# rf_multiport

### Clock wires, drivers and flops, rf_multiport

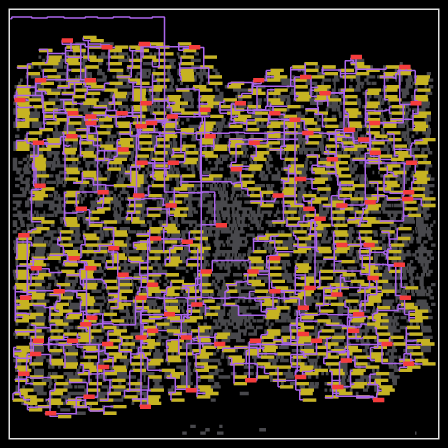

**src/rtl/rf_pkg.sv**
```systemverilog
`default_nettype none
// ============================================================================
//  Module      : rf_pkg
//  Description : Shared types and constants for the multi-ported register
//                file: FSM state encoding, default geometry, and the helper
//                that derives the address width from the register count.
//  Revision    : 1.0 - initial release
// ============================================================================
package rf_pkg;

    // Sequencer states: CLEAR walks the array writing zeros, READY is normal
    // operation.
    typedef enum logic [0:0] {
        CLEAR = 1'b0,
        READY = 1'b1
    } rf_state_e;

    localparam int XLEN_DEF  = 32;
    localparam int NREGS_DEF = 32;

    // Address width for a file of nregs entries (nregs is a power of two).
    function automatic int rf_aw(input int nregs);
        return $clog2(nregs);
    endfunction

endpackage : rf_pkg
`default_nettype wire

```
**src/rtl/rf_wr_arbiter.sv**
```systemverilog
`default_nettype none
// ============================================================================
//  Module      : rf_wr_arbiter
//  Description : Combinational write-port resolver for rf_multiport.
//                For every register it produces the winning write enable and
//                data (highest-index port wins), flags same-address
//                multi-port writes, and produces the bypass hit/data seen by
//                each read port.
//  Ports       : en        - writes are allowed this cycle
//                we/waddr/wdata - NWR write requests
//                raddr     - NRD read addresses (for bypass matching)
//                reg_we/reg_wdata - per-register resolved write
//                collision - two or more enabled ports hit one non-zero addr
//                byp_hit/byp_data - per-read-port bypass result
//  Revision    : 1.0 - initial release
// ============================================================================
module rf_wr_arbiter #(
    parameter int XLEN  = 32,
    parameter int NREGS = 32,
    parameter int NRD   = 2,
    parameter int NWR   = 1,
    parameter int AW    = 5
) (
    input  logic                           en,
    input  logic [NWR-1:0]                 we,
    input  logic [NWR-1:0][AW-1:0]         waddr,
    input  logic [NWR-1:0][XLEN-1:0]       wdata,
    input  logic [NRD-1:0][AW-1:0]         raddr,
    output logic [NREGS-1:1]               reg_we,
    output logic [NREGS-1:1][XLEN-1:0]     reg_wdata,
    output logic                           collision,
    output logic [NRD-1:0]                 byp_hit,
    output logic [NRD-1:0][XLEN-1:0]       byp_data
);

    // A port request is live only when writes are allowed, it is enabled,
    // and it does not target x0.
    logic [NWR-1:0] w_live;

    always_comb begin
        for (int p = 0; p < NWR; p++) begin
            w_live[p] = en && we[p] && (waddr[p] != '0);
        end
    end

    // Per-register decode. Ports are scanned in ascending order so a later
    // (higher-index) port overrides an earlier one on the same address.
    always_comb begin
        reg_we    = '0;
        reg_wdata = '0;
        for (int i = 1; i < NREGS; i++) begin
            for (int p = 0; p < NWR; p++) begin
                if (w_live[p] && (waddr[p] == AW'(i))) begin
                    reg_we[i]    = 1'b1;
                    reg_wdata[i] = wdata[p];
                end
            end
        end
    end

    // Any pair of live ports sharing an address is a collision.
    always_comb begin
        collision = 1'b0;
        for (int p = 0; p < NWR; p++) begin
            for (int q = p + 1; q < NWR; q++) begin
                if (w_live[p] && w_live[q] && (waddr[p] == waddr[q])) begin
                    collision = 1'b1;
                end
            end
        end
    end

    // Bypass uses the same ascending scan so it forwards the same data that
    // will land in the array.
    always_comb begin
        byp_hit  = '0;
        byp_data = '0;
        for (int r = 0; r < NRD; r++) begin
            for (int p = 0; p < NWR; p++) begin
                if (w_live[p] && (waddr[p] == raddr[r])) begin
                    byp_hit[r]  = 1'b1;
                    byp_data[r] = wdata[p];
                end
            end
        end
    end

endmodule : rf_wr_arbiter
`default_nettype wire

```
**src/rtl/rf_multiport.sv**
```systemverilog
`default_nettype none
// ============================================================================
//  Module      : rf_multiport
//  Description : Parametrised multi-ported integer register file with
//                write-to-read bypass, highest-port-wins write priority, a
//                registered write-collision pulse and a sequential hardware
//                clear run after reset or on request.
//  Ports       : clk          - clock, rising edge
//                rst          - asynchronous active-high reset
//                clear_req    - re-zero all registers (honoured in READY)
//                we/waddr/wdata - NWR write ports
//                raddr/rdata  - NRD combinational read ports
//                init_done    - file valid, writes accepted
//                wr_collision - previous cycle had a same-address write
//  Revision    : 1.0 - initial release
// ============================================================================
module rf_multiport
    import rf_pkg::*;
#(
    parameter  int XLEN   = XLEN_DEF,
    parameter  int NREGS  = NREGS_DEF,
    parameter  int NRD    = 2,
    parameter  int NWR    = 1,
    parameter  int BYPASS = 1,
    localparam int AW     = rf_aw(NREGS)
) (
    input  logic                       clk,
    input  logic                       rst,
    input  logic                       clear_req,
    input  logic [NWR-1:0]             we,
    input  logic [NWR-1:0][AW-1:0]     waddr,
    input  logic [NWR-1:0][XLEN-1:0]   wdata,
    input  logic [NRD-1:0][AW-1:0]     raddr,
    output logic [NRD-1:0][XLEN-1:0]   rdata,
    output logic                       init_done,
    output logic                       wr_collision
);

    localparam logic [AW-1:0] c_idx_first = AW'(1);
    localparam logic [AW-1:0] c_idx_last  = AW'(NREGS - 1);

    // x0 has no storage; it is hard-wired to zero on the read side.
    logic [XLEN-1:0] r_regs [1:NREGS-1];

    rf_state_e       r_state;
    logic [AW-1:0]   r_idx;
    logic            r_init_done;
    logic            r_wr_collision;

    logic                        w_wr_en;
    logic [NREGS-1:1]            w_reg_we;
    logic [NREGS-1:1][XLEN-1:0]  w_reg_wdata;
    logic                        w_collision;
    logic [NRD-1:0]              w_byp_hit;
    logic [NRD-1:0][XLEN-1:0]    w_byp_data;

    // Writes on the edge that starts a clear are discarded, so they are
    // also kept out of bypass and collision detection.
    assign w_wr_en = (r_state == READY) && !clear_req;

    rf_wr_arbiter #(
        .XLEN  (XLEN),
        .NREGS (NREGS),
        .NRD   (NRD),
        .NWR   (NWR),
        .AW    (AW)
    ) u_arb (
        .en        (w_wr_en),
        .we        (we),
        .waddr     (waddr),
        .wdata     (wdata),
        .raddr     (raddr),
        .reg_we    (w_reg_we),
        .reg_wdata (w_reg_wdata),
        .collision (w_collision),
        .byp_hit   (w_byp_hit),
        .byp_data  (w_byp_data)
    );

    // Clear sequencer. Starts at index 1 because x0 has no storage.
    always_ff @(posedge clk or posedge rst) begin
        if (rst) begin
            r_state        <= CLEAR;
            r_idx          <= c_idx_first;
            r_init_done    <= 1'b0;
            r_wr_collision <= 1'b0;
        end else begin
            r_wr_collision <= w_collision;
            case (r_state)
                CLEAR: begin
                    if (r_idx == c_idx_last) begin
                        r_state     <= READY;
                        r_init_done <= 1'b1;
                    end else begin
                        r_idx <= r_idx + c_idx_first;
                    end
                end
                READY: begin
                    if (clear_req) begin
                        r_state     <= CLEAR;
                        r_idx       <= c_idx_first;
                        r_init_done <= 1'b0;
                    end
                end
                default: begin
                    r_state     <= CLEAR;
                    r_idx       <= c_idx_first;
                    r_init_done <= 1'b0;
                end
            endcase
        end
    end

    // Storage has no reset; the clear sequence is what zeroes it. r_idx is
    // never 0 while in CLEAR.
    always_ff @(posedge clk) begin
        if (r_state == CLEAR) begin
            r_regs[r_idx] <= '0;
        end else begin
            for (int i = 1; i < NREGS; i++) begin
                if (w_reg_we[i]) begin
                    r_regs[i] <= w_reg_wdata[i];
                end
            end
        end
    end

    // Reads: zero for x0 and during clear, otherwise bypass or stored value.
    always_comb begin
        rdata = '0;
        for (int r = 0; r < NRD; r++) begin
            if ((r_state == READY) && (raddr[r] != '0)) begin
                if ((BYPASS != 0) && w_byp_hit[r]) begin
                    rdata[r] = w_byp_data[r];
                end else begin
                    rdata[r] = r_regs[raddr[r]];
                end
            end
        end
    end

    assign init_done    = r_init_done;
    assign wr_collision = r_wr_collision;

endmodule : rf_multiport
`default_nettype wire

```
**config.mk**
```make
export PLATFORM = sky130hd
export DESIGN_NAME = rf_multiport
export DESIGN_NICKNAME = d
export VERILOG_FILES = /design/src/rtl/rf_pkg.sv /design/src/rtl/rf_wr_arbiter.sv /design/src/rtl/rf_multiport.sv
export SDC_FILE = /design/constraint.sdc
export NUM_CORES = 2
export LEC_CHECK = 0
export CAP_MARGIN = 20
export CORE_MARGIN = 2
export CORE_UTILIZATION = 45
export DETAILED_ROUTE_END_ITERATION = 8
export PLACE_DENSITY = 0.64
export SKIP_CTS_REPAIR_TIMING = 1
export SYNTH_ARGS = -nofsm -noshare
export SYNTH_HDL_FRONTEND = slang
export SYNTH_SLANG_ARGS = --single-unit
```
**constraint.sdc**
```tcl
create_clock -name clk -period 5 [get_ports clk]
set_clock_uncertainty 0.15 [all_clocks]
set_input_delay 1 -clock clk [delete_from_list [all_inputs] [get_ports clk]]
set_output_delay 1 -clock clk [all_outputs]
set_load 0.005 [all_outputs]
```
# clz_normalise

<file path="src/rtl/clz_normalise_pkg.sv">
// ----------------------------------------------------------------------------
// clz_normalise_pkg
//   Shared helpers for the normaliser slice.
//   clog2() sizes the leading-zero count and exponent fields so the top and
//   the count unit agree on widths from one definition.
// ----------------------------------------------------------------------------
package clz_normalise_pkg;

    // Ceiling log2 for elaboration-time width sizing (v >= 1).
    function automatic int clog2(input int v);
        int r;
        r = 0;
        while ((1 << r) < v) r++;
        return r;
    endfunction

endpackage

</file>
<file path="src/rtl/clz_normalise_clz.sv">
// ----------------------------------------------------------------------------
// clz_normalise_clz
//   Leading-zero counter for a bits_in-wide word (bits_in a power of two).
//   Ports:
//     in    [bits_in-1:0]   word to scan
//     out   [OUT_W-1:0]     number of zeros above the highest set bit
//     valid                 1 when any bit of in is set; 0 means all-zero
//                           (out is 0 in that case and must be ignored)
// ----------------------------------------------------------------------------
module clz_normalise_clz
    import clz_normalise_pkg::*;
#(
    parameter int bits_in = 16,
    localparam int OUT_W  = clog2(bits_in)
) (
    input  logic [bits_in-1:0] in,
    output logic [OUT_W-1:0]   out,
    output logic               valid
);

    logic [OUT_W-1:0] cnt;
    logic             any;

    // Scan LSB to MSB; the last hit is the highest set bit, so it wins.
    always_comb begin
        cnt = '0;
        any = 1'b0;
        for (int i = 0; i < bits_in; i++) begin
            if (in[i]) begin
                cnt = OUT_W'(bits_in - 1 - i);
                any = 1'b1;
            end
        end
    end

    assign out   = cnt;
    assign valid = any;

endmodule

</file>
<file path="src/rtl/clz_normalise.sv">
// ----------------------------------------------------------------------------
// clz_normalise
//   Two-stage pipelined integer normaliser with valid/ready on both sides.
//   Stage 1: sign/magnitude conversion and leading-zero count.
//   Stage 2: left-shift magnitude so its MSB is 1, emit MSB-position exponent.
//   Ports:
//     clk, rst                 clock (rising) / async active-high reset
//     in_valid/in_ready        upstream handshake
//     in_data   [WIDTH-1:0]    integer to normalise (two's complement if SIGNED)
//     out_valid/out_ready      downstream handshake
//     out_sign                 input was negative (only when SIGNED)
//     out_zero                 input was zero
//     out_exp   [EXP_W-1:0]    bit index of magnitude MSB
//     out_mant  [WIDTH-1:0]    normalised magnitude (MSB set unless zero)
//   All out_* come straight from stage-2 registers.
// ----------------------------------------------------------------------------
module clz_normalise
    import clz_normalise_pkg::*;
#(
    parameter int WIDTH  = 16,
    parameter bit SIGNED = 1'b0,
    localparam int EXP_W = clog2(WIDTH)
) (
    input  logic             clk,
    input  logic             rst,
    input  logic             in_valid,
    output logic             in_ready,
    input  logic [WIDTH-1:0] in_data,
    output logic             out_valid,
    input  logic             out_ready,
    output logic             out_sign,
    output logic             out_zero,
    output logic [EXP_W-1:0] out_exp,
    output logic [WIDTH-1:0] out_mant
);

    // ---------------- stage 1 combinational front end ----------------
    logic             neg;
    logic [WIDTH-1:0] mag;
    logic [EXP_W-1:0] lzc_c;
    logic             nz_c;

    // -2^(WIDTH-1) negates to itself, which read as unsigned is exactly the
    // correct magnitude, so no overflow handling is needed.
    assign neg = SIGNED && in_data[WIDTH-1];
    assign mag = neg ? (~in_data + 1'b1) : in_data;

    clz_normalise_clz #(.bits_in(WIDTH)) u_clz (
        .in    (mag),
        .out   (lzc_c),
        .valid (nz_c)
    );

    // ---------------- handshake / load enables ----------------
    logic             s1_valid, s2_valid;
    logic             s1_load,  s2_load;
    logic [WIDTH-1:0] s1_mag;
    logic [EXP_W-1:0] s1_lzc;
    logic             s1_sign, s1_zero;

    // Stage 2 drains into the consumer or refills when the consumer takes
    // its word, giving full throughput; out_ready reaches in_ready
    // combinationally through s2_load.
    assign s2_load  = s1_valid && (!s2_valid || out_ready);
    assign in_ready = !rst && (!s1_valid || s2_load);
    assign s1_load  = in_valid && in_ready;

    assign out_valid = s2_valid;

    // ---------------- stage 1 register ----------------
    always_ff @(posedge clk or posedge rst) begin
        if (rst) begin
            s1_valid <= 1'b0;
            s1_mag   <= '0;
            s1_lzc   <= '0;
            s1_sign  <= 1'b0;
            s1_zero  <= 1'b0;
        end else begin
            if (s1_load) begin
                s1_valid <= 1'b1;
                s1_mag   <= mag;
                s1_lzc   <= lzc_c;
                s1_sign  <= neg;
                s1_zero  <= !nz_c;
            end else if (s2_load) begin
                s1_valid <= 1'b0;
            end
        end
    end

    // ---------------- stage 2 register ----------------
    always_ff @(posedge clk or posedge rst) begin
        if (rst) begin
            s2_valid <= 1'b0;
            out_sign <= 1'b0;
            out_zero <= 1'b0;
            out_exp  <= '0;
            out_mant <= '0;
        end else begin
            if (s2_load) begin
                s2_valid <= 1'b1;
                out_zero <= s1_zero;
                if (s1_zero) begin
                    out_sign <= 1'b0;
                    out_exp  <= '0;
                    out_mant <= '0;
                end else begin
                    out_sign <= s1_sign;
                    out_exp  <= EXP_W'(WIDTH - 1) - s1_lzc;
                    out_mant <= s1_mag << s1_lzc;
                end
            end else if (out_ready) begin
                s2_valid <= 1'b0;
            end
        end
    end

endmodule
</file>
<file path="config.mk">
export PLATFORM = sky130hd
export DESIGN_NAME = clz_normalise
export DESIGN_NICKNAME = d
export VERILOG_FILES = /design/src/rtl/clz_normalise_pkg.sv /design/src/rtl/clz_normalise_clz.sv /design/src/rtl/clz_normalise.sv
export SDC_FILE = /design/constraint.sdc
export NUM_CORES = 1
export LEC_CHECK = 0
export ABC_AREA = 1
export CAP_MARGIN = 20
export CORE_ASPECT_RATIO = 0.7
export CORE_UTILIZATION = 30
export CTS_CLUSTER_SIZE = 30
export DETAILED_ROUTE_END_ITERATION = 12
export GPL_TIMING_DRIVEN = 1
export PLACE_DENSITY = 0.52
export SLEW_MARGIN = 5
export SYNTH_ARGS = -nofsm -noshare
export SYNTH_HDL_FRONTEND = slang
export SYNTH_HIERARCHICAL = 1
export SYNTH_SLANG_ARGS = --single-unit
</file>
<file path="constraint.sdc">
create_clock -name clk -period 4.6 [get_ports clk]
set_clock_uncertainty 0.05 [all_clocks]
set_input_delay 1.38 -clock clk [delete_from_list [all_inputs] [get_ports clk]]
set_output_delay 1.38 -clock clk [all_outputs]
set_load 0.05 [all_outputs]
</file>
# axi_read_slave_fsm

File: src/rtl/axi_pkg.sv
// Shared AXI4 encodings and read-channel FSM state type.
package axi_pkg;

    localparam logic [1:0] BURST_FIXED = 2'b00;
    localparam logic [1:0] BURST_INCR  = 2'b01;
    localparam logic [1:0] BURST_WRAP  = 2'b10;

    localparam logic [1:0] RESP_OKAY   = 2'b00;
    localparam logic [1:0] RESP_EXOKAY = 2'b01;
    localparam logic [1:0] RESP_SLVERR = 2'b10;
    localparam logic [1:0] RESP_DECERR = 2'b11;

    typedef enum logic [1:0] {
        IDLE,
        FETCH,
        LOAD,
        DATA
    } rd_state_e;

endpackage

File: src/rtl/axi_burst_addr_gen.sv
// Combinational AXI4 burst next-address calculator (FIXED/INCR/WRAP).
module axi_burst_addr_gen
    import axi_pkg::*;
#(
    parameter int AW = 32
) (
    input  logic [AW-1:0] addr,
    input  logic [2:0]    size,
    input  logic [7:0]    len,
    input  logic [1:0]    burst,
    output logic [AW-1:0] next_addr
);

    logic [AW-1:0] step;
    logic [AW-1:0] wrap_bytes;

    always_comb begin
        step       = AW'(1) << size;
        wrap_bytes = step * (AW'(len) + AW'(1));
        next_addr  = addr;
        unique case (burst)
            BURST_INCR: next_addr = (addr & ~(step - AW'(1))) + step;
            // wrap_bytes is a power of two only for legal WRAP lengths
            BURST_WRAP: next_addr = (addr & ~(wrap_bytes - AW'(1)))
                                  | ((addr + step) & (wrap_bytes - AW'(1)));
            default:    next_addr = addr;
        endcase
    end

endmodule

File: src/rtl/axi_read_slave_fsm.sv
// AXI4 read responder: one AR burst at a time, 1-cycle backend, R beats.
// Optional address window decode via AXI_RD_RANGE_CHECK_EN.
module axi_read_slave_fsm
    import axi_pkg::*;
#(
    parameter int          AW        = 32,
    parameter int          DW        = 64,
    parameter int unsigned ADDR_BASE = 0,
    parameter int unsigned ADDR_SPAN = 4096
) (
    input  logic          clk,
    input  logic          rst,
    input  logic [AW-1:0] s_axi_araddr,
    input  logic [7:0]    s_axi_arlen,
    input  logic [2:0]    s_axi_arsize,
    input  logic [1:0]    s_axi_arburst,
    input  logic          s_axi_arvalid,
    output logic          s_axi_arready,
    output logic [DW-1:0] s_axi_rdata,
    output logic [1:0]    s_axi_rresp,
    output logic          s_axi_rlast,
    output logic          s_axi_rvalid,
    input  logic          s_axi_rready,
    input  logic          read_ready,
    output logic          mem_rd_en,
    output logic [AW-1:0] mem_rd_addr,
    input  logic [DW-1:0] mem_rd_data,
    output logic          busy
);

    localparam logic [2:0] MAX_SIZE = 3'($clog2(DW / 8));

    rd_state_e     state_q, state_d;
    logic [AW-1:0] addr_q, addr_d;
    logic [7:0]    len_q, len_d;
    logic [2:0]    size_q, size_d;
    logic [1:0]    burst_q, burst_d;
    logic [7:0]    beat_q, beat_d;
    logic          slverr_q, slverr_d;
    logic          arready_q, arready_d;
    logic          rvalid_q, rvalid_d;
    logic          rlast_q, rlast_d;
    logic [1:0]    rresp_q, rresp_d;
    logic [DW-1:0] rdata_q, rdata_d;

    logic [AW-1:0] next_addr;
    logic [AW-1:0] phys_addr;
    logic          decerr;
    logic          beat_err;
    logic [1:0]    beat_resp;
    logic          ar_err;

    axi_burst_addr_gen #(
        .AW (AW)
    ) u_addr_gen (
        .addr      (addr_q),
        .size      (size_q),
        .len       (len_q),
        .burst     (burst_q),
        .next_addr (next_addr)
    );

`ifdef AXI_RD_RANGE_CHECK_EN
    assign phys_addr = addr_q - AW'(ADDR_BASE);
    assign decerr    = !((addr_q >= AW'(ADDR_BASE))
                      && ({1'b0, phys_addr} < (AW+1)'(ADDR_SPAN)));
`else
    logic unused_range;
    assign unused_range = ^{ADDR_BASE, ADDR_SPAN};
    assign phys_addr    = addr_q;
    assign decerr       = 1'b0;
`endif

    assign ar_err = (s_axi_arsize > MAX_SIZE)
                 || (s_axi_arburst == 2'b11)
                 || ((s_axi_arburst == BURST_WRAP)
                     && !(s_axi_arlen inside {8'd1, 8'd3, 8'd7, 8'd15}));

    assign beat_err  = slverr_q || decerr;
    assign beat_resp = slverr_q ? RESP_SLVERR :
                       decerr   ? RESP_DECERR : RESP_OKAY;

    assign mem_rd_en     = (state_q == FETCH) && read_ready && !beat_err;
    assign mem_rd_addr   = mem_rd_en ? phys_addr : '0;
    assign busy          = (state_q != IDLE);
    assign s_axi_arready = arready_q;
    assign s_axi_rvalid  = rvalid_q;
    assign s_axi_rlast   = rlast_q;
    assign s_axi_rresp   = rresp_q;
    assign s_axi_rdata   = rdata_q;

    always_comb begin
        state_d   = state_q;
        addr_d    = addr_q;
        len_d     = len_q;
        size_d    = size_q;
        burst_d   = burst_q;
        beat_d    = beat_q;
        slverr_d  = slverr_q;
        arready_d = arready_q;
        rvalid_d  = rvalid_q;
        rlast_d   = rlast_q;
        rresp_d   = rresp_q;
        rdata_d   = rdata_q;
        unique case (state_q)
            IDLE: begin
                arready_d = 1'b1;
                if (s_axi_arvalid && arready_q) begin
                    addr_d    = s_axi_araddr;
                    len_d     = s_axi_arlen;
                    size_d    = s_axi_arsize;
                    burst_d   = s_axi_arburst;
                    beat_d    = 8'd0;
                    slverr_d  = ar_err;
                    arready_d = 1'b0;
                    state_d   = FETCH;
                end
            end
            FETCH: begin
                // error beats never touch the backend, so no stall
                if (read_ready || beat_err) begin
                    state_d = LOAD;
                end
            end
            LOAD: begin
                rdata_d  = beat_err ? '0 : mem_rd_data;
                rresp_d  = beat_resp;
                rlast_d  = (beat_q == len_q);
                rvalid_d = 1'b1;
                state_d  = DATA;
            end
            DATA: begin
                if (s_axi_rready) begin
                    rvalid_d = 1'b0;
                    rlast_d  = 1'b0;
                    if (rlast_q) begin
                        arready_d = 1'b1;
                        state_d   = IDLE;
                    end else begin
                        beat_d  = beat_q + 8'd1;
                        addr_d  = next_addr;
                        state_d = FETCH;
                    end
                end
            end
            default: state_d = IDLE;
        endcase
    end

    always_ff @(posedge clk) begin
        if (rst) begin
            state_q   <= IDLE;
            addr_q    <= '0;
            len_q     <= '0;
            size_q    <= '0;
            burst_q   <= '0;
            beat_q    <= '0;
            slverr_q  <= 1'b0;
            arready_q <= 1'b0;
            rvalid_q  <= 1'b0;
            rlast_q   <= 1'b0;
            rresp_q   <= '0;
            rdata_q   <= '0;
        end else begin
            state_q   <= state_d;
            addr_q    <= addr_d;
            len_q     <= len_d;
            size_q    <= size_d;
            burst_q   <= burst_d;
            beat_q    <= beat_d;
            slverr_q  <= slverr_d;
            arready_q <= arready_d;
            rvalid_q  <= rvalid_d;
            rlast_q   <= rlast_d;
            rresp_q   <= rresp_d;
            rdata_q   <= rdata_d;
        end
    end

endmodule

File: config.mk
export PLATFORM = sky130hd
export DESIGN_NAME = axi_read_slave_fsm
export DESIGN_NICKNAME = d
export VERILOG_FILES = /design/src/rtl/axi_pkg.sv /design/src/rtl/axi_burst_addr_gen.sv /design/src/rtl/axi_read_slave_fsm.sv
export SDC_FILE = /design/constraint.sdc
export NUM_CORES = 1
export LEC_CHECK = 0
export CAP_MARGIN = 0
export CORE_ASPECT_RATIO = 0.5
export CORE_MARGIN = 2
export CORE_UTILIZATION = 50
export CTS_CLUSTER_DIAMETER = 80
export DETAILED_ROUTE_END_ITERATION = 16
export PLACE_DENSITY_LB_ADDON = 0.15
export SLEW_MARGIN = 10
export SYNTH_ARGS = -nofsm -noshare
export SYNTH_HDL_FRONTEND = slang
export SYNTH_SLANG_ARGS = --single-unit
export TNS_END_PERCENT = 30
File: constraint.sdc
create_clock -name clk -period 13.65 [get_ports clk]
set_input_delay 2.73 -clock clk [delete_from_list [all_inputs] [get_ports clk]]
set_output_delay 2.73 -clock clk [all_outputs]
set_load 0.02 [all_outputs]
### Metal layers overlaid, clz_normalise

The bar under the picture is 20 um long.
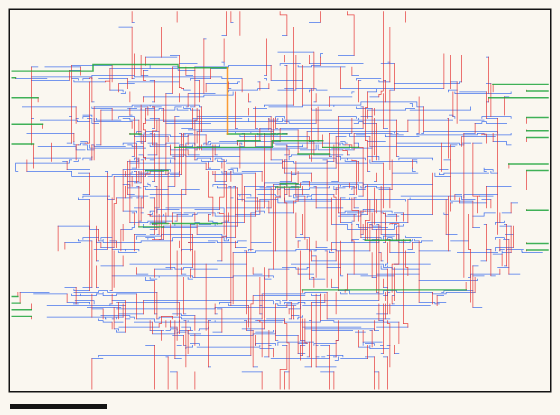
- orange: M4 (wire length 13.6 um)
- blue: M1 (wire length 3270 um)
- green: M3 (wire length 279 um)
- red: M2 (wire length 2540 um)

==> run notes, clz_normalise <==
The synthesis and place-and-route flow finished, so here is a summary.

The area fraction in compound gates came out at 3.221%. The multi-input logic cell count is approximately 270. The run finished with clean final reports. After its last routability iteration, the placer logged a weighted congestion of 0.7966. There are 44 flip-flops and latches. According to the dpl log, the detail-placed design has an HPWL of about 4600 um. The pre-CTS worst setup slack is 792.5 ps. The clock tree from TritonCTS is built. By count the netlist is led by sky130_fd_sc_hd__nand2_1, sky130_fd_sc_hd__nand3_1, sky130_fd_sc_hd__dfrtp_1.

The registers of the reported paths see a clock transition of 60 ps. In the synthesized netlist, the dominant kind of combinational cell is simple AND/OR/NAND/NOR gates. The finished cells cover 0.003132 mm^2.

Tracing the worst setup path back leads to its startpoint at out_ready. When the netlist entered floorplanning its net count stood at 378. The script extracted a total leakage power of 1.582 nW. The cell family contributing the most delay on the critical path is buffers and inverters.
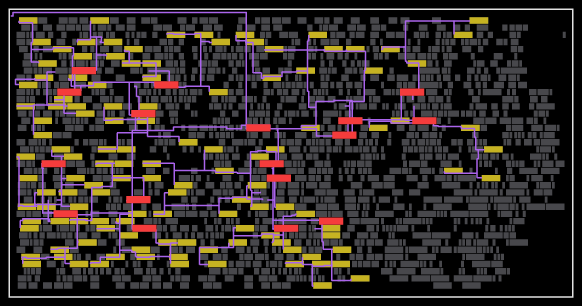
*Clock wires, drivers and flops, axi_read_slave_fsm*
- red: clock-net drivers (count 17)
- purple: clock wires (length 1910 um)
- yellow: flip-flops (count 124)
- routed clock nets: 18

==> run notes, axi_read_slave_fsm <==
The synthesis and place-and-route flow finished, so here is a summary.

The transition time of the tightest slew-check pin came out at 1070 ps. According to the floorplan log, the row count is 38. The multi-input logic cell count is ~1100. Input and output buffers added on the ports amount to 215. The cell family contributing the most delay on the critical path is buffers and inverters. From bottom edge to top edge, the die measures 108.7 um. The most used routing layer is met2. The post-synthesis share of cell area spent on xor and xnor gates came out at 5.913%. The wire length per cell after detailed routing is 18.59 um. The total half-perimeter wirelength after legalization and detailed placement came out at 26420 um. The last timing report of the flow puts the setup violation total at 0.

The H-tree was split into 4 levels. The fraction of area in clock buffers and inverters is around 4.3%. After layout, the minimum clock period comes to 7452 ps.

TritonCTS built the clock tree. The number of max-slew violations in the final report came out at 0. The combinational gate area is 0.007750 mm^2. The instance area at placement is roughly 0.013 mm^2. The final timing summary puts the cycle share of the worst path at 54.60%. The met3 track demand over resource is 7.892%. The path with the worst hold slack has its endpoint at burst_q[1]. The initial antenna violation count came out at 0.

The overall die width is 213.4 um. The uppermost layer routed is met4. Listed in order, past its start point the critical path passes clkdlybuf4s50_1 -> nor3b_2 -> buf_4 -> and2_1 -> clkdlybuf4s50_1. Of the total power, the share spent switching nets is 46.78%. The run finished with clean final reports. In the Yosys report the total cell count is about 1400.

The sequential cell area is approximately 0.0025 mm^2. The most frequent standard cell in the layout excluding fill and tap cells is sky130_fd_sc_hd__clkdlybuf4s50_1. Of all the cell area in the finished design, non-clock buffers hold 16.20%. The worst-case clock buffer depth came out at 2. The number of distinct library cells after synthesis came out at 93. The largest fanout of any net on the critical path is 26. The chip area came out at between 0.02 and 0.025 mm^2. Routing resource usage on met2 recorded by global route was 50.95%. The number of fill cells in the layout came out at 1942.

The number of clock buffers in the layout is 20. The number of design rule violations left after detail routing came out at 0. The hold path depth came out at 2.

Power attributed to sequential cells is between 0.5 and 0.6 mW. The clock-pin slew on the worst setup and hold paths came out at roughly 60 ps.
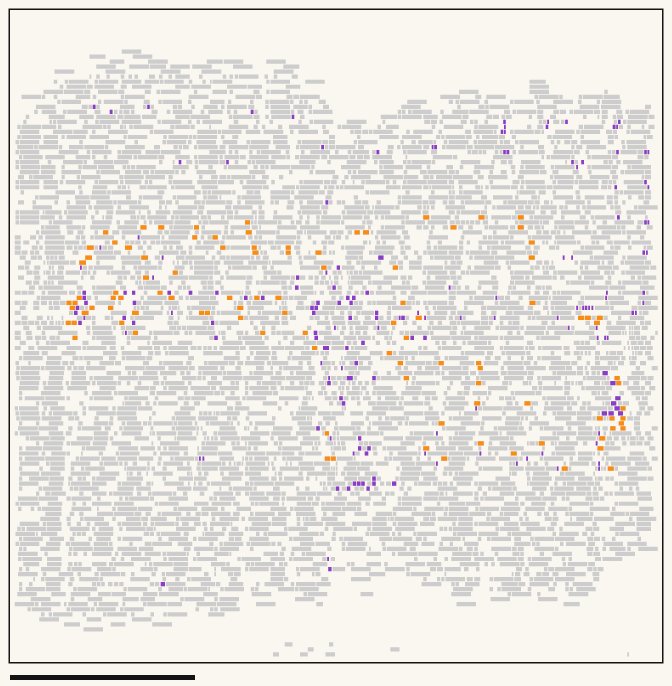
*Logic cells by family, rf_multiport*
The bar under the picture is 100 um long.
- purple: nor cells (cells 169)
- orange: non-inverting ao/oa cells (cells 102)

About 'Clock wires, drivers and flops' of rf_multiport:
- purple: clock wires (length 12700 um)
- red: clock-net drivers (count 108)
- yellow: flip-flops (count 999)
- flops lie: widely spread
- routed clock nets: 109

==> run notes, rf_multiport <==
The synthesis and place-and-route flow finished, so here is a summary.

The run finished with clean final reports. The number of non-clock buffers came out at 508. The multiplexer share of the synthesized area is 18.92%. Once layout is complete, the utilization of the core stands at 52.55%. The transition time of the tightest slew-check pin came out at approximately 900 ps.

The largest registers in the layout are r_regs x992, r_idx x5. The highest metal layer carrying signal wires in the routed design is met5. The launch instance of the worst register-to-register path is r_state. The instance tally after logic synthesis is 4112. The end-of-flow timing check tallies setup violations at 0. The total routing resource utilization after global routing is 30.41%. The number of design rule violations left after detail routing came out at 0. Following the worst setup path forward leads to its endpoint at rdata[48]. The number of buffers and inverters on the critical path is 5.

Before placement the cells fill a little under half of the core. The largest fanout of any net on the critical path is 21. The synthesized area divided by synthesized cell count came out at 13.33 um^2. The slack of the worst reg-to-reg path is 1910 ps. The worst-case clock buffer depth came out at 3. The leftover overflow at the end of global routing came out at 0. The cell type with the largest total area is sky130_fd_sc_hd__edfxtp_1. The nature of the critical path startpoint is a primary input.

OpenROAD reports that the post-layout worst path occupies about 99% of the period. TritonCTS built the clock tree. The initial antenna violation count was 11. The count of inverters other than clock inverters in the layout came out at 25. In this run, power in combinational logic comes to 4.21 mW.

The total half-perimeter wirelength after legalization and detailed placement came out at 127500 um.

# icache_line_fetcher

### Logic cells by family, icache_line_fetcher

The bar under the picture is 50 um long.
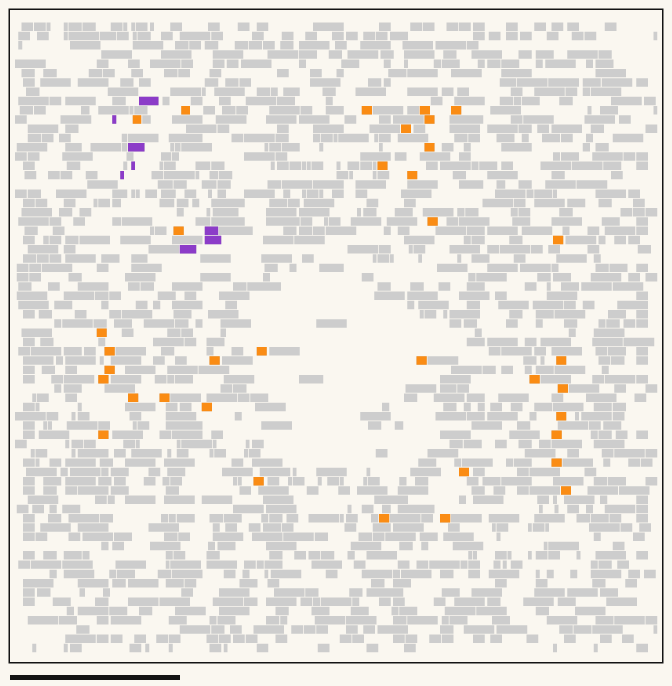

## src/rtl/aquila_pkg.sv

```systemverilog
// Shared constants and types for the memory-side line fetch path.
package aquila_pkg;
   localparam int XLEN     = 32;
   localparam int CLSIZE   = 256;
   localparam int N_BEATS  = CLSIZE / XLEN;
   localparam int LINE_OFS = $clog2(CLSIZE / 8);

   localparam logic [1:0] AXI_INCR    = 2'b01;
   localparam logic [1:0] RESP_OKAY   = 2'b00;
   localparam logic [1:0] RESP_SLVERR = 2'b10;
   localparam logic [1:0] RESP_DECERR = 2'b11;

   typedef enum logic [2:0] {
      S_IDLE,
      S_ADDR,
      S_DATA,
      S_DONE,
      S_HOLD
   } fetch_state_t;
endpackage

```

## src/rtl/line_packer.sv

```systemverilog
// Beat counter plus MSB-first word slot write into the line register.
module line_packer #(
   parameter int XLEN   = 32,
   parameter int CLSIZE = 256,
   localparam int N_BEATS = CLSIZE / XLEN,
   localparam int BEAT_W  = $clog2(N_BEATS)
) (
   input  logic              clk,
   input  logic              rst,
   input  logic              clr,
   input  logic              wr,
   input  logic [XLEN-1:0]   wdata,
   output logic [CLSIZE-1:0] line,
   output logic [BEAT_W-1:0] beat
);

   // Word 0 lands in the MSBs; slots not written keep the previous line.
   always_ff @(posedge clk or posedge rst) begin
      if (rst) begin
         line <= '0;
         beat <= '0;
      end else if (clr) begin
         beat <= '0;
      end else if (wr) begin
         line[CLSIZE-1 - int'(beat)*XLEN -: XLEN] <= wdata;
         beat <= beat + 1'b1;
      end
   end

endmodule

```

## src/rtl/icache_line_fetcher.sv

```systemverilog
// Turns an I-cache line miss into one AXI4 INCR read burst and returns the
// assembled line with a single-cycle ready pulse.
import aquila_pkg::*;

module icache_line_fetcher #(
   parameter int XLEN   = aquila_pkg::XLEN,
   parameter int CLSIZE = aquila_pkg::CLSIZE
) (
   input  logic              clk_i,
   input  logic              rst_i,
   input  logic              c_strobe_i,
   input  logic [XLEN-1:0]   c_addr_i,
   output logic              c_ready_o,
   output logic [CLSIZE-1:0] c_data_o,
   output logic              err_o,
   output logic [XLEN-1:0]   m_araddr_o,
   output logic [7:0]        m_arlen_o,
   output logic [1:0]        m_arburst_o,
   output logic [2:0]        m_arsize_o,
   output logic              m_arvalid_o,
   input  logic              m_arready_i,
   input  logic [XLEN-1:0]   m_rdata_i,
   input  logic [1:0]        m_rresp_i,
   input  logic              m_rlast_i,
   input  logic              m_rvalid_i,
   output logic              m_rready_o
);

   localparam int N_BEATS  = CLSIZE / XLEN;
   localparam int BEAT_W   = $clog2(N_BEATS);
   localparam int LINE_OFS = $clog2(CLSIZE / 8);
   localparam logic [7:0] AR_LEN  = 8'(N_BEATS - 1);
   localparam logic [2:0] AR_SIZE = 3'($clog2(XLEN / 8));
   localparam logic [BEAT_W-1:0] LAST_BEAT = BEAT_W'(N_BEATS - 1);

   fetch_state_t      state;
   logic [BEAT_W-1:0] beat;
   logic              beat_ok;
   logic              beat_clr;
   logic              last;
   logic              unused_addr_bits;

   assign m_arlen_o   = AR_LEN;
   assign m_arburst_o = AXI_INCR;
   assign m_arsize_o  = AR_SIZE;

   assign beat_ok  = (state == S_DATA) && m_rvalid_i && m_rready_o;
   assign beat_clr = (state == S_ADDR) && m_arready_i;
   assign last     = (beat == LAST_BEAT);

   // Byte offset within the line is dropped by alignment.
   assign unused_addr_bits = ^c_addr_i[LINE_OFS-1:0];

   line_packer #(
      .XLEN   (XLEN),
      .CLSIZE (CLSIZE)
   ) u_packer (
      .clk   (clk_i),
      .rst   (rst_i),
      .clr   (beat_clr),
      .wr    (beat_ok),
      .wdata (m_rdata_i),
      .line  (c_data_o),
      .beat  (beat)
   );

   // Request/burst sequencing; every control output is registered here.
   always_ff @(posedge clk_i or posedge rst_i) begin
      if (rst_i) begin
         state       <= S_IDLE;
         c_ready_o   <= 1'b0;
         err_o       <= 1'b0;
         m_arvalid_o <= 1'b0;
         m_rready_o  <= 1'b0;
         m_araddr_o  <= '0;
      end else begin
         c_ready_o <= 1'b0;
         case (state)
            S_IDLE: begin
               if (c_strobe_i) begin
                  m_araddr_o  <= {c_addr_i[XLEN-1:LINE_OFS], {LINE_OFS{1'b0}}};
                  m_arvalid_o <= 1'b1;
                  state       <= S_ADDR;
               end
            end
            S_ADDR: begin
               if (m_arready_i) begin
                  m_arvalid_o <= 1'b0;
                  m_rready_o  <= 1'b1;
                  state       <= S_DATA;
               end
            end
            S_DATA: begin
               if (beat_ok) begin
                  if (m_rresp_i != RESP_OKAY) err_o <= 1'b1;
                  // Finish on the last counted beat or an early rlast;
                  // any disagreement between the two is a protocol error.
                  if (last || m_rlast_i) begin
                     if (last != m_rlast_i) err_o <= 1'b1;
                     m_rready_o <= 1'b0;
                     c_ready_o  <= 1'b1;
                     state      <= S_DONE;
                  end
               end
            end
            S_DONE:  state <= S_HOLD;
            // Swallows the cache's registered strobe still high after ready.
            S_HOLD:  state <= S_IDLE;
            default: state <= S_IDLE;
         endcase
      end
   end

endmodule

```

## config.mk

```make
export PLATFORM = sky130hd
export DESIGN_NAME = icache_line_fetcher
export DESIGN_NICKNAME = d
export VERILOG_FILES = /design/src/rtl/aquila_pkg.sv /design/src/rtl/line_packer.sv /design/src/rtl/icache_line_fetcher.sv
export SDC_FILE = /design/constraint.sdc
export NUM_CORES = 1
export LEC_CHECK = 0
export CAP_MARGIN = 40
export CORE_UTILIZATION = 35
export CTS_CLUSTER_SIZE = 28
export DETAILED_ROUTE_END_ITERATION = 6
export PLACE_DENSITY_LB_ADDON = 0.08
export SLEW_MARGIN = 25
export SYNTH_ARGS = -nofsm -noshare
export SYNTH_HDL_FRONTEND = slang
export SYNTH_SLANG_ARGS = --single-unit
```

## constraint.sdc

```tcl
create_clock -name clk_i -period 15.1 [get_ports clk_i]
set_input_delay 4.53 -clock clk_i [delete_from_list [all_inputs] [get_ports clk_i]]
set_output_delay 4.53 -clock clk_i [all_outputs]
set_load 0.05 [all_outputs]
```

# ps2_host_tx_flat

**src/rtl/ps2_host_tx_if.sv**
```systemverilog
// Command/status handshake and PS/2 pad signals for the host-to-device transmitter.
// master: the side that supplies commands and the raw pad levels.
// slave:  the transmitter itself.
interface ps2_host_tx_if;
  logic       tx_valid;
  logic [7:0] tx_data;
  logic       tx_ready;
  logic       tx_busy;
  logic       tx_done;
  logic       tx_err;
  logic       ps2_clk_in;
  logic       ps2_data_in;
  logic       ps2_clk_oe;
  logic       ps2_data_oe;

  modport master (
    output tx_valid, tx_data, ps2_clk_in, ps2_data_in,
    input  tx_ready, tx_busy, tx_done, tx_err, ps2_clk_oe, ps2_data_oe
  );

  modport slave (
    input  tx_valid, tx_data, ps2_clk_in, ps2_data_in,
    output tx_ready, tx_busy, tx_done, tx_err, ps2_clk_oe, ps2_data_oe
  );
endinterface

```
**src/rtl/ps2_host_tx.sv**
```systemverilog
// PS/2 host-to-device transmitter: inhibit the clock, request-to-send, shift one command
// byte (LSB first, odd parity, stop) on device clock falls, then check the device ACK.
// Lines are driven open-drain through the two output enables.
module ps2_host_tx #(
  parameter int unsigned INHIBIT_CYCLES = 5000,
  parameter int unsigned TIMEOUT_CYCLES = 750000
) (
  input logic          clk,
  input logic          rst,
  ps2_host_tx_if.slave bus
);

  localparam int unsigned InhW = $clog2(INHIBIT_CYCLES + 1);
  localparam int unsigned WdW  = $clog2(TIMEOUT_CYCLES + 1);
  localparam logic [InhW-1:0] InhLast = InhW'(INHIBIT_CYCLES - 1);
  localparam logic [WdW-1:0]  WdLast  = WdW'(TIMEOUT_CYCLES - 1);
  localparam logic [WdW-1:0]  WdMax   = WdW'(TIMEOUT_CYCLES);

  typedef enum logic [2:0] {
    StIdle,
    StInhibit,
    StRelease,
    StShift,
    StAck,
    StWaitIdle
  } state_e;

  state_e          state_q, state_d;
  logic [InhW-1:0] inh_q, inh_d;
  logic [WdW-1:0]  wd_q, wd_d;
  logic [3:0]      idx_q, idx_d;
  logic [9:0]      frame_q, frame_d;
  logic            data_oe_q, data_oe_d;
  logic            done_q, done_d;
  logic            err_q, err_d;

  logic [1:0] clk_sync_q, data_sync_q;
  logic       clk_prev_q;
  logic       clk_s, data_s, fall, timeout;
  logic       clk_oe_c, data_oe_c, ready_c;

  // Two-flop synchronizers on both pads plus one delayed copy of clk for edge detect.
  // Reset to 1 so a bus at rest never looks like a falling edge.
  always_ff @(posedge clk or posedge rst) begin
    if (rst) begin
      clk_sync_q  <= 2'b11;
      data_sync_q <= 2'b11;
      clk_prev_q  <= 1'b1;
    end else begin
      clk_sync_q  <= {clk_sync_q[0], bus.ps2_clk_in};
      data_sync_q <= {data_sync_q[0], bus.ps2_data_in};
      clk_prev_q  <= clk_sync_q[1];
    end
  end

  assign clk_s  = clk_sync_q[1];
  assign data_s = data_sync_q[1];
  assign fall   = clk_prev_q & ~clk_s;
  // Last counted cycle: the abort becomes visible TIMEOUT_CYCLES cycles after clock release.
  assign timeout = (wd_q >= WdLast);

  // State and datapath registers.
  always_ff @(posedge clk or posedge rst) begin
    if (rst) begin
      state_q   <= StIdle;
      inh_q     <= '0;
      wd_q      <= '0;
      idx_q     <= '0;
      frame_q   <= '0;
      data_oe_q <= 1'b0;
      done_q    <= 1'b0;
      err_q     <= 1'b0;
    end else begin
      state_q   <= state_d;
      inh_q     <= inh_d;
      wd_q      <= wd_d;
      idx_q     <= idx_d;
      frame_q   <= frame_d;
      data_oe_q <= data_oe_d;
      done_q    <= done_d;
      err_q     <= err_d;
    end
  end

  // Next-state logic and line drive; OEs decode from state so reset releases them at once.
  always_comb begin
    state_d   = state_q;
    inh_d     = inh_q;
    wd_d      = wd_q;
    idx_d     = idx_q;
    frame_d   = frame_q;
    data_oe_d = data_oe_q;
    done_d    = 1'b0;
    err_d     = 1'b0;
    clk_oe_c  = 1'b0;
    data_oe_c = 1'b0;
    ready_c   = 1'b0;

    unique case (state_q)
      StIdle: begin
        ready_c   = 1'b1;
        inh_d     = '0;
        data_oe_d = 1'b0;
        if (bus.tx_valid) begin
          frame_d = {1'b1, ~^bus.tx_data, bus.tx_data};
          state_d = StInhibit;
        end
      end

      StInhibit: begin
        clk_oe_c = 1'b1;
        if (inh_q == InhLast) begin
          data_oe_c = 1'b1;  // start bit goes down while the clock is still held
          inh_d     = '0;
          state_d   = StRelease;
        end else begin
          inh_d = inh_q + 1'b1;
        end
      end

      StRelease: begin
        clk_oe_c  = 1'b1;
        data_oe_c = 1'b1;
        data_oe_d = 1'b1;
        wd_d      = '0;
        idx_d     = '0;
        state_d   = StShift;
      end

      StShift: begin
        data_oe_c = data_oe_q;
        wd_d      = (wd_q == WdMax) ? wd_q : wd_q + 1'b1;
        if (timeout) begin
          data_oe_d = 1'b0;
          err_d     = 1'b1;
          state_d   = StIdle;
        end else if (fall) begin
          data_oe_d = ~frame_q[idx_q];
          idx_d     = idx_q + 4'd1;
          if (idx_q == 4'd9) begin
            state_d = StAck;
          end
        end
      end

      StAck: begin
        data_oe_c = data_oe_q;
        wd_d      = (wd_q == WdMax) ? wd_q : wd_q + 1'b1;
        if (timeout) begin
          data_oe_d = 1'b0;
          err_d     = 1'b1;
          state_d   = StIdle;
        end else if (fall) begin
          if (!data_s) begin
            state_d = StWaitIdle;
          end else begin
            err_d   = 1'b1;
            state_d = StIdle;
          end
        end
      end

      StWaitIdle: begin
        if (clk_s && data_s) begin
          done_d  = 1'b1;
          state_d = StIdle;
        end
      end

      default: begin
        state_d = StIdle;
      end
    endcase
  end

  assign bus.tx_ready    = ready_c;
  assign bus.tx_busy     = (state_q != StIdle);
  assign bus.tx_done     = done_q;
  assign bus.tx_err      = err_q;
  assign bus.ps2_clk_oe  = clk_oe_c;
  assign bus.ps2_data_oe = data_oe_c;

endmodule
```
**src/flat_wrapper.sv**
```systemverilog
// flat-port wrapper written by rule: the top's interface ports become plain ports
module ps2_host_tx_flat 
#(
  parameter int unsigned INHIBIT_CYCLES = 5000,
  parameter int unsigned TIMEOUT_CYCLES = 750000
)
  (clk, rst, bus_tx_valid, bus_tx_data, bus_ps2_clk_in, bus_ps2_data_in, bus_tx_ready, bus_tx_busy, bus_tx_done, bus_tx_err, bus_ps2_clk_oe, bus_ps2_data_oe);
  ps2_host_tx_if bus_i ();
  input logic clk;
  input logic rst;
  input wire logic [$bits(bus_i.tx_valid)-1:0] bus_tx_valid;
  input wire logic [$bits(bus_i.tx_data)-1:0] bus_tx_data;
  input wire logic [$bits(bus_i.ps2_clk_in)-1:0] bus_ps2_clk_in;
  input wire logic [$bits(bus_i.ps2_data_in)-1:0] bus_ps2_data_in;
  output wire logic [$bits(bus_i.tx_ready)-1:0] bus_tx_ready;
  output wire logic [$bits(bus_i.tx_busy)-1:0] bus_tx_busy;
  output wire logic [$bits(bus_i.tx_done)-1:0] bus_tx_done;
  output wire logic [$bits(bus_i.tx_err)-1:0] bus_tx_err;
  output wire logic [$bits(bus_i.ps2_clk_oe)-1:0] bus_ps2_clk_oe;
  output wire logic [$bits(bus_i.ps2_data_oe)-1:0] bus_ps2_data_oe;
  assign bus_i.tx_valid = bus_tx_valid;
  assign bus_i.tx_data = bus_tx_data;
  assign bus_i.ps2_clk_in = bus_ps2_clk_in;
  assign bus_i.ps2_data_in = bus_ps2_data_in;
  assign bus_tx_ready = bus_i.tx_ready;
  assign bus_tx_busy = bus_i.tx_busy;
  assign bus_tx_done = bus_i.tx_done;
  assign bus_tx_err = bus_i.tx_err;
  assign bus_ps2_clk_oe = bus_i.ps2_clk_oe;
  assign bus_ps2_data_oe = bus_i.ps2_data_oe;
  ps2_host_tx #(.INHIBIT_CYCLES(INHIBIT_CYCLES), .TIMEOUT_CYCLES(TIMEOUT_CYCLES)) u_core (.clk(clk), .rst(rst), .bus(bus_i));
endmodule
```
**config.mk**
```make
export PLATFORM = sky130hd
export DESIGN_NAME = ps2_host_tx_flat
export DESIGN_NICKNAME = d
export VERILOG_FILES = /design/src/rtl/ps2_host_tx_if.sv /design/src/rtl/ps2_host_tx.sv /design/src/flat_wrapper.sv
export SDC_FILE = /design/constraint.sdc
export NUM_CORES = 1
export LEC_CHECK = 0
export CAP_MARGIN = 20
export CORE_UTILIZATION = 36
export DETAILED_ROUTE_END_ITERATION = 8
export MAX_ROUTING_LAYER = met4
export PLACE_DENSITY_LB_ADDON = 0.2
export SETUP_SLACK_MARGIN = 0.1
export SKIP_LAST_GASP = 1
export SLEW_MARGIN = 25
export SYNTH_ARGS = -nofsm -noshare
export SYNTH_HDL_FRONTEND = slang
export SYNTH_SLANG_ARGS = --single-unit
```
**constraint.sdc**
```tcl
create_clock -name clk -period 2.6 [get_ports clk]
set_input_delay 0.39 -clock clk [delete_from_list [all_inputs] [get_ports clk]]
set_output_delay 0.39 -clock clk [all_outputs]
set_load 0.005 [all_outputs]
```
# alu_pipe

`src/rtl/alu_pkg.sv`:
```
// Shared opcode encoding and width-dependent saturation limits for the alu_pipe slice.
package alu_pkg;

    localparam int unsigned OP_W = 3;

    typedef enum logic [OP_W-1:0] {
        OpAdd  = 3'b000,
        OpAddc = 3'b001,
        OpSub  = 3'b010,
        OpRsub = 3'b011,
        OpNeg  = 3'b100,
        OpAcc  = 3'b101,
        OpClr  = 3'b110,
        OpPass = 3'b111
    } op_e;

    // Largest positive two's complement value of the given width (0111..1).
    function automatic logic [31:0] sat_max(input int unsigned width);
        return (32'd1 << (width - 1)) - 32'd1;
    endfunction

    // Most negative two's complement value of the given width (1000..0).
    function automatic logic [31:0] sat_min(input int unsigned width);
        return 32'd1 << (width - 1);
    endfunction

endpackage

```
`src/rtl/alu_pipe_adder.sv`:
```
// Parametrised ripple-carry adder (x + y + cin) with carry out and signed overflow.
module adder_nbit #(
    parameter int unsigned WIDTH = 4
) (
    input  logic [WIDTH-1:0] a,
    input  logic [WIDTH-1:0] b,
    input  logic             cin,
    output logic [WIDTH-1:0] sum,
    output logic             cout,
    output logic             ovf
);

    always_comb begin
        logic c;
        c   = cin;
        sum = '0;
        for (int i = 0; i < int'(WIDTH); i++) begin
            sum[i] = a[i] ^ b[i] ^ c;
            c      = (a[i] & b[i]) | (c & (a[i] ^ b[i]));
        end
        cout = c;
    end

    assign ovf = (a[WIDTH-1] == b[WIDTH-1]) & (sum[WIDTH-1] != a[WIDTH-1]);

endmodule

```
`src/rtl/alu_pipe.sv`:
```
// Two-stage valid/ready integer ALU with flags, accumulator and sticky overflow.
// Define ALU_SAT_EN to clamp overflowing results instead of wrapping.
module alu_pipe
    import alu_pkg::*;
#(
    parameter int unsigned WIDTH = 4
) (
    input  logic             clk,
    input  logic             rst_n,
    input  logic             in_valid,
    output logic             in_ready,
    input  logic [2:0]       in_op,
    input  logic [WIDTH-1:0] in_a,
    input  logic [WIDTH-1:0] in_b,
    output logic             out_valid,
    input  logic             out_ready,
    output logic [WIDTH-1:0] out_res,
    output logic             out_c,
    output logic             out_v,
    output logic             out_z,
    output logic             out_n,
    output logic             ovf_sticky,
    input  logic             clr_sticky
);

    localparam logic [31:0] SatMax32 = sat_max(WIDTH);
    localparam logic [31:0] SatMin32 = sat_min(WIDTH);
    localparam logic [WIDTH-1:0] SatMax = SatMax32[WIDTH-1:0];
    localparam logic [WIDTH-1:0] SatMin = SatMin32[WIDTH-1:0];

    logic             s1_valid_q;
    op_e              s1_op_q;
    logic [WIDTH-1:0] s1_a_q, s1_b_q;

    logic             out_valid_q;
    logic [WIDTH-1:0] res_q;
    logic             c_q, v_q, z_q, n_q;

    logic [WIDTH-1:0] acc_q, acc_d;
    logic             cf_q, cf_d;
    logic             sticky_q, sticky_d;

    logic             s2_load, accept;
    logic [WIDTH-1:0] x, y, sum, res_d;
    logic             cin, cout, ovf, c_d, v_d;

    assign s2_load  = s1_valid_q & (~out_valid_q | out_ready);
    assign in_ready = ~s1_valid_q | s2_load;
    assign accept   = in_valid & in_ready;

    always_ff @(posedge clk or negedge rst_n) begin
        if (!rst_n) begin
            s1_valid_q <= 1'b0;
            s1_op_q    <= OpAdd;
            s1_a_q     <= '0;
            s1_b_q     <= '0;
        end else if (accept) begin
            s1_valid_q <= 1'b1;
            s1_op_q    <= op_e'(in_op);
            s1_a_q     <= in_a;
            s1_b_q     <= in_b;
        end else if (s2_load) begin
            s1_valid_q <= 1'b0;
        end
    end

    // Every op is mapped onto the single x + y + cin adder.
    always_comb begin
        x   = '0;
        y   = '0;
        cin = 1'b0;
        unique case (s1_op_q)
            OpAdd:  begin x = s1_a_q; y = s1_b_q; end
            OpAddc: begin x = s1_a_q; y = s1_b_q; cin = cf_q; end
            OpSub:  begin x = s1_a_q; y = ~s1_b_q; cin = 1'b1; end
            OpRsub: begin x = s1_b_q; y = ~s1_a_q; cin = 1'b1; end
            OpNeg:  begin x = '0; y = ~s1_a_q; cin = 1'b1; end
            OpAcc:  begin x = acc_q; y = s1_a_q; end
            OpClr, OpPass: ;
        endcase
    end

    adder_nbit #(
        .WIDTH(WIDTH)
    ) u_adder (
        .a   (x),
        .b   (y),
        .cin (cin),
        .sum (sum),
        .cout(cout),
        .ovf (ovf)
    );

    always_comb begin
        res_d = sum;
        c_d   = cout;
        v_d   = ovf;
`ifdef ALU_SAT_EN
        // Operand signs agree on overflow, so x's sign gives the overflow direction.
        if (ovf) begin
            res_d = x[WIDTH-1] ? SatMin : SatMax;
        end
`endif
        case (s1_op_q)
            OpClr: begin
                res_d = '0;
                c_d   = 1'b0;
                v_d   = 1'b0;
            end
            OpPass: begin
                res_d = s1_a_q;
                c_d   = 1'b0;
                v_d   = 1'b0;
            end
            default: ;
        endcase

        acc_d = acc_q;
        cf_d  = cf_q;
        if (s2_load) begin
            if (s1_op_q != OpClr && s1_op_q != OpPass) begin
                cf_d = c_d;
            end
            if (s1_op_q == OpAcc) begin
                acc_d = res_d;
            end else if (s1_op_q == OpClr) begin
                acc_d = '0;
            end
        end
        sticky_d = (sticky_q & ~clr_sticky) | (s2_load & v_d);
    end

    always_ff @(posedge clk or negedge rst_n) begin
        if (!rst_n) begin
            out_valid_q <= 1'b0;
            res_q       <= '0;
            c_q         <= 1'b0;
            v_q         <= 1'b0;
            z_q         <= 1'b0;
            n_q         <= 1'b0;
            acc_q       <= '0;
            cf_q        <= 1'b0;
            sticky_q    <= 1'b0;
        end else begin
            if (s2_load) begin
                out_valid_q <= 1'b1;
                res_q       <= res_d;
                c_q         <= c_d;
                v_q         <= v_d;
                z_q         <= (res_d == '0);
                n_q         <= res_d[WIDTH-1];
            end else if (out_ready) begin
                out_valid_q <= 1'b0;
            end
            acc_q    <= acc_d;
            cf_q     <= cf_d;
            sticky_q <= sticky_d;
        end
    end

    assign out_valid  = out_valid_q;
    assign out_res    = res_q;
    assign out_c      = c_q;
    assign out_v      = v_q;
    assign out_z      = z_q;
    assign out_n      = n_q;
    assign ovf_sticky = sticky_q;

endmodule
```
`config.mk`:
```
export PLATFORM = sky130hd
export DESIGN_NAME = alu_pipe
export DESIGN_NICKNAME = d
export VERILOG_FILES = /design/src/rtl/alu_pkg.sv /design/src/rtl/alu_pipe_adder.sv /design/src/rtl/alu_pipe.sv
export SDC_FILE = /design/constraint.sdc
export NUM_CORES = 1
export LEC_CHECK = 0
export ABC_AREA = 1
export CORE_AREA = 5 5 75 77
export DETAILED_ROUTE_END_ITERATION = 10
export DIE_AREA = 0 0 80 82
export PLACE_DENSITY = 0.55
export SLEW_MARGIN = 5
export SYNTH_ARGS = -nofsm -noshare
export SYNTH_HDL_FRONTEND = slang
export SYNTH_SLANG_ARGS = --single-unit
```
`constraint.sdc`:
```
create_clock -name clk -period 3.5 [get_ports clk]
set_input_delay 0.7 -clock clk [delete_from_list [all_inputs] [get_ports clk]]
set_output_delay 0.7 -clock clk [all_outputs]
set_load 0.01 [all_outputs]
```
### Cell density map, ps2_host_tx_flat

10 x 10 tiles, from dark blue (low) to red (high), 0 to 100% covered.
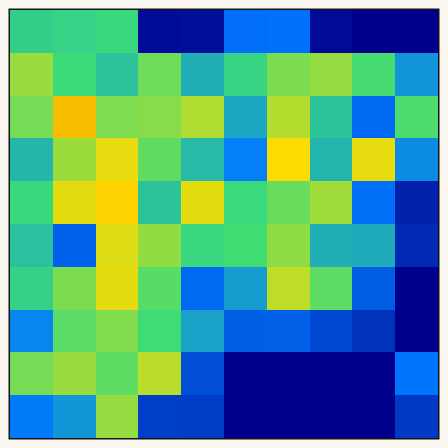
- tiles over 75% full: 2.0%
- fullest tile: 78%
- emptiest ninth of the die: south-east
- nearly empty tiles: 12%

==> run notes, ps2_host_tx_flat <==
The synthesis and place-and-route flow finished, so here is a summary.

Per the final report, max-transition violations number 0. According to the finish report, the design has a final net count of ~370. The number of design rule violations left after detail routing came out at 0. The share of flip-flops with an asynchronous set or reset after synthesis came out at 100.0%.

The classification of the worst setup path is reg2out. More flip-flops sit in one register than any other, and that register is u_core.wd_q. CTS placed an instance of sky130_fd_sc_hd__clkbuf_8 at the clock tree root. The flip-flop count of the largest register after layout is 20. Logic depth along the worst register-to-register path is recorded as 5. The number of buffers and inverters on the critical path is 1.

STA reports the tightest min-delay check as being of type reg2reg. In the routed layout, each cell is associated on average with a via count of 5.525. The flow ran to the end, and the final reports show no timing, DRC or antenna violations. Counting instances in the post-synthesis netlist gives the leading cell types as sky130_fd_sc_hd__dfrtp_1, sky130_fd_sc_hd__nand2_1, sky130_fd_sc_hd__nand3_1. The number of buffers added for setup after CTS came out at 0. The overall die width came out at 96.81 um.

The data required time of the critical path came out at 2210 ps. With fillers left out, the area of the finished cells amounts to 0.003750 mm^2. The flop count came out at 58. The first global-routing pass estimated 12120 um of wire.

The most used routing layer is met2. The tool warning count is 28. The total via count after detailed routing came out at 2547. The worst hold margin came out at 355.8 ps. The clock network latency to the later pin of the worst-skew pair is 350 ps. In the final layout, the multi-input gates occupy about 0.0017 mm^2. For reference, the final report shows the hold violation count at 0. Before antenna repair, the detailed router went through 4 iterations.

The maximum cell stage delay along the critical path is 520 ps. The hold path startpoint is u_core.clk_sync_q[0]. Per the synthesis report, the single largest cell type by area occupies 40.99% of cell area. The number of CTS-inserted buffers came out at 9.

Wire segments on met2 add up to around 3100 um in the final route. The well-tap cell count is around 110. The remaining antenna violation count after routing came out at 0. The synthesized-area fraction occupied by adder cells came out at 1.933%. The worst setup path is launched from a flip-flop. From the final report, the count of setup violators was given as 0. The multi-input logic portion of the cell area is a little under half.

The instance tally after logic synthesis came out at between 300 and 400. Summed over all layers, the routed wires come to roughly 7000 um. The worst max-slew margin expressed relative to the limit is 61.11%. Entering global routing, the biggest net connects 59 pins. The areal power density over the cells came out at 818.7 mW/mm^2. After synthesis, the share of cell area in mux cells is 7.657%. Per the post-synthesis stats, the area per cell is ~9.9 um^2. After layout, the worst setup slack is about 240 ps. The global routing report lists met3 layer usage as approximately 2.7%.

The post-synthesis share of cell area spent on xor and xnor gates is 2.978%. The layout overhead on the synthesized area came out at 15.89%. The number of diodes added for antenna fixing is 0. The worst vdd rail ir drop came out at 460.5 uV.

In the finished design, the share of the clock period the worst path needs comes to 90.95%. The number of hold buffers added after CTS was 0. Following the worst setup path forward leads to its endpoint at bus_tx_ready.

The aggregate negative setup slack came out at 0 ps. The met1 usage came out at between 20 and 25%. The utilization of the core after routing came out at 43.00%.

The end of the worst register-to-register path is u_core.inh_q[6].
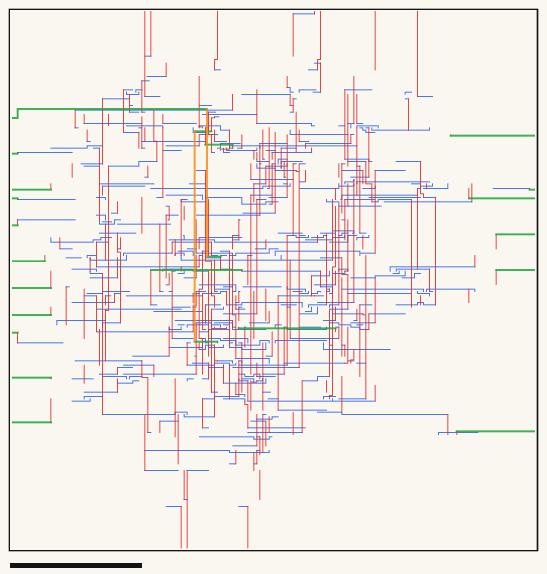
*Metal layers overlaid, alu_pipe*
The bar under the picture is 20 um long.
- blue: M1 (wire length 1490 um)
- green: M3 (wire length 154 um)
- red: M2 (wire length 1370 um)
- orange: M4 (wire length 54.4 um)

==> run notes, alu_pipe <==
The synthesis and place-and-route flow finished, so here is a summary.

The run finished with clean final reports. The cell repeated most along the worst path is sky130_fd_sc_hd__inv_1. The synthesized-area fraction occupied by adder cells is 6.497%. Counting plain and timing-repair buffers in the layout gives 28. The worst hold margin came out at around 480 ps.

The worst min-delay path category is reg2reg. The power in sequential cells came out at 0.448 mW. The tool warning count is 27. The number of clock buffers added by TritonCTS is 3. For the clock group, total power comes out at 0.193 mW. The net count after synthesis is just under 200. The violation tally recorded at the end of detailed-routing iteration 0 is 68. The count of cells along the worst register-to-register path came out at 17. The filler cells instantiated in the layout total 548. met1 track demand over resource after global routing is 14.12%. Averaged over all synthesized cells, the footprint is 8.144 um^2. The sequential cell area came out at about 650 um^2.

In the hold report, the worst path ends at out_res[1].
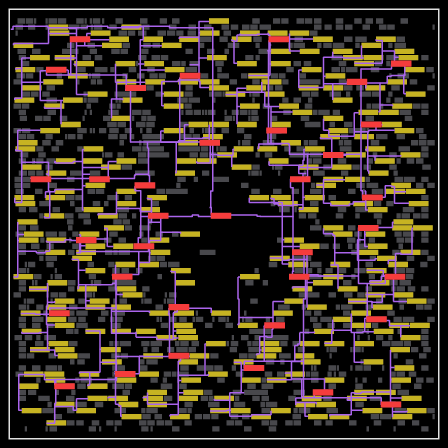
*Clock wires, drivers and flops, icache_line_fetcher*
- purple: clock wires (length 4060 um)
- yellow: flip-flops (count 293)
- red: clock-net drivers (count 35)
- routed clock nets: 36
- flops lie: widely spread

About 'Logic cells by family' of icache_line_fetcher:
- orange: non-inverting ao/oa cells (cells 35)
- purple: nor cells (cells 8; where north-west)

==> run notes, icache_line_fetcher <==
The synthesis and place-and-route flow finished, so here is a summary.

The flow ran to the end, and the final reports show no timing, DRC or antenna violations. Switching power as a fraction of the total was reported as a little under two fifths. The clock net sink count came out at 293. For reference, the critical path is launched at m_rvalid_i.

The portion of the clock cycle consumed by the worst path in the final layout is 42.13%. The combinational gate area is ~0.0046 mm^2. The register with the most flip-flops in the final layout is u_packer.line.

The post-synthesis share of cell area spent on xor and xnor gates came out at 0%. The wire length on met1 is between 15000 and 20000 um. The total routing resource utilization after global routing came out at 19.28%. Non-clock inverters in the final layout number 40. The tree is rooted in a sky130_fd_sc_hd__clkbuf_16.

The multi-input logic cell count is 478. The logs give a warning total of 35. The total of buffers placed on input and output ports is between 300 and 400. The chip area is 0.03657 mm^2. The worst-case hold path end point is u_packer.line[49]. Final hold analysis gives a worst-case slack of 484.6 ps.

# audio_mixer

### Metal layers overlaid, audio_mixer

The bar under the picture is 50 um long.
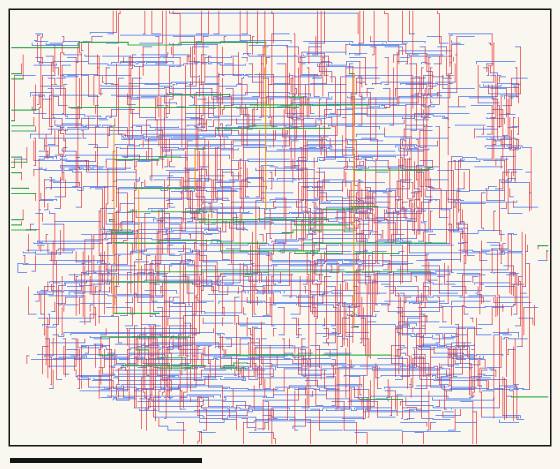

==> src/rtl/audio_mixer.sv <==
// Sample-rate voice mixer: divides the system clock to the audio rate, snapshots
// the voices on each tick, sums enabled voices serially, scales by volume and saturates.
module audio_mixer #(
  parameter int NUM_VOICES = 3,
  parameter int VOICE_W    = 12,
  parameter int CLK_DIV    = 1000
) (
  input  logic                          clk_i,
  input  logic                          rst_i,
  input  logic [NUM_VOICES*VOICE_W-1:0] voice_i,
  input  logic [NUM_VOICES-1:0]         voice_en_i,
  input  logic [3:0]                    volume_i,
  output logic [13:0]                   audio_o,
  output logic                          audio_valid_o
);

  localparam int CNT_W  = (CLK_DIV > 1) ? $clog2(CLK_DIV) : 1;
  localparam int IDX_W  = (NUM_VOICES > 1) ? $clog2(NUM_VOICES) : 1;
  localparam int ACC_W  = VOICE_W + 3;
  localparam int PROD_W = ACC_W + 5;
  localparam logic signed [PROD_W-1:0] SAT_MAX = PROD_W'(8191);
  localparam logic signed [PROD_W-1:0] SAT_MIN = PROD_W'(-8192);

  typedef enum logic [1:0] {
    ST_IDLE  = 2'd0,
    ST_ACCUM = 2'd1,
    ST_SCALE = 2'd2
  } state_t;

  state_t                          state_q, state_d;
  logic [CNT_W-1:0]                cnt_q, cnt_d;
  logic signed [ACC_W-1:0]         acc_q, acc_d;
  logic [IDX_W-1:0]                idx_q, idx_d;
  logic [NUM_VOICES*VOICE_W-1:0]   voice_q, voice_d;
  logic [NUM_VOICES-1:0]           en_q, en_d;
  logic [3:0]                      vol_q, vol_d;
  logic [13:0]                     audio_q, audio_d;
  logic                            valid_q, valid_d;

  logic                            tick_s;
  logic signed [VOICE_W-1:0]       voice_arr_s [NUM_VOICES];
  logic signed [ACC_W-1:0]         addend_s;
  logic signed [PROD_W-1:0]        prod_s;
  logic signed [PROD_W-1:0]        y_s;
  logic [13:0]                     sat_s;

  assign tick_s = (cnt_q == CNT_W'(CLK_DIV - 1));

  for (genvar k = 0; k < NUM_VOICES; k++) begin : g_voice
    assign voice_arr_s[k] = voice_q[k*VOICE_W +: VOICE_W];
  end

  // Sign-extended contribution of the voice currently addressed by idx.
  always_comb begin
    if (en_q[idx_q]) begin
      addend_s = {{3{voice_arr_s[idx_q][VOICE_W-1]}}, voice_arr_s[idx_q]};
    end else begin
      addend_s = '0;
    end
  end

  // Volume scaling with floor shift, then clamp to signed 14 bits.
  always_comb begin
    prod_s = acc_q * $signed({1'b0, vol_q});
    y_s    = prod_s >>> 3'd3;
    if (y_s > SAT_MAX) begin
      sat_s = 14'h1FFF;
    end else if (y_s < SAT_MIN) begin
      sat_s = 14'h2000;
    end else begin
      sat_s = y_s[13:0];
    end
  end

  // Sample-rate divider.
  always_comb begin
    if (tick_s) begin
      cnt_d = '0;
    end else begin
      cnt_d = cnt_q + CNT_W'(1);
    end
  end

  // Next-state and datapath control for the capture/accumulate/scale sequence.
  always_comb begin
    state_d = state_q;
    acc_d   = acc_q;
    idx_d   = idx_q;
    voice_d = voice_q;
    en_d    = en_q;
    vol_d   = vol_q;
    audio_d = audio_q;
    valid_d = 1'b0;
    case (state_q)
      ST_IDLE: begin
        if (tick_s) begin
          voice_d = voice_i;
          en_d    = voice_en_i;
          vol_d   = volume_i;
          acc_d   = '0;
          idx_d   = '0;
          state_d = ST_ACCUM;
        end else begin
          state_d = ST_IDLE;
        end
      end
      ST_ACCUM: begin
        acc_d = acc_q + addend_s;
        if (idx_q == IDX_W'(NUM_VOICES - 1)) begin
          idx_d   = '0;
          state_d = ST_SCALE;
        end else begin
          idx_d   = idx_q + IDX_W'(1);
        end
      end
      ST_SCALE: begin
        audio_d = sat_s;
        valid_d = 1'b1;
        state_d = ST_IDLE;
      end
      default: begin
        state_d = ST_IDLE;
      end
    endcase
  end

  // State and datapath registers.
  always_ff @(posedge clk_i) begin
    if (rst_i) begin
      state_q <= ST_IDLE;
      cnt_q   <= '0;
      acc_q   <= '0;
      idx_q   <= '0;
      voice_q <= '0;
      en_q    <= '0;
      vol_q   <= 4'd0;
      audio_q <= 14'd0;
      valid_q <= 1'b0;
    end else begin
      state_q <= state_d;
      cnt_q   <= cnt_d;
      acc_q   <= acc_d;
      idx_q   <= idx_d;
      voice_q <= voice_d;
      en_q    <= en_d;
      vol_q   <= vol_d;
      audio_q <= audio_d;
      valid_q <= valid_d;
    end
  end

  assign audio_o       = audio_q;
  assign audio_valid_o = valid_q;

  audio_mixer_chk u_chk (
    .clk_i  (clk_i),
    .rst_i  (rst_i),
    .tick_i (tick_s),
    .idle_i (state_q == ST_IDLE)
  );

endmodule

// Flags a sample tick arriving while a previous sample is still being mixed.
module audio_mixer_chk (
  input logic clk_i,
  input logic rst_i,
  input logic tick_i,
  input logic idle_i
);

  a_tick_in_idle: assert property (@(posedge clk_i) disable iff (rst_i) tick_i |-> idle_i);

endmodule

==> config.mk <==
export PLATFORM = sky130hd
export DESIGN_NAME = audio_mixer
export DESIGN_NICKNAME = d
export VERILOG_FILES = /design/src/rtl/audio_mixer.sv
export SDC_FILE = /design/constraint.sdc
export NUM_CORES = 1
export LEC_CHECK = 0
export CAP_MARGIN = 30
export CELL_PAD_IN_SITES_DETAIL_PLACEMENT = 1
export CELL_PAD_IN_SITES_GLOBAL_PLACEMENT = 1
export CORE_ASPECT_RATIO = 0.8
export CORE_MARGIN = 2
export CORE_UTILIZATION = 44
export DETAILED_ROUTE_END_ITERATION = 8
export PLACE_DENSITY_LB_ADDON = 0.1
export SLEW_MARGIN = 20
export SYNTH_ARGS = -nofsm -noshare
export SYNTH_HDL_FRONTEND = slang
export SYNTH_SLANG_ARGS = --single-unit
export TNS_END_PERCENT = 1
==> constraint.sdc <==
create_clock -name clk_i -period 5.8 [get_ports clk_i]
set_input_delay 1.16 -clock clk_i [delete_from_list [all_inputs] [get_ports clk_i]]
set_output_delay 1.16 -clock clk_i [all_outputs]
set_load 0.02 [all_outputs]
# uart_imem_loader

`src/rtl/uart_loader_pkg.sv`:
```
// -----------------------------------------------------------------------------
// uart_loader_pkg
// Shared definitions for the UART instruction-memory loader:
//   - loader_state_t : FSM states (COLLECT, COMMIT, DONE)
//   - DEF_TERM_WORD  : default end-of-program marker
//   - NUM_LANES      : bytes per instruction word
// No ports (package).
// -----------------------------------------------------------------------------
package uart_loader_pkg;

   typedef enum logic [1:0] {
      COLLECT = 2'd0,
      COMMIT  = 2'd1,
      DONE    = 2'd2
   } loader_state_t;

   localparam logic [31:0] DEF_TERM_WORD = 32'hffff_ffff;
   localparam int unsigned NUM_LANES     = 4;

endpackage

```
`src/rtl/uart_imem_loader_byte_packer.sv`:
```
// -----------------------------------------------------------------------------
// uart_imem_loader_byte_packer
// Packs received bytes little-endian into a 32-bit word. The first byte of a
// word lands in bits 7:0. The word is presented combinationally together with
// the byte that completes it, so the consumer can register it in the same
// edge that accepts the last byte.
//
// Ports:
//   i_clk        system clock
//   i_rst        asynchronous active-high reset
//   i_valid      accept i_data into the current lane (already gated by caller)
//   i_data       received byte
//   i_clear      discard the partial word (break / timeout); wins over i_valid
//   o_word       {i_data, lanes 2..0}; meaningful when o_word_ready is high
//   o_word_ready this cycle's byte completes lane 3
//   o_partial    at least one lane holds a byte (LOADER_TIMEOUT_EN builds only)
// -----------------------------------------------------------------------------
module uart_imem_loader_byte_packer
   import uart_loader_pkg::*;
(
   input  logic        i_clk,
   input  logic        i_rst,
   input  logic        i_valid,
   input  logic [7:0]  i_data,
   input  logic        i_clear,
   output logic [31:0] o_word,
   output logic        o_word_ready
`ifdef LOADER_TIMEOUT_EN
   ,
   output logic        o_partial
`endif
);

   localparam logic [1:0] LAST_LANE = 2'(NUM_LANES - 1);

   logic [1:0]  r_bc;
   logic [23:0] r_lanes;

   // Lane counter and shift-in of the first three bytes of a word
   always_ff @(posedge i_clk or posedge i_rst) begin
      if (i_rst) begin
         r_bc    <= 2'd0;
         r_lanes <= 24'd0;
      end else if (i_clear) begin
         r_bc    <= 2'd0;
         r_lanes <= 24'd0;
      end else if (i_valid) begin
         // bc wraps 3 -> 0 on the completing byte
         r_bc <= r_bc + 2'd1;
         case (r_bc)
            2'd0:    r_lanes[7:0]   <= i_data;
            2'd1:    r_lanes[15:8]  <= i_data;
            2'd2:    r_lanes[23:16] <= i_data;
            default: r_lanes        <= 24'd0;
         endcase
      end
   end

   assign o_word       = {i_data, r_lanes};
   assign o_word_ready = i_valid & ~i_clear & (r_bc == LAST_LANE);

`ifdef LOADER_TIMEOUT_EN
   assign o_partial = (r_bc != 2'd0);
`endif

endmodule

```
`src/rtl/uart_imem_loader.sv`:
```
// -----------------------------------------------------------------------------
// uart_imem_loader
// Takes bytes from the UART receiver, packs them into 32-bit little-endian
// instruction words and writes them to sequential instruction-memory word
// addresses. The terminator word (TERM_WORD) is never written; it raises the
// sticky o_write_done. Filling the last address before the terminator raises
// o_load_overflow and o_write_done together.
//
// Optional feature (macro LOADER_TIMEOUT_EN): a partial word is discarded after
// TIMEOUT_CYCLES clocks without a new byte.
//
// Ports:
//   i_clk            system clock
//   i_rst            asynchronous active-high reset
//   i_uart_rx_valid  one-cycle strobe, i_uart_rx_data holds a new byte
//   i_uart_rx_data   received byte
//   i_uart_rx_break  BREAK detected; drops the partial word while collecting
//   o_imem_we        write strobe, one cycle per word
//   o_imem_addr      word address of the current write (held otherwise)
//   o_imem_wdata     word being written (held otherwise)
//   o_write_done     sticky, load finished
//   o_load_overflow  sticky, memory filled before the terminator
// -----------------------------------------------------------------------------
module uart_imem_loader
   import uart_loader_pkg::*;
#(
   parameter int unsigned ADDR_W    = 8,
   parameter logic [31:0] TERM_WORD = DEF_TERM_WORD
`ifdef LOADER_TIMEOUT_EN
   ,
   parameter int unsigned TIMEOUT_CYCLES = 1000000
`endif
)(
   input  logic              i_clk,
   input  logic              i_rst,
   input  logic              i_uart_rx_valid,
   input  logic [7:0]        i_uart_rx_data,
   input  logic              i_uart_rx_break,
   output logic              o_imem_we,
   output logic [ADDR_W-1:0] o_imem_addr,
   output logic [31:0]       o_imem_wdata,
   output logic              o_write_done,
   output logic              o_load_overflow
);

   localparam logic [ADDR_W-1:0] ADDR_LAST = '1;

   loader_state_t     r_state;
   logic [ADDR_W-1:0] r_addr;        // next address to write
   logic              r_imem_we;
   logic [ADDR_W-1:0] r_imem_addr;
   logic [31:0]       r_imem_wdata;
   logic              r_write_done;
   logic              r_load_overflow;

   logic              w_collect;
   logic              w_clear;
   logic              w_accept;
   logic              w_to_clr;
   logic [31:0]       w_word;
   logic              w_word_ready;

   assign w_collect = (r_state == COLLECT);

   // Break only resynchronises while collecting; in COMMIT the packer is
   // already empty and a coincident byte must still be taken as byte 0.
   assign w_clear  = (w_collect & i_uart_rx_break) | w_to_clr;
   assign w_accept = i_uart_rx_valid & (r_state != DONE) & ~w_clear;

`ifdef LOADER_TIMEOUT_EN
   localparam int unsigned     TO_W   = $clog2(TIMEOUT_CYCLES + 1);
   localparam logic [TO_W-1:0] TO_MAX = TO_W'(TIMEOUT_CYCLES);

   logic [TO_W-1:0] r_to_cnt;
   logic            w_partial;

   assign w_to_clr = w_collect & w_partial & (r_to_cnt == TO_MAX);

   // Inter-byte gap counter; saturates at TO_MAX until the next accepted byte
   always_ff @(posedge i_clk or posedge i_rst) begin
      if (i_rst) begin
         r_to_cnt <= '0;
      end else if (w_accept) begin
         r_to_cnt <= '0;
      end else if (w_collect && w_partial && (r_to_cnt != TO_MAX)) begin
         r_to_cnt <= r_to_cnt + TO_W'(1);
      end
   end
`else
   assign w_to_clr = 1'b0;
`endif

   uart_imem_loader_byte_packer u_packer (
      .i_clk        (i_clk),
      .i_rst        (i_rst),
      .i_valid      (w_accept),
      .i_data       (i_uart_rx_data),
      .i_clear      (w_clear),
      .o_word       (w_word),
      .o_word_ready (w_word_ready)
`ifdef LOADER_TIMEOUT_EN
      ,
      .o_partial    (w_partial)
`endif
   );

   // Load FSM; outputs are registered on the edge that accepts the 4th byte so
   // the write strobe appears in the COMMIT cycle.
   always_ff @(posedge i_clk or posedge i_rst) begin
      if (i_rst) begin
         r_state         <= COLLECT;
         r_addr          <= '0;
         r_imem_we       <= 1'b0;
         r_imem_addr     <= '0;
         r_imem_wdata    <= 32'd0;
         r_write_done    <= 1'b0;
         r_load_overflow <= 1'b0;
      end else begin
         case (r_state)
            COLLECT: begin
               if (w_word_ready) begin
                  r_state <= COMMIT;
                  if (w_word == TERM_WORD) begin
                     r_imem_we    <= 1'b0;
                     r_write_done <= 1'b1;
                  end else begin
                     r_imem_we    <= 1'b1;
                     r_imem_addr  <= r_addr;
                     r_imem_wdata <= w_word;
                     if (r_addr == ADDR_LAST) begin
                        r_load_overflow <= 1'b1;
                        r_write_done    <= 1'b1;
                     end else begin
                        r_addr <= r_addr + ADDR_W'(1);
                     end
                  end
               end else begin
                  r_imem_we <= 1'b0;
               end
            end
            COMMIT: begin
               r_imem_we <= 1'b0;
               if (r_write_done) begin
                  r_state <= DONE;
               end else begin
                  r_state <= COLLECT;
               end
            end
            DONE: begin
               r_imem_we <= 1'b0;
            end
            default: begin
               r_imem_we <= 1'b0;
               r_state   <= DONE;
            end
         endcase
      end
   end

   assign o_imem_we       = r_imem_we;
   assign o_imem_addr     = r_imem_addr;
   assign o_imem_wdata    = r_imem_wdata;
   assign o_write_done    = r_write_done;
   assign o_load_overflow = r_load_overflow;

endmodule

```
`config.mk`:
```
export PLATFORM = sky130hd
export DESIGN_NAME = uart_imem_loader
export DESIGN_NICKNAME = d
export VERILOG_FILES = /design/src/rtl/uart_loader_pkg.sv /design/src/rtl/uart_imem_loader_byte_packer.sv /design/src/rtl/uart_imem_loader.sv
export SDC_FILE = /design/constraint.sdc
export NUM_CORES = 1
export LEC_CHECK = 0
export CAP_MARGIN = 30
export CORE_UTILIZATION = 45
export DETAILED_ROUTE_END_ITERATION = 16
export GPL_TIMING_DRIVEN = 0
export PLACE_DENSITY = 0.71
export SETUP_SLACK_MARGIN = 0.3
export SLEW_MARGIN = 10
export SYNTH_ARGS = -nofsm -noshare
export SYNTH_HDL_FRONTEND = slang
export SYNTH_HIERARCHICAL = 1
export SYNTH_SLANG_ARGS = --single-unit
```
`constraint.sdc`:
```
create_clock -name i_clk -period 2.4 [get_ports i_clk]
set_input_delay 0.48 -clock i_clk [delete_from_list [all_inputs] [get_ports i_clk]]
set_output_delay 0.48 -clock i_clk [all_outputs]
set_load 0.02 [all_outputs]
```
# stream_row_transpose_flat

==> config.mk <==
export PLATFORM = sky130hd
export DESIGN_NAME = stream_row_transpose_flat
export DESIGN_NICKNAME = d
export VERILOG_FILES = /design/src/rtl/videox_stream_pkg.sv /design/src/rtl/nasti_stream_channel.sv /design/src/rtl/transpose_bank.sv /design/src/rtl/stream_row_transpose.sv /design/src/flat_wrapper.sv
export SDC_FILE = /design/constraint.sdc
export NUM_CORES = 2
export LEC_CHECK = 0
export ABC_AREA = 1
export CAP_MARGIN = 5
export CORE_MARGIN = 5
export CORE_UTILIZATION = 55
export DETAILED_ROUTE_END_ITERATION = 12
export HOLD_SLACK_MARGIN = 0.15
export PLACE_DENSITY = 0.72
export SYNTH_ARGS = -nofsm -noshare
export SYNTH_HDL_FRONTEND = slang
export SYNTH_SLANG_ARGS = --single-unit
==> constraint.sdc <==
create_clock -name aclk -period 27.3 [get_ports aclk]
set_input_delay 2.73 -clock aclk [delete_from_list [all_inputs] [get_ports aclk]]
set_output_delay 2.73 -clock aclk [all_outputs]
set_load 0.005 [all_outputs]
==> src/rtl/videox_stream_pkg.sv <==
// Shared types and sizes for the videox coefficient stream blocks.
package videox_stream_pkg;

  localparam int unsigned BLK_DIM       = 8;
  localparam int unsigned IDX_W         = $clog2(BLK_DIM);
  localparam int unsigned COEF_W        = 16;
  localparam int unsigned STREAM_DATA_W = 128;
  localparam int unsigned STREAM_ID_W   = 4;
  localparam int unsigned STREAM_DEST_W = 4;
  localparam int unsigned STREAM_USER_W = 4;

  typedef logic [BLK_DIM-1:0][COEF_W-1:0] coef_row_t;
  typedef coef_row_t [BLK_DIM-1:0]        coef_blk_t;

  // Per-block sideband captured from the first row of a block.
  typedef struct packed {
    logic [STREAM_ID_W-1:0]   id;
    logic [STREAM_DEST_W-1:0] dest;
    logic [STREAM_USER_W-1:0] user;
  } stream_side_t;

endpackage

==> src/rtl/nasti_stream_channel.sv <==
// AXI-stream style channel bundle used between videox pipeline blocks.
interface nasti_stream_channel #(
  parameter int unsigned N_DATA_BITS = videox_stream_pkg::STREAM_DATA_W,
  parameter int unsigned N_ID_BITS   = videox_stream_pkg::STREAM_ID_W,
  parameter int unsigned N_DEST_BITS = videox_stream_pkg::STREAM_DEST_W,
  parameter int unsigned N_USER_BITS = videox_stream_pkg::STREAM_USER_W
);
  logic                     t_valid;
  logic                     t_ready;
  logic [N_DATA_BITS-1:0]   t_data;
  logic [N_DATA_BITS/8-1:0] t_keep;
  logic [N_DATA_BITS/8-1:0] t_strb;
  logic                     t_last;
  logic [N_ID_BITS-1:0]     t_id;
  logic [N_DEST_BITS-1:0]   t_dest;
  logic [N_USER_BITS-1:0]   t_user;

  modport master (
    output t_valid, t_data, t_keep, t_strb, t_last, t_id, t_dest, t_user,
    input  t_ready
  );

  modport slave (
    input  t_valid, t_data, t_keep, t_strb, t_last, t_id, t_dest, t_user,
    output t_ready
  );
endinterface

==> src/rtl/transpose_bank.sv <==
// One 8x8 coefficient store: row-wide write port, column-wide combinational read port.
module transpose_bank
  import videox_stream_pkg::*;
#(
  parameter int unsigned COEF_WIDTH = COEF_W
) (
  input  logic                                 clk,
  input  logic                                 we,
  input  logic                                 zero_fill,
  input  logic [IDX_W-1:0]                     wr_row,
  input  logic [BLK_DIM-1:0][COEF_WIDTH-1:0]   wr_data,
  input  logic [IDX_W-1:0]                     rd_col,
  output logic [BLK_DIM-1:0][COEF_WIDTH-1:0]   rd_data_c
);

  logic [BLK_DIM-1:0][BLK_DIM-1:0][COEF_WIDTH-1:0] mem;

  // Storage is intentionally not reset; zero_fill clears the rows below a short block's last row.
  always_ff @(posedge clk) begin
    if (we) begin
      for (int r = 0; r < int'(BLK_DIM); r++) begin
        if (r == int'(wr_row)) begin
          mem[r] <= wr_data;
        end else if (zero_fill && (r > int'(wr_row))) begin
          mem[r] <= '0;
        end
      end
    end
  end

  always_comb begin
    rd_data_c = '0;
    for (int r = 0; r < int'(BLK_DIM); r++) begin
      rd_data_c[r] = mem[r][rd_col];
    end
  end

endmodule

==> src/rtl/stream_row_transpose.sv <==
// Row-serial to column-serial 8x8 transpose with ping-pong banks.
// Build option STREAM_TRANSPOSE_LAST_CHECK_EN enables t_last framing checks and the sticky err output.
module stream_row_transpose
  import videox_stream_pkg::*;
#(
  parameter int unsigned COEF_WIDTH = COEF_W
) (
  input  logic                      aclk,
  input  logic                      areset,
  nasti_stream_channel.slave        in_ch,
  nasti_stream_channel.master       out_ch,
  output logic                      err
);

  localparam int unsigned ROW_BITS = BLK_DIM * COEF_WIDTH;
  localparam logic [IDX_W-1:0] LAST_IDX = IDX_W'(BLK_DIM - 1);

  typedef logic [BLK_DIM-1:0][COEF_WIDTH-1:0] row_t;

  logic               wr_bank;
  logic               rd_bank;
  logic [IDX_W-1:0]   wr_row;
  logic [IDX_W-1:0]   rd_col;
  logic [1:0]         full;
  stream_side_t       side_q [2];

  logic               in_ready_c;
  logic               in_hs_c;
  logic               out_hs_c;
  logic               row_end_c;
  logic               blk_end_c;
  logic               zero_fill_c;
  logic [1:0]         full_set_c;
  logic [1:0]         full_clr_c;
  row_t               in_row_c;
  row_t               col0_c;
  row_t               col1_c;
  row_t               rd_data_c;
  stream_side_t       in_side_c;
  logic               unused_c;

  assign in_ready_c = !full[wr_bank];
  assign in_row_c   = in_ch.t_data[ROW_BITS-1:0];
  assign unused_c   = ^{in_ch.t_keep, in_ch.t_strb, in_ch.t_last, in_ch.t_data};

  // Handshakes, block framing and full-flag set/clear requests.
  always_comb begin
    in_hs_c     = in_ch.t_valid && in_ready_c;
    out_hs_c    = full[rd_bank] && out_ch.t_ready;
    row_end_c   = (wr_row == LAST_IDX);
    blk_end_c   = row_end_c;
    zero_fill_c = 1'b0;
`ifdef STREAM_TRANSPOSE_LAST_CHECK_EN
    blk_end_c   = row_end_c || in_ch.t_last;
    zero_fill_c = in_ch.t_last && !row_end_c;
`endif
    full_set_c  = '0;
    full_clr_c  = '0;
    if (in_hs_c && blk_end_c) full_set_c[wr_bank] = 1'b1;
    if (out_hs_c && (rd_col == LAST_IDX)) full_clr_c[rd_bank] = 1'b1;
    in_side_c.id   = in_ch.t_id;
    in_side_c.dest = in_ch.t_dest;
    in_side_c.user = in_ch.t_user;
  end

  always_ff @(posedge aclk or posedge areset) begin
    if (areset) begin
      wr_bank   <= 1'b0;
      wr_row    <= '0;
      rd_bank   <= 1'b0;
      rd_col    <= '0;
      full      <= '0;
      side_q[0] <= '0;
      side_q[1] <= '0;
    end else begin
      if (in_hs_c) begin
        wr_row <= blk_end_c ? '0 : wr_row + IDX_W'(1);
        if (blk_end_c) wr_bank <= ~wr_bank;
        if (wr_row == '0) side_q[wr_bank] <= in_side_c;
      end
      if (out_hs_c) begin
        rd_col <= rd_col + IDX_W'(1);
        if (rd_col == LAST_IDX) rd_bank <= ~rd_bank;
      end
      full <= (full & ~full_clr_c) | full_set_c;
    end
  end

`ifdef STREAM_TRANSPOSE_LAST_CHECK_EN
  // Sticky framing error: t_last must coincide exactly with the eighth row.
  always_ff @(posedge aclk or posedge areset) begin
    if (areset) begin
      err <= 1'b0;
    end else if (in_hs_c && (in_ch.t_last != row_end_c)) begin
      err <= 1'b1;
    end
  end
`else
  assign err = 1'b0;
`endif

  transpose_bank #(.COEF_WIDTH(COEF_WIDTH)) u_bank0 (
    .clk       (aclk),
    .we        (in_hs_c && (wr_bank == 1'b0)),
    .zero_fill (zero_fill_c),
    .wr_row    (wr_row),
    .wr_data   (in_row_c),
    .rd_col    (rd_col),
    .rd_data_c (col0_c)
  );

  transpose_bank #(.COEF_WIDTH(COEF_WIDTH)) u_bank1 (
    .clk       (aclk),
    .we        (in_hs_c && (wr_bank == 1'b1)),
    .zero_fill (zero_fill_c),
    .wr_row    (wr_row),
    .wr_data   (in_row_c),
    .rd_col    (rd_col),
    .rd_data_c (col1_c)
  );

  assign rd_data_c = rd_bank ? col1_c : col0_c;

  assign in_ch.t_ready  = in_ready_c;
  assign out_ch.t_valid = full[rd_bank];
  assign out_ch.t_data  = STREAM_DATA_W'(rd_data_c);
  assign out_ch.t_last  = (rd_col == LAST_IDX);
  assign out_ch.t_keep  = '1;
  assign out_ch.t_strb  = '1;
  assign out_ch.t_id    = side_q[rd_bank].id;
  assign out_ch.t_dest  = side_q[rd_bank].dest;
  assign out_ch.t_user  = side_q[rd_bank].user;

endmodule

==> src/flat_wrapper.sv <==
// flat-port wrapper written by rule: the top's interface ports become plain ports
module stream_row_transpose_flat import videox_stream_pkg::*;
#(
  parameter int unsigned COEF_WIDTH = COEF_W
)
  (aclk, areset, err, in_ch_t_valid, in_ch_t_data, in_ch_t_keep, in_ch_t_strb, in_ch_t_last, in_ch_t_id, in_ch_t_dest, in_ch_t_user, in_ch_t_ready, out_ch_t_valid, out_ch_t_data, out_ch_t_keep, out_ch_t_strb, out_ch_t_last, out_ch_t_id, out_ch_t_dest, out_ch_t_user, out_ch_t_ready);
  nasti_stream_channel in_ch_i ();
  nasti_stream_channel out_ch_i ();
  input  logic aclk;
  input  logic areset;
  output logic err;
  input wire logic [$bits(in_ch_i.t_valid)-1:0] in_ch_t_valid;
  input wire logic [$bits(in_ch_i.t_data)-1:0] in_ch_t_data;
  input wire logic [$bits(in_ch_i.t_keep)-1:0] in_ch_t_keep;
  input wire logic [$bits(in_ch_i.t_strb)-1:0] in_ch_t_strb;
  input wire logic [$bits(in_ch_i.t_last)-1:0] in_ch_t_last;
  input wire logic [$bits(in_ch_i.t_id)-1:0] in_ch_t_id;
  input wire logic [$bits(in_ch_i.t_dest)-1:0] in_ch_t_dest;
  input wire logic [$bits(in_ch_i.t_user)-1:0] in_ch_t_user;
  output wire logic [$bits(in_ch_i.t_ready)-1:0] in_ch_t_ready;
  output wire logic [$bits(out_ch_i.t_valid)-1:0] out_ch_t_valid;
  output wire logic [$bits(out_ch_i.t_data)-1:0] out_ch_t_data;
  output wire logic [$bits(out_ch_i.t_keep)-1:0] out_ch_t_keep;
  output wire logic [$bits(out_ch_i.t_strb)-1:0] out_ch_t_strb;
  output wire logic [$bits(out_ch_i.t_last)-1:0] out_ch_t_last;
  output wire logic [$bits(out_ch_i.t_id)-1:0] out_ch_t_id;
  output wire logic [$bits(out_ch_i.t_dest)-1:0] out_ch_t_dest;
  output wire logic [$bits(out_ch_i.t_user)-1:0] out_ch_t_user;
  input wire logic [$bits(out_ch_i.t_ready)-1:0] out_ch_t_ready;
  assign in_ch_i.t_valid = in_ch_t_valid;
  assign in_ch_i.t_data = in_ch_t_data;
  assign in_ch_i.t_keep = in_ch_t_keep;
  assign in_ch_i.t_strb = in_ch_t_strb;
  assign in_ch_i.t_last = in_ch_t_last;
  assign in_ch_i.t_id = in_ch_t_id;
  assign in_ch_i.t_dest = in_ch_t_dest;
  assign in_ch_i.t_user = in_ch_t_user;
  assign in_ch_t_ready = in_ch_i.t_ready;
  assign out_ch_t_valid = out_ch_i.t_valid;
  assign out_ch_t_data = out_ch_i.t_data;
  assign out_ch_t_keep = out_ch_i.t_keep;
  assign out_ch_t_strb = out_ch_i.t_strb;
  assign out_ch_t_last = out_ch_i.t_last;
  assign out_ch_t_id = out_ch_i.t_id;
  assign out_ch_t_dest = out_ch_i.t_dest;
  assign out_ch_t_user = out_ch_i.t_user;
  assign out_ch_i.t_ready = out_ch_t_ready;
  stream_row_transpose #(.COEF_WIDTH(COEF_WIDTH)) u_core (.aclk(aclk), .areset(areset), .in_ch(in_ch_i), .out_ch(out_ch_i), .err(err));
endmodule
# mem_stage

### config.mk
export PLATFORM = sky130hd
export DESIGN_NAME = mem_stage
export DESIGN_NICKNAME = d
export VERILOG_FILES = /design/src/rtl/mem_stage.sv
export SDC_FILE = /design/constraint.sdc
export NUM_CORES = 1
export LEC_CHECK = 0
export CORE_ASPECT_RATIO = 0.5
export CORE_MARGIN = 5
export CORE_UTILIZATION = 40
export CTS_CLUSTER_DIAMETER = 150
export DETAILED_ROUTE_END_ITERATION = 16
export PLACE_DENSITY = 0.69
export SYNTH_ARGS = -nofsm -noshare
export SYNTH_HDL_FRONTEND = slang
export SYNTH_SLANG_ARGS = --single-unit
### constraint.sdc
create_clock -name clk -period 3.3 [get_ports clk]
set_clock_uncertainty 0.05 [all_clocks]
set_input_delay 0.99 -clock clk [delete_from_list [all_inputs] [get_ports clk]]
set_output_delay 0.99 -clock clk [all_outputs]
set_load 0.005 [all_outputs]
### src/rtl/mem_stage.sv
// ============================================================================
// Module  : mem_stage
// Brief   : EX/MEM pipeline register plus data-memory access stage with
//           req/ready handshake, timeout and MEM/WB writeback register.
// Revision: 1.0 - initial release
// ============================================================================
`default_nettype none

module mem_stage #(
  parameter int DMEM_TIMEOUT = 255
) (
  input  logic        clk,
  input  logic        rst_n,
  input  logic [31:0] EX_ALU_result,
  input  logic [31:0] EX_rs2_data,
  input  logic [4:0]  EX_rd,
  input  logic        EX_memread,
  input  logic        EX_memwrite,
  input  logic        EX_memtoreg,
  input  logic        EX_regwrite,
  input  logic        EX_stall,
  output logic [31:0] EX_MEM_ALU_result,
  output logic [4:0]  EX_MEM_rd,
  output logic        EX_MEM_regwrite,
  output logic        EX_MEM_memtoreg,
  output logic [31:0] MEM_WB_result,
  output logic [4:0]  MEM_WB_rd,
  output logic        MEM_WB_regwrite,
  output logic        MEM_stall,
  output logic        MEM_fault,
  output logic        dmem_req,
  output logic        dmem_we,
  output logic [31:0] dmem_addr,
  output logic [31:0] dmem_wdata,
  input  logic        dmem_ready,
  input  logic [31:0] dmem_rdata
);

  typedef enum logic [1:0] {
    IDLE = 2'd0,
    BUSY = 2'd1,
    DONE = 2'd2
  } state_e;

  localparam logic [16:0] TIMEOUT_LIMIT = 17'(DMEM_TIMEOUT);

  state_e      state_q, state_d;
  logic [15:0] cnt_q, cnt_d;
  logic [31:0] rdata_q, rdata_d;
  logic        fault_q, fault_d;
  logic        stall;
  logic        memop;
  logic        timeout_hit;

  logic [31:0] exmem_alu_q;
  logic [31:0] exmem_rs2_q;
  logic [4:0]  exmem_rd_q;
  logic        exmem_memread_q;
  logic        exmem_memwrite_q;
  logic        exmem_memtoreg_q;
  logic        exmem_regwrite_q;

  logic [31:0] memwb_result_q;
  logic [4:0]  memwb_rd_q;
  logic        memwb_regwrite_q;

  assign memop       = exmem_memread_q | exmem_memwrite_q;
  // Counter holds the number of BUSY cycles already spent before this one.
  assign timeout_hit = ({1'b0, cnt_q} + 17'd1) == TIMEOUT_LIMIT;

  always_ff @(posedge clk or negedge rst_n) begin
    if (!rst_n) begin
      exmem_alu_q      <= '0;
      exmem_rs2_q      <= '0;
      exmem_rd_q       <= '0;
      exmem_memread_q  <= 1'b0;
      exmem_memwrite_q <= 1'b0;
      exmem_memtoreg_q <= 1'b0;
      exmem_regwrite_q <= 1'b0;
    end else if (!stall) begin
      if (EX_stall) begin
        exmem_alu_q      <= '0;
        exmem_rs2_q      <= '0;
        exmem_rd_q       <= '0;
        exmem_memread_q  <= 1'b0;
        exmem_memwrite_q <= 1'b0;
        exmem_memtoreg_q <= 1'b0;
        exmem_regwrite_q <= 1'b0;
      end else begin
        exmem_alu_q      <= EX_ALU_result;
        exmem_rs2_q      <= EX_rs2_data;
        exmem_rd_q       <= EX_rd;
        exmem_memread_q  <= EX_memread;
        exmem_memwrite_q <= EX_memwrite;
        exmem_memtoreg_q <= EX_memtoreg;
        exmem_regwrite_q <= EX_regwrite;
      end
    end
  end

  always_comb begin
    state_d = state_q;
    cnt_d   = cnt_q;
    rdata_d = rdata_q;
    fault_d = fault_q;
    stall   = 1'b0;
    case (state_q)
      IDLE: begin
        if (memop) begin
          stall   = 1'b1;
          cnt_d   = '0;
          state_d = BUSY;
        end
      end
      BUSY: begin
        stall = 1'b1;
        cnt_d = cnt_q + 16'd1;
        // A response arriving on the timeout cycle still counts as success.
        if (dmem_ready) begin
          rdata_d = dmem_rdata;
          state_d = DONE;
        end else if (timeout_hit) begin
          rdata_d = '0;
          fault_d = 1'b1;
          state_d = DONE;
        end
      end
      DONE: begin
        state_d = IDLE;
      end
      default: begin
        state_d = IDLE;
      end
    endcase
  end

  always_ff @(posedge clk or negedge rst_n) begin
    if (!rst_n) begin
      state_q <= IDLE;
      cnt_q   <= '0;
      rdata_q <= '0;
      fault_q <= 1'b0;
    end else begin
      state_q <= state_d;
      cnt_q   <= cnt_d;
      rdata_q <= rdata_d;
      fault_q <= fault_d;
    end
  end

  // Bubbles during a stall keep a held instruction from writing back twice.
  always_ff @(posedge clk or negedge rst_n) begin
    if (!rst_n) begin
      memwb_result_q   <= '0;
      memwb_rd_q       <= '0;
      memwb_regwrite_q <= 1'b0;
    end else if (stall) begin
      memwb_result_q   <= '0;
      memwb_rd_q       <= '0;
      memwb_regwrite_q <= 1'b0;
    end else begin
      memwb_result_q   <= exmem_memtoreg_q ? rdata_q : exmem_alu_q;
      memwb_rd_q       <= exmem_rd_q;
      memwb_regwrite_q <= exmem_regwrite_q & (exmem_rd_q != 5'd0);
    end
  end

  assign EX_MEM_ALU_result = exmem_alu_q;
  assign EX_MEM_rd         = exmem_rd_q;
  assign EX_MEM_regwrite   = exmem_regwrite_q;
  assign EX_MEM_memtoreg   = exmem_memtoreg_q;
  assign MEM_WB_result     = memwb_result_q;
  assign MEM_WB_rd         = memwb_rd_q;
  assign MEM_WB_regwrite   = memwb_regwrite_q;
  assign MEM_stall         = stall;
  assign MEM_fault         = fault_q;
  assign dmem_req          = (state_q == BUSY);
  assign dmem_we           = exmem_memwrite_q;
  assign dmem_addr         = exmem_alu_q;
  assign dmem_wdata        = exmem_rs2_q;

endmodule

`default_nettype wire
### Logic cells by family, mem_stage

The bar under the picture is 50 um long.
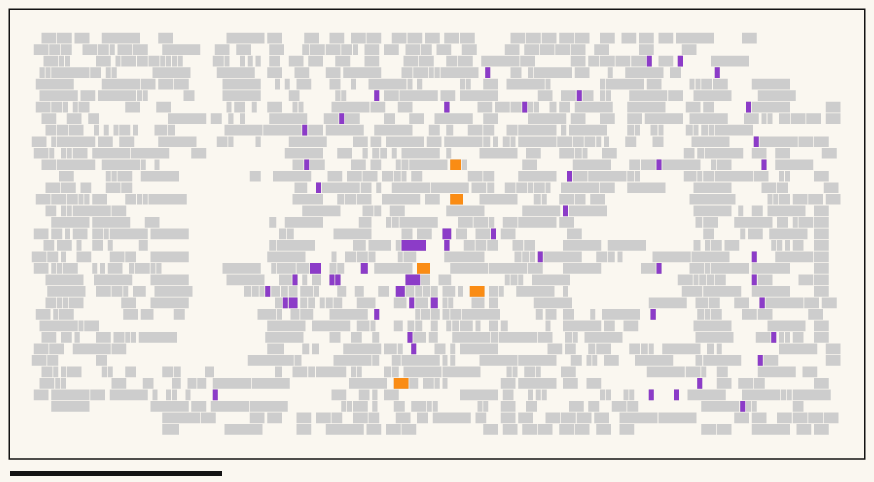
- purple: nor cells (cells 50)
- orange: non-inverting ao/oa cells (cells 5)

==> run notes, mem_stage <==
The synthesis and place-and-route flow finished, so here is a summary.

The sequential cell area came out at 0.004055 mm^2. The initial detailed-routing violation count is 344. The script computed a power per unit cell area of 836.4 mW/mm^2.

The total half-perimeter wirelength after legalization and detailed placement is between 10000 and 15000 um. The worst-case hold path end point is dmem_wdata[6]. The run finished with clean final reports. The total routing resource utilization after global routing came out at roughly a fifth. No sink is reached through more buffers than the 2 on the longest clock path. Entering global routing, the biggest net connects 89 pins. The worst setup path is captured at a primary output. The leftover overflow at the end of global routing came out at 0. In the detailed route, the total length drawn on met3 is between 1500 and 2000 um. The multiplexer share of the synthesized area is about 4.4%. The utilization of the core after routing is 57.46%. The layout has 268 buffers outside the clock class. The aggregate negative setup slack is 0 ps. The number of failing hold endpoints at the final stage came out at 0.

The area figure in the yosys stat output came out at 0.007363 mm^2. The post-synthesis sequential area ratio came out at a little under three fifths. The flop share of the area is 38.74%.

The internal power is around 5.6 mW. For reference, the critical path is captured by MEM_stall. The vertical die dimension reported for this design is 105.9 um. The worst max-slew margin expressed relative to the limit came out at 34.62%. In the synthesized netlist, the cells that appear most often are sky130_fd_sc_hd__nand2_1, sky130_fd_sc_hd__dfrtp_1, sky130_fd_sc_hd__nand3b_1.

According to the hold report, the worst path is of the reg2reg type. The final worst slack came out at 535.3 ps. Leaving out fill and tap cells, the most frequent cell in the layout is sky130_fd_sc_hd__clkdlybuf4s50_1.

The layout overhead on the synthesized area came out at 42.16%. The non-clock buffering overhead in the final layout came out at 25.47%. The net switching fraction of the power came out at 35.51%. The cell area after synthesis is 0.007363 mm^2. The worst path needs 2765 ps of the cycle, external delays included. Per the detail_route report, routed wire per instance is 17.76 um.

The well-tap cell count came out at 240. The synthesized-area fraction occupied by adder cells is 0.3398%. The total power of the final layout is 8.755 mW.

In this run the most critical hold path is launched from dmem_wdata[6]. The transition time of the tightest slew-check pin is 980.8 ps. The largest fanout of any net on the critical path came out at 4. The final cell count without fillers came out at 1212. The total detailed-routing wirelength came out at approximately 22000 um. The biggest slice of the total power is consumed by combinational cells. The library cell used as clock root buffer is sky130_fd_sc_hd__clkbuf_16.
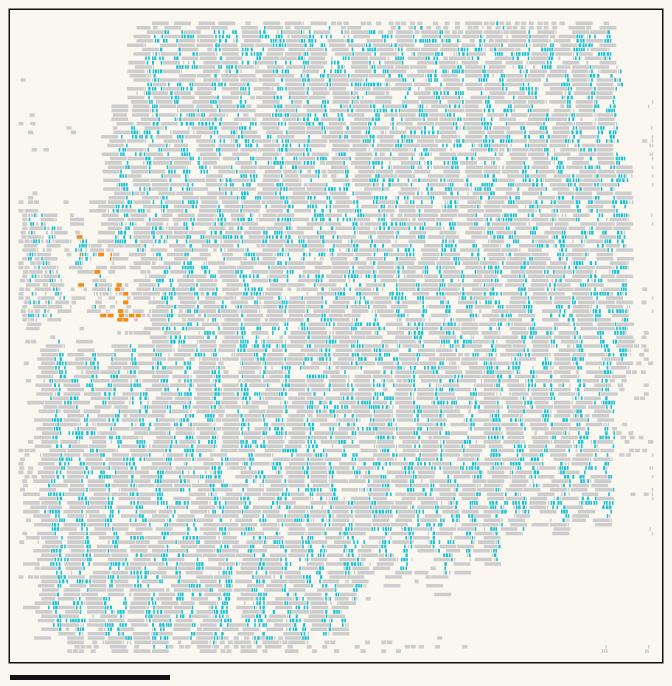
*Logic cells by family, stream_row_transpose_flat*
The bar under the picture is 100 um long.
- cyan: nand cells (cells 4371; where widely spread)
- orange: nor cells (cells 19; where west)

==> run notes, stream_row_transpose_flat <==
The synthesis and place-and-route flow finished, so here is a summary.

Per STA, the library cell used most along the worst path is sky130_fd_sc_hd__nand2_1. Checking hold timing, the worst path is listed with class reg2reg. Buffers added to address setup during post-CTS repair amount to 0. The layout cell share with drive strength beyond 1 came out at 4.610%. The layout report gives the register share of total cell area as 64.34%. The largest fanout of any net on the critical path is 198. The fraction of area in clock buffers and inverters is under 10%. The run finished with clean final reports. The wire length on met1 is 88870 um. The post-synthesis share of cell area spent on xor and xnor gates came out at 0.01011%. The synthesized area divided by synthesized cell count is 11.04 um^2.

The number of synthesized register bits came out at 2082. The final cell count without fillers is 10210. The buffer_ports step reported a buffer count of 286. After layout the signal buffers, clock cells excluded, come to 3.653% of cell area.

The count of cells along the worst register-to-register path is 5. For met1 alone, demand over resource in global routing was between 30 and 40%. The sequential cell area is 0.06236 mm^2. The post-cts gate resize count is 0. The dominant register cell in the synthesized netlist is sky130_fd_sc_hd__edfxtp_1. The row count is 145.

Dividing the detail-routed via count by the number of cells gives 5.640. By area the synthesized netlist is led by sky130_fd_sc_hd__edfxtp_1, sky130_fd_sc_hd__nand2_1, sky130_fd_sc_hd__nand3_1. The overall die width came out at slightly above 400 um. In this run the layout overhead on the synthesized area is reported as 11.91%. Setup repair after global routing left no endpoint under its margin. The worst setup path is of the reg2out kind. The clock net sink count came out at 2082. The multi-input logic portion of the cell area is 19.50%.

The pin closest to its max-slew limit shows a slew of around 1300 ps. The chip area is 0.1655 mm^2. The worst hold path was traced through 2 stages.
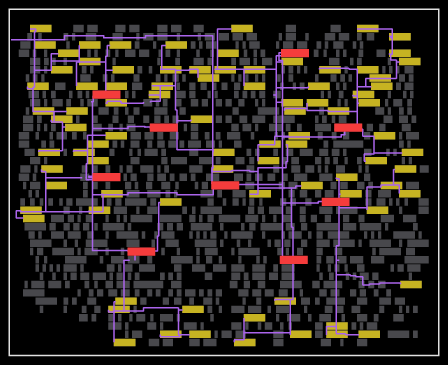
*Clock wires, drivers and flops, audio_mixer*
- purple: clock wires (length 1360 um)
- yellow: flip-flops (count 87)
- red: clock-net drivers (count 9)
- routed clock nets: 10

Notes on 'Metal layers overlaid' of audio_mixer above:
- green: M3 (wire length 845 um)
- orange: M4 (wire length 193 um)
- blue: M1 (wire length 9450 um)
- red: M2 (wire length 8320 um)

==> run notes, audio_mixer <==
The synthesis and place-and-route flow finished, so here is a summary.

The number of buffers added for setup after CTS came out at 0. The combinational gate area is approximately 0.0044 mm^2. The wire length per cell after detailed routing came out at between 15 and 20 um. By area, the class that comes first in the final layout consists of logic gates. The global-route wire length before repair came out at 31120 um.

The largest register by flop count is voice_q. The hold buffer count at cts came out at 0. The area share of the largest cell type after synthesis is 26.41%. The number of diodes added for antenna fixing is 0.

The power report lists cell-internal power as ~0.9 mW. The largest part of the power goes to sequential cells. The sequential fraction of design power came out at 49.2%.

The flow reports power dissipated in sequential cells as between 0.6 and 0.7 mW. Walking the critical path from launch to capture passes 15 cell instances. Looking at the cell usage after synthesis, the top flip-flop cell is sky130_fd_sc_hd__dfxtp_1. The maximum cell stage delay along the critical path came out at approximately 650 ps. Counting every net in the synthesized netlist gives 944.

The post-synthesis sequential area ratio came out at 26.41%. For reference, the top logic cell family by area is simple AND/OR/NAND/NOR gates. The warning count from the yosys run is 0.

Warnings raised by the tools during the run amount to 27. The leftover overflow at the end of global routing came out at 0. The fraction of power consumed by combinational cells is 4.0%. The chip area came out at 0.01599 mm^2.

The largest individual stage delay along the critical path comes from the cell sky130_fd_sc_hd__dfxtp_1. The area figure in the yosys stat output came out at 0.006595 mm^2. The number of fill cells in the layout is approximately 1700. The buffering stage count on the worst path with inverters included is 2.

The number of top-level pins is 60. The startpoint of the worst setup timing path is vol_q[2]. The wire length on met2 came out at 8316 um. The net switching fraction of the power came out at 24.20%.

The cell-mix breakdown from Yosys lists the simple-gate area share as 24.19%. The violation tally recorded at the end of detailed-routing iteration 0 is around 270. The number of design rule violations left after detail routing came out at 0. The run finished with clean final reports. In this run the cell area of the synthesized design comes to 0.006595 mm^2. The setup check on the worst reg-to-reg path leaves a slack of 900 ps. For this configuration, the core starts out at a cell density of approximately 46%. STA lists the endpoint of the worst register-to-register path as audio_o[9].

The post-placement cell area is 0.007298 mm^2. The worst max-slew margin expressed relative to the limit came out at a little over two fifths. The worst-case clock buffer depth came out at 2.
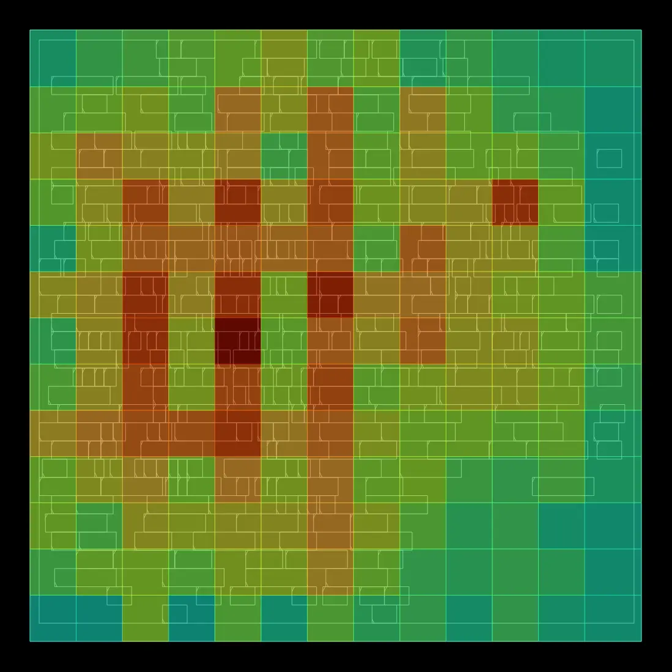
*Congestion heat map, uart_imem_loader*
global-route total usage across every layer: 19.47%
utilization after layout: 61.33%
met3 demand-to-capacity share in global routing: 5.360%

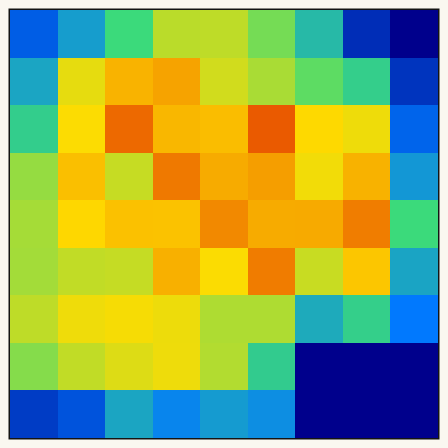
*Cell density map, uart_imem_loader*
9 x 9 tiles, from dark blue (low) to red (high), 0 to 100% covered.
- mean over tiles: 55%
- densest ninth of the die: center
- tiles over 75% full: 27%
- emptiest ninth of the die: south-east

==> run notes, uart_imem_loader <==
The synthesis and place-and-route flow finished, so here is a summary.

The flow ran to the end, and the final reports show no timing, DRC or antenna violations. The wire length on met2 came out at 3737 um. Per the hold report, the tightest min-delay path originates at o_load_overflow. Of all power groups, the one with the highest power is sequential cells. The worst hold margin is 479.1 ps. The final timing report gives a worst setup slack of around 280 ps.

The critical path goes through dlygate4sd2_1 -> nor3b_2 -> clkbuf_4 -> and3b_1 -> nor3b_4 -> a21boi_4 -> buf_12 -> buf_12 -> mux2_4. The first-pass detailed-route iteration total is 4. The total via count after detailed routing came out at 2429. The hold buffer count at cts is 0. The non-clock buffering overhead in the final layout is 19.03%. The areal power density over the cells is about 570 mW/mm^2.

The end of the worst register-to-register path is o_imem_wdata[4]. Static timing analysis puts the maximum clock frequency at about 0.47 GHz. The uppermost layer routed is met4.


==> notes/layouts.md <==
Pictures saved along the way, in no particular order.

Congestion heat map.
panel A
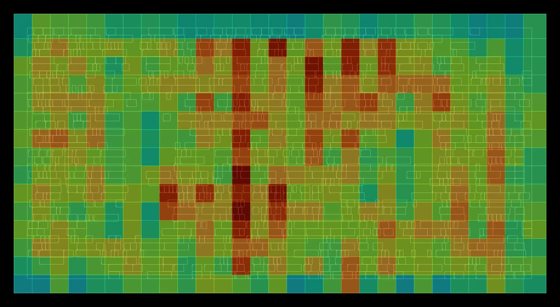
panel B
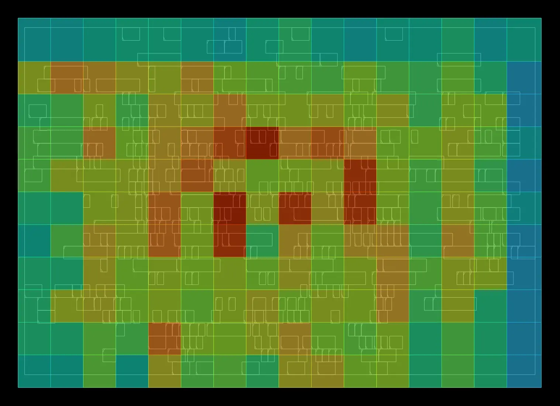
panel C
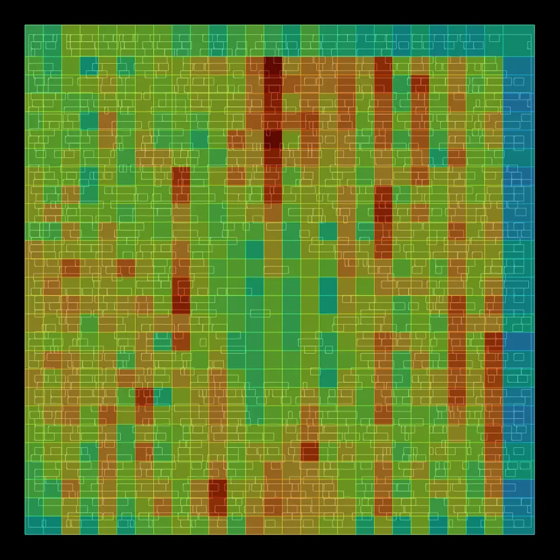
panel D
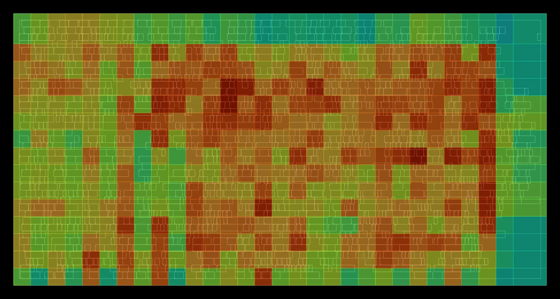
panel E
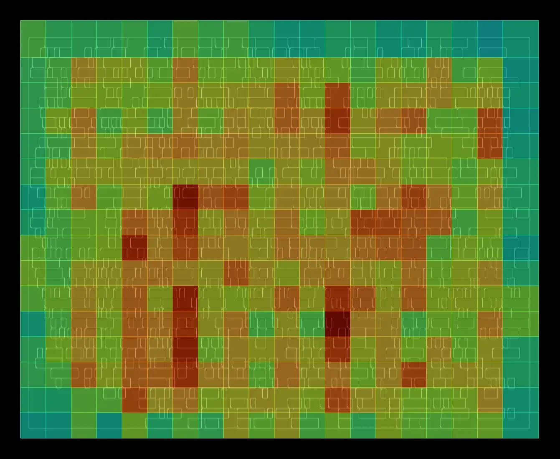
panel F
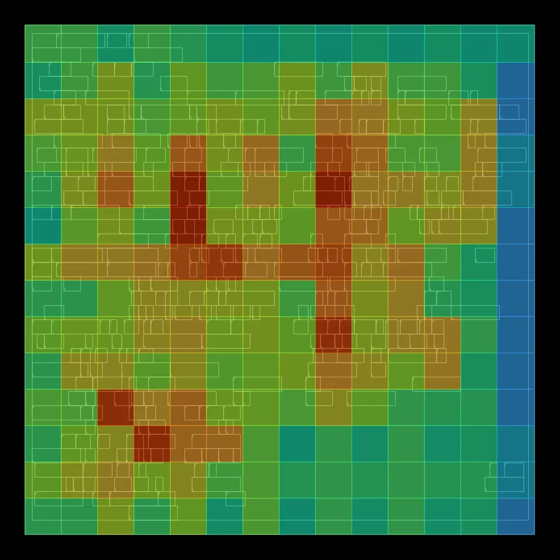
- least wire per cell: panel B
- highest track usage: panel D
audio_mixer: panel E
icache_line_fetcher: panel C
mem_stage: panel A
clz_normalise: panel B
axi_read_slave_fsm: panel D
ps2_host_tx_flat: panel F


==> gallery <==
Clock wires, drivers and flops.
image #1
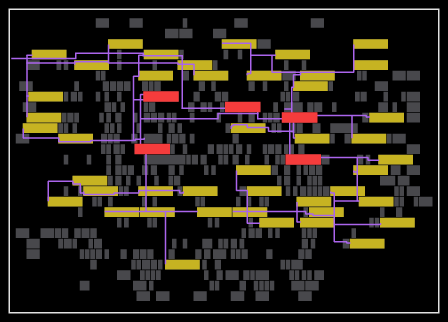
image #2
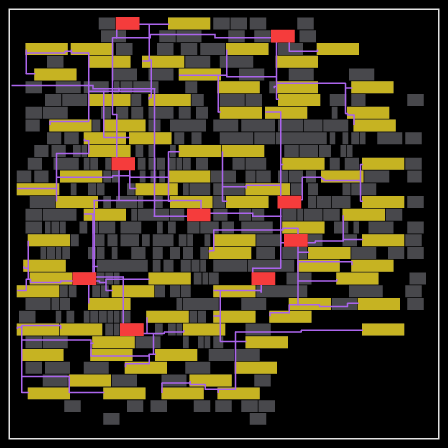
image #3
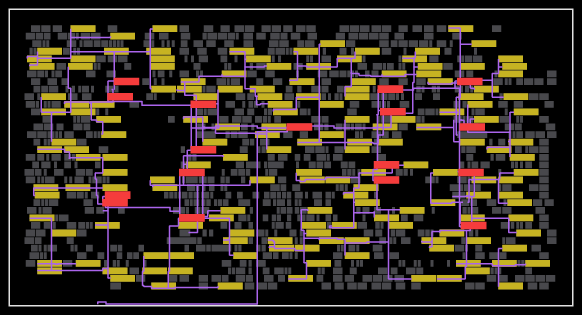
image #4
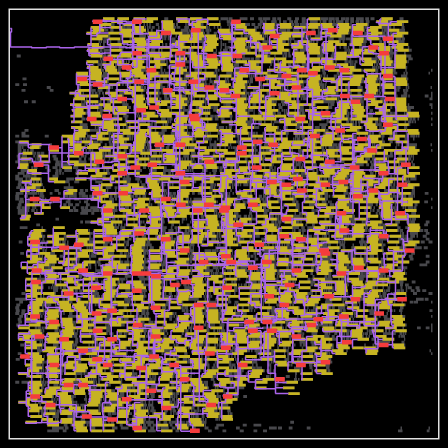
image #5
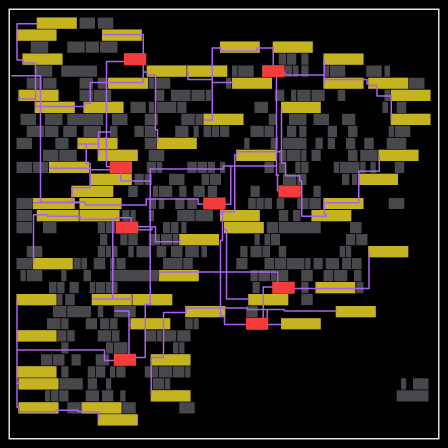
image #6
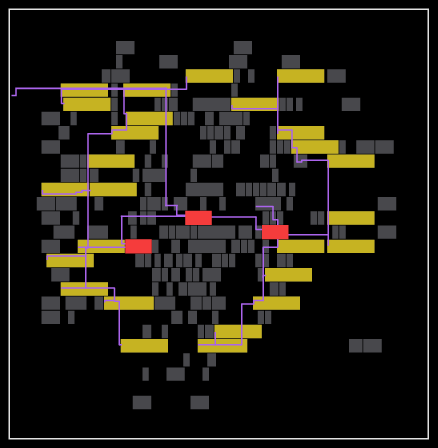
| from | picture |
|---|---|
| clz_normalise | image #1 |
| ps2_host_tx_flat | image #5 |
| alu_pipe | image #6 |
| uart_imem_loader | image #2 |
| mem_stage | image #3 |
| stream_row_transpose_flat | image #4 |
The one with the most sequential cells is image #4.
The one with the fewest sequential cells is image #6.

No activity file was given, so power comes from the tool's default toggle rates.
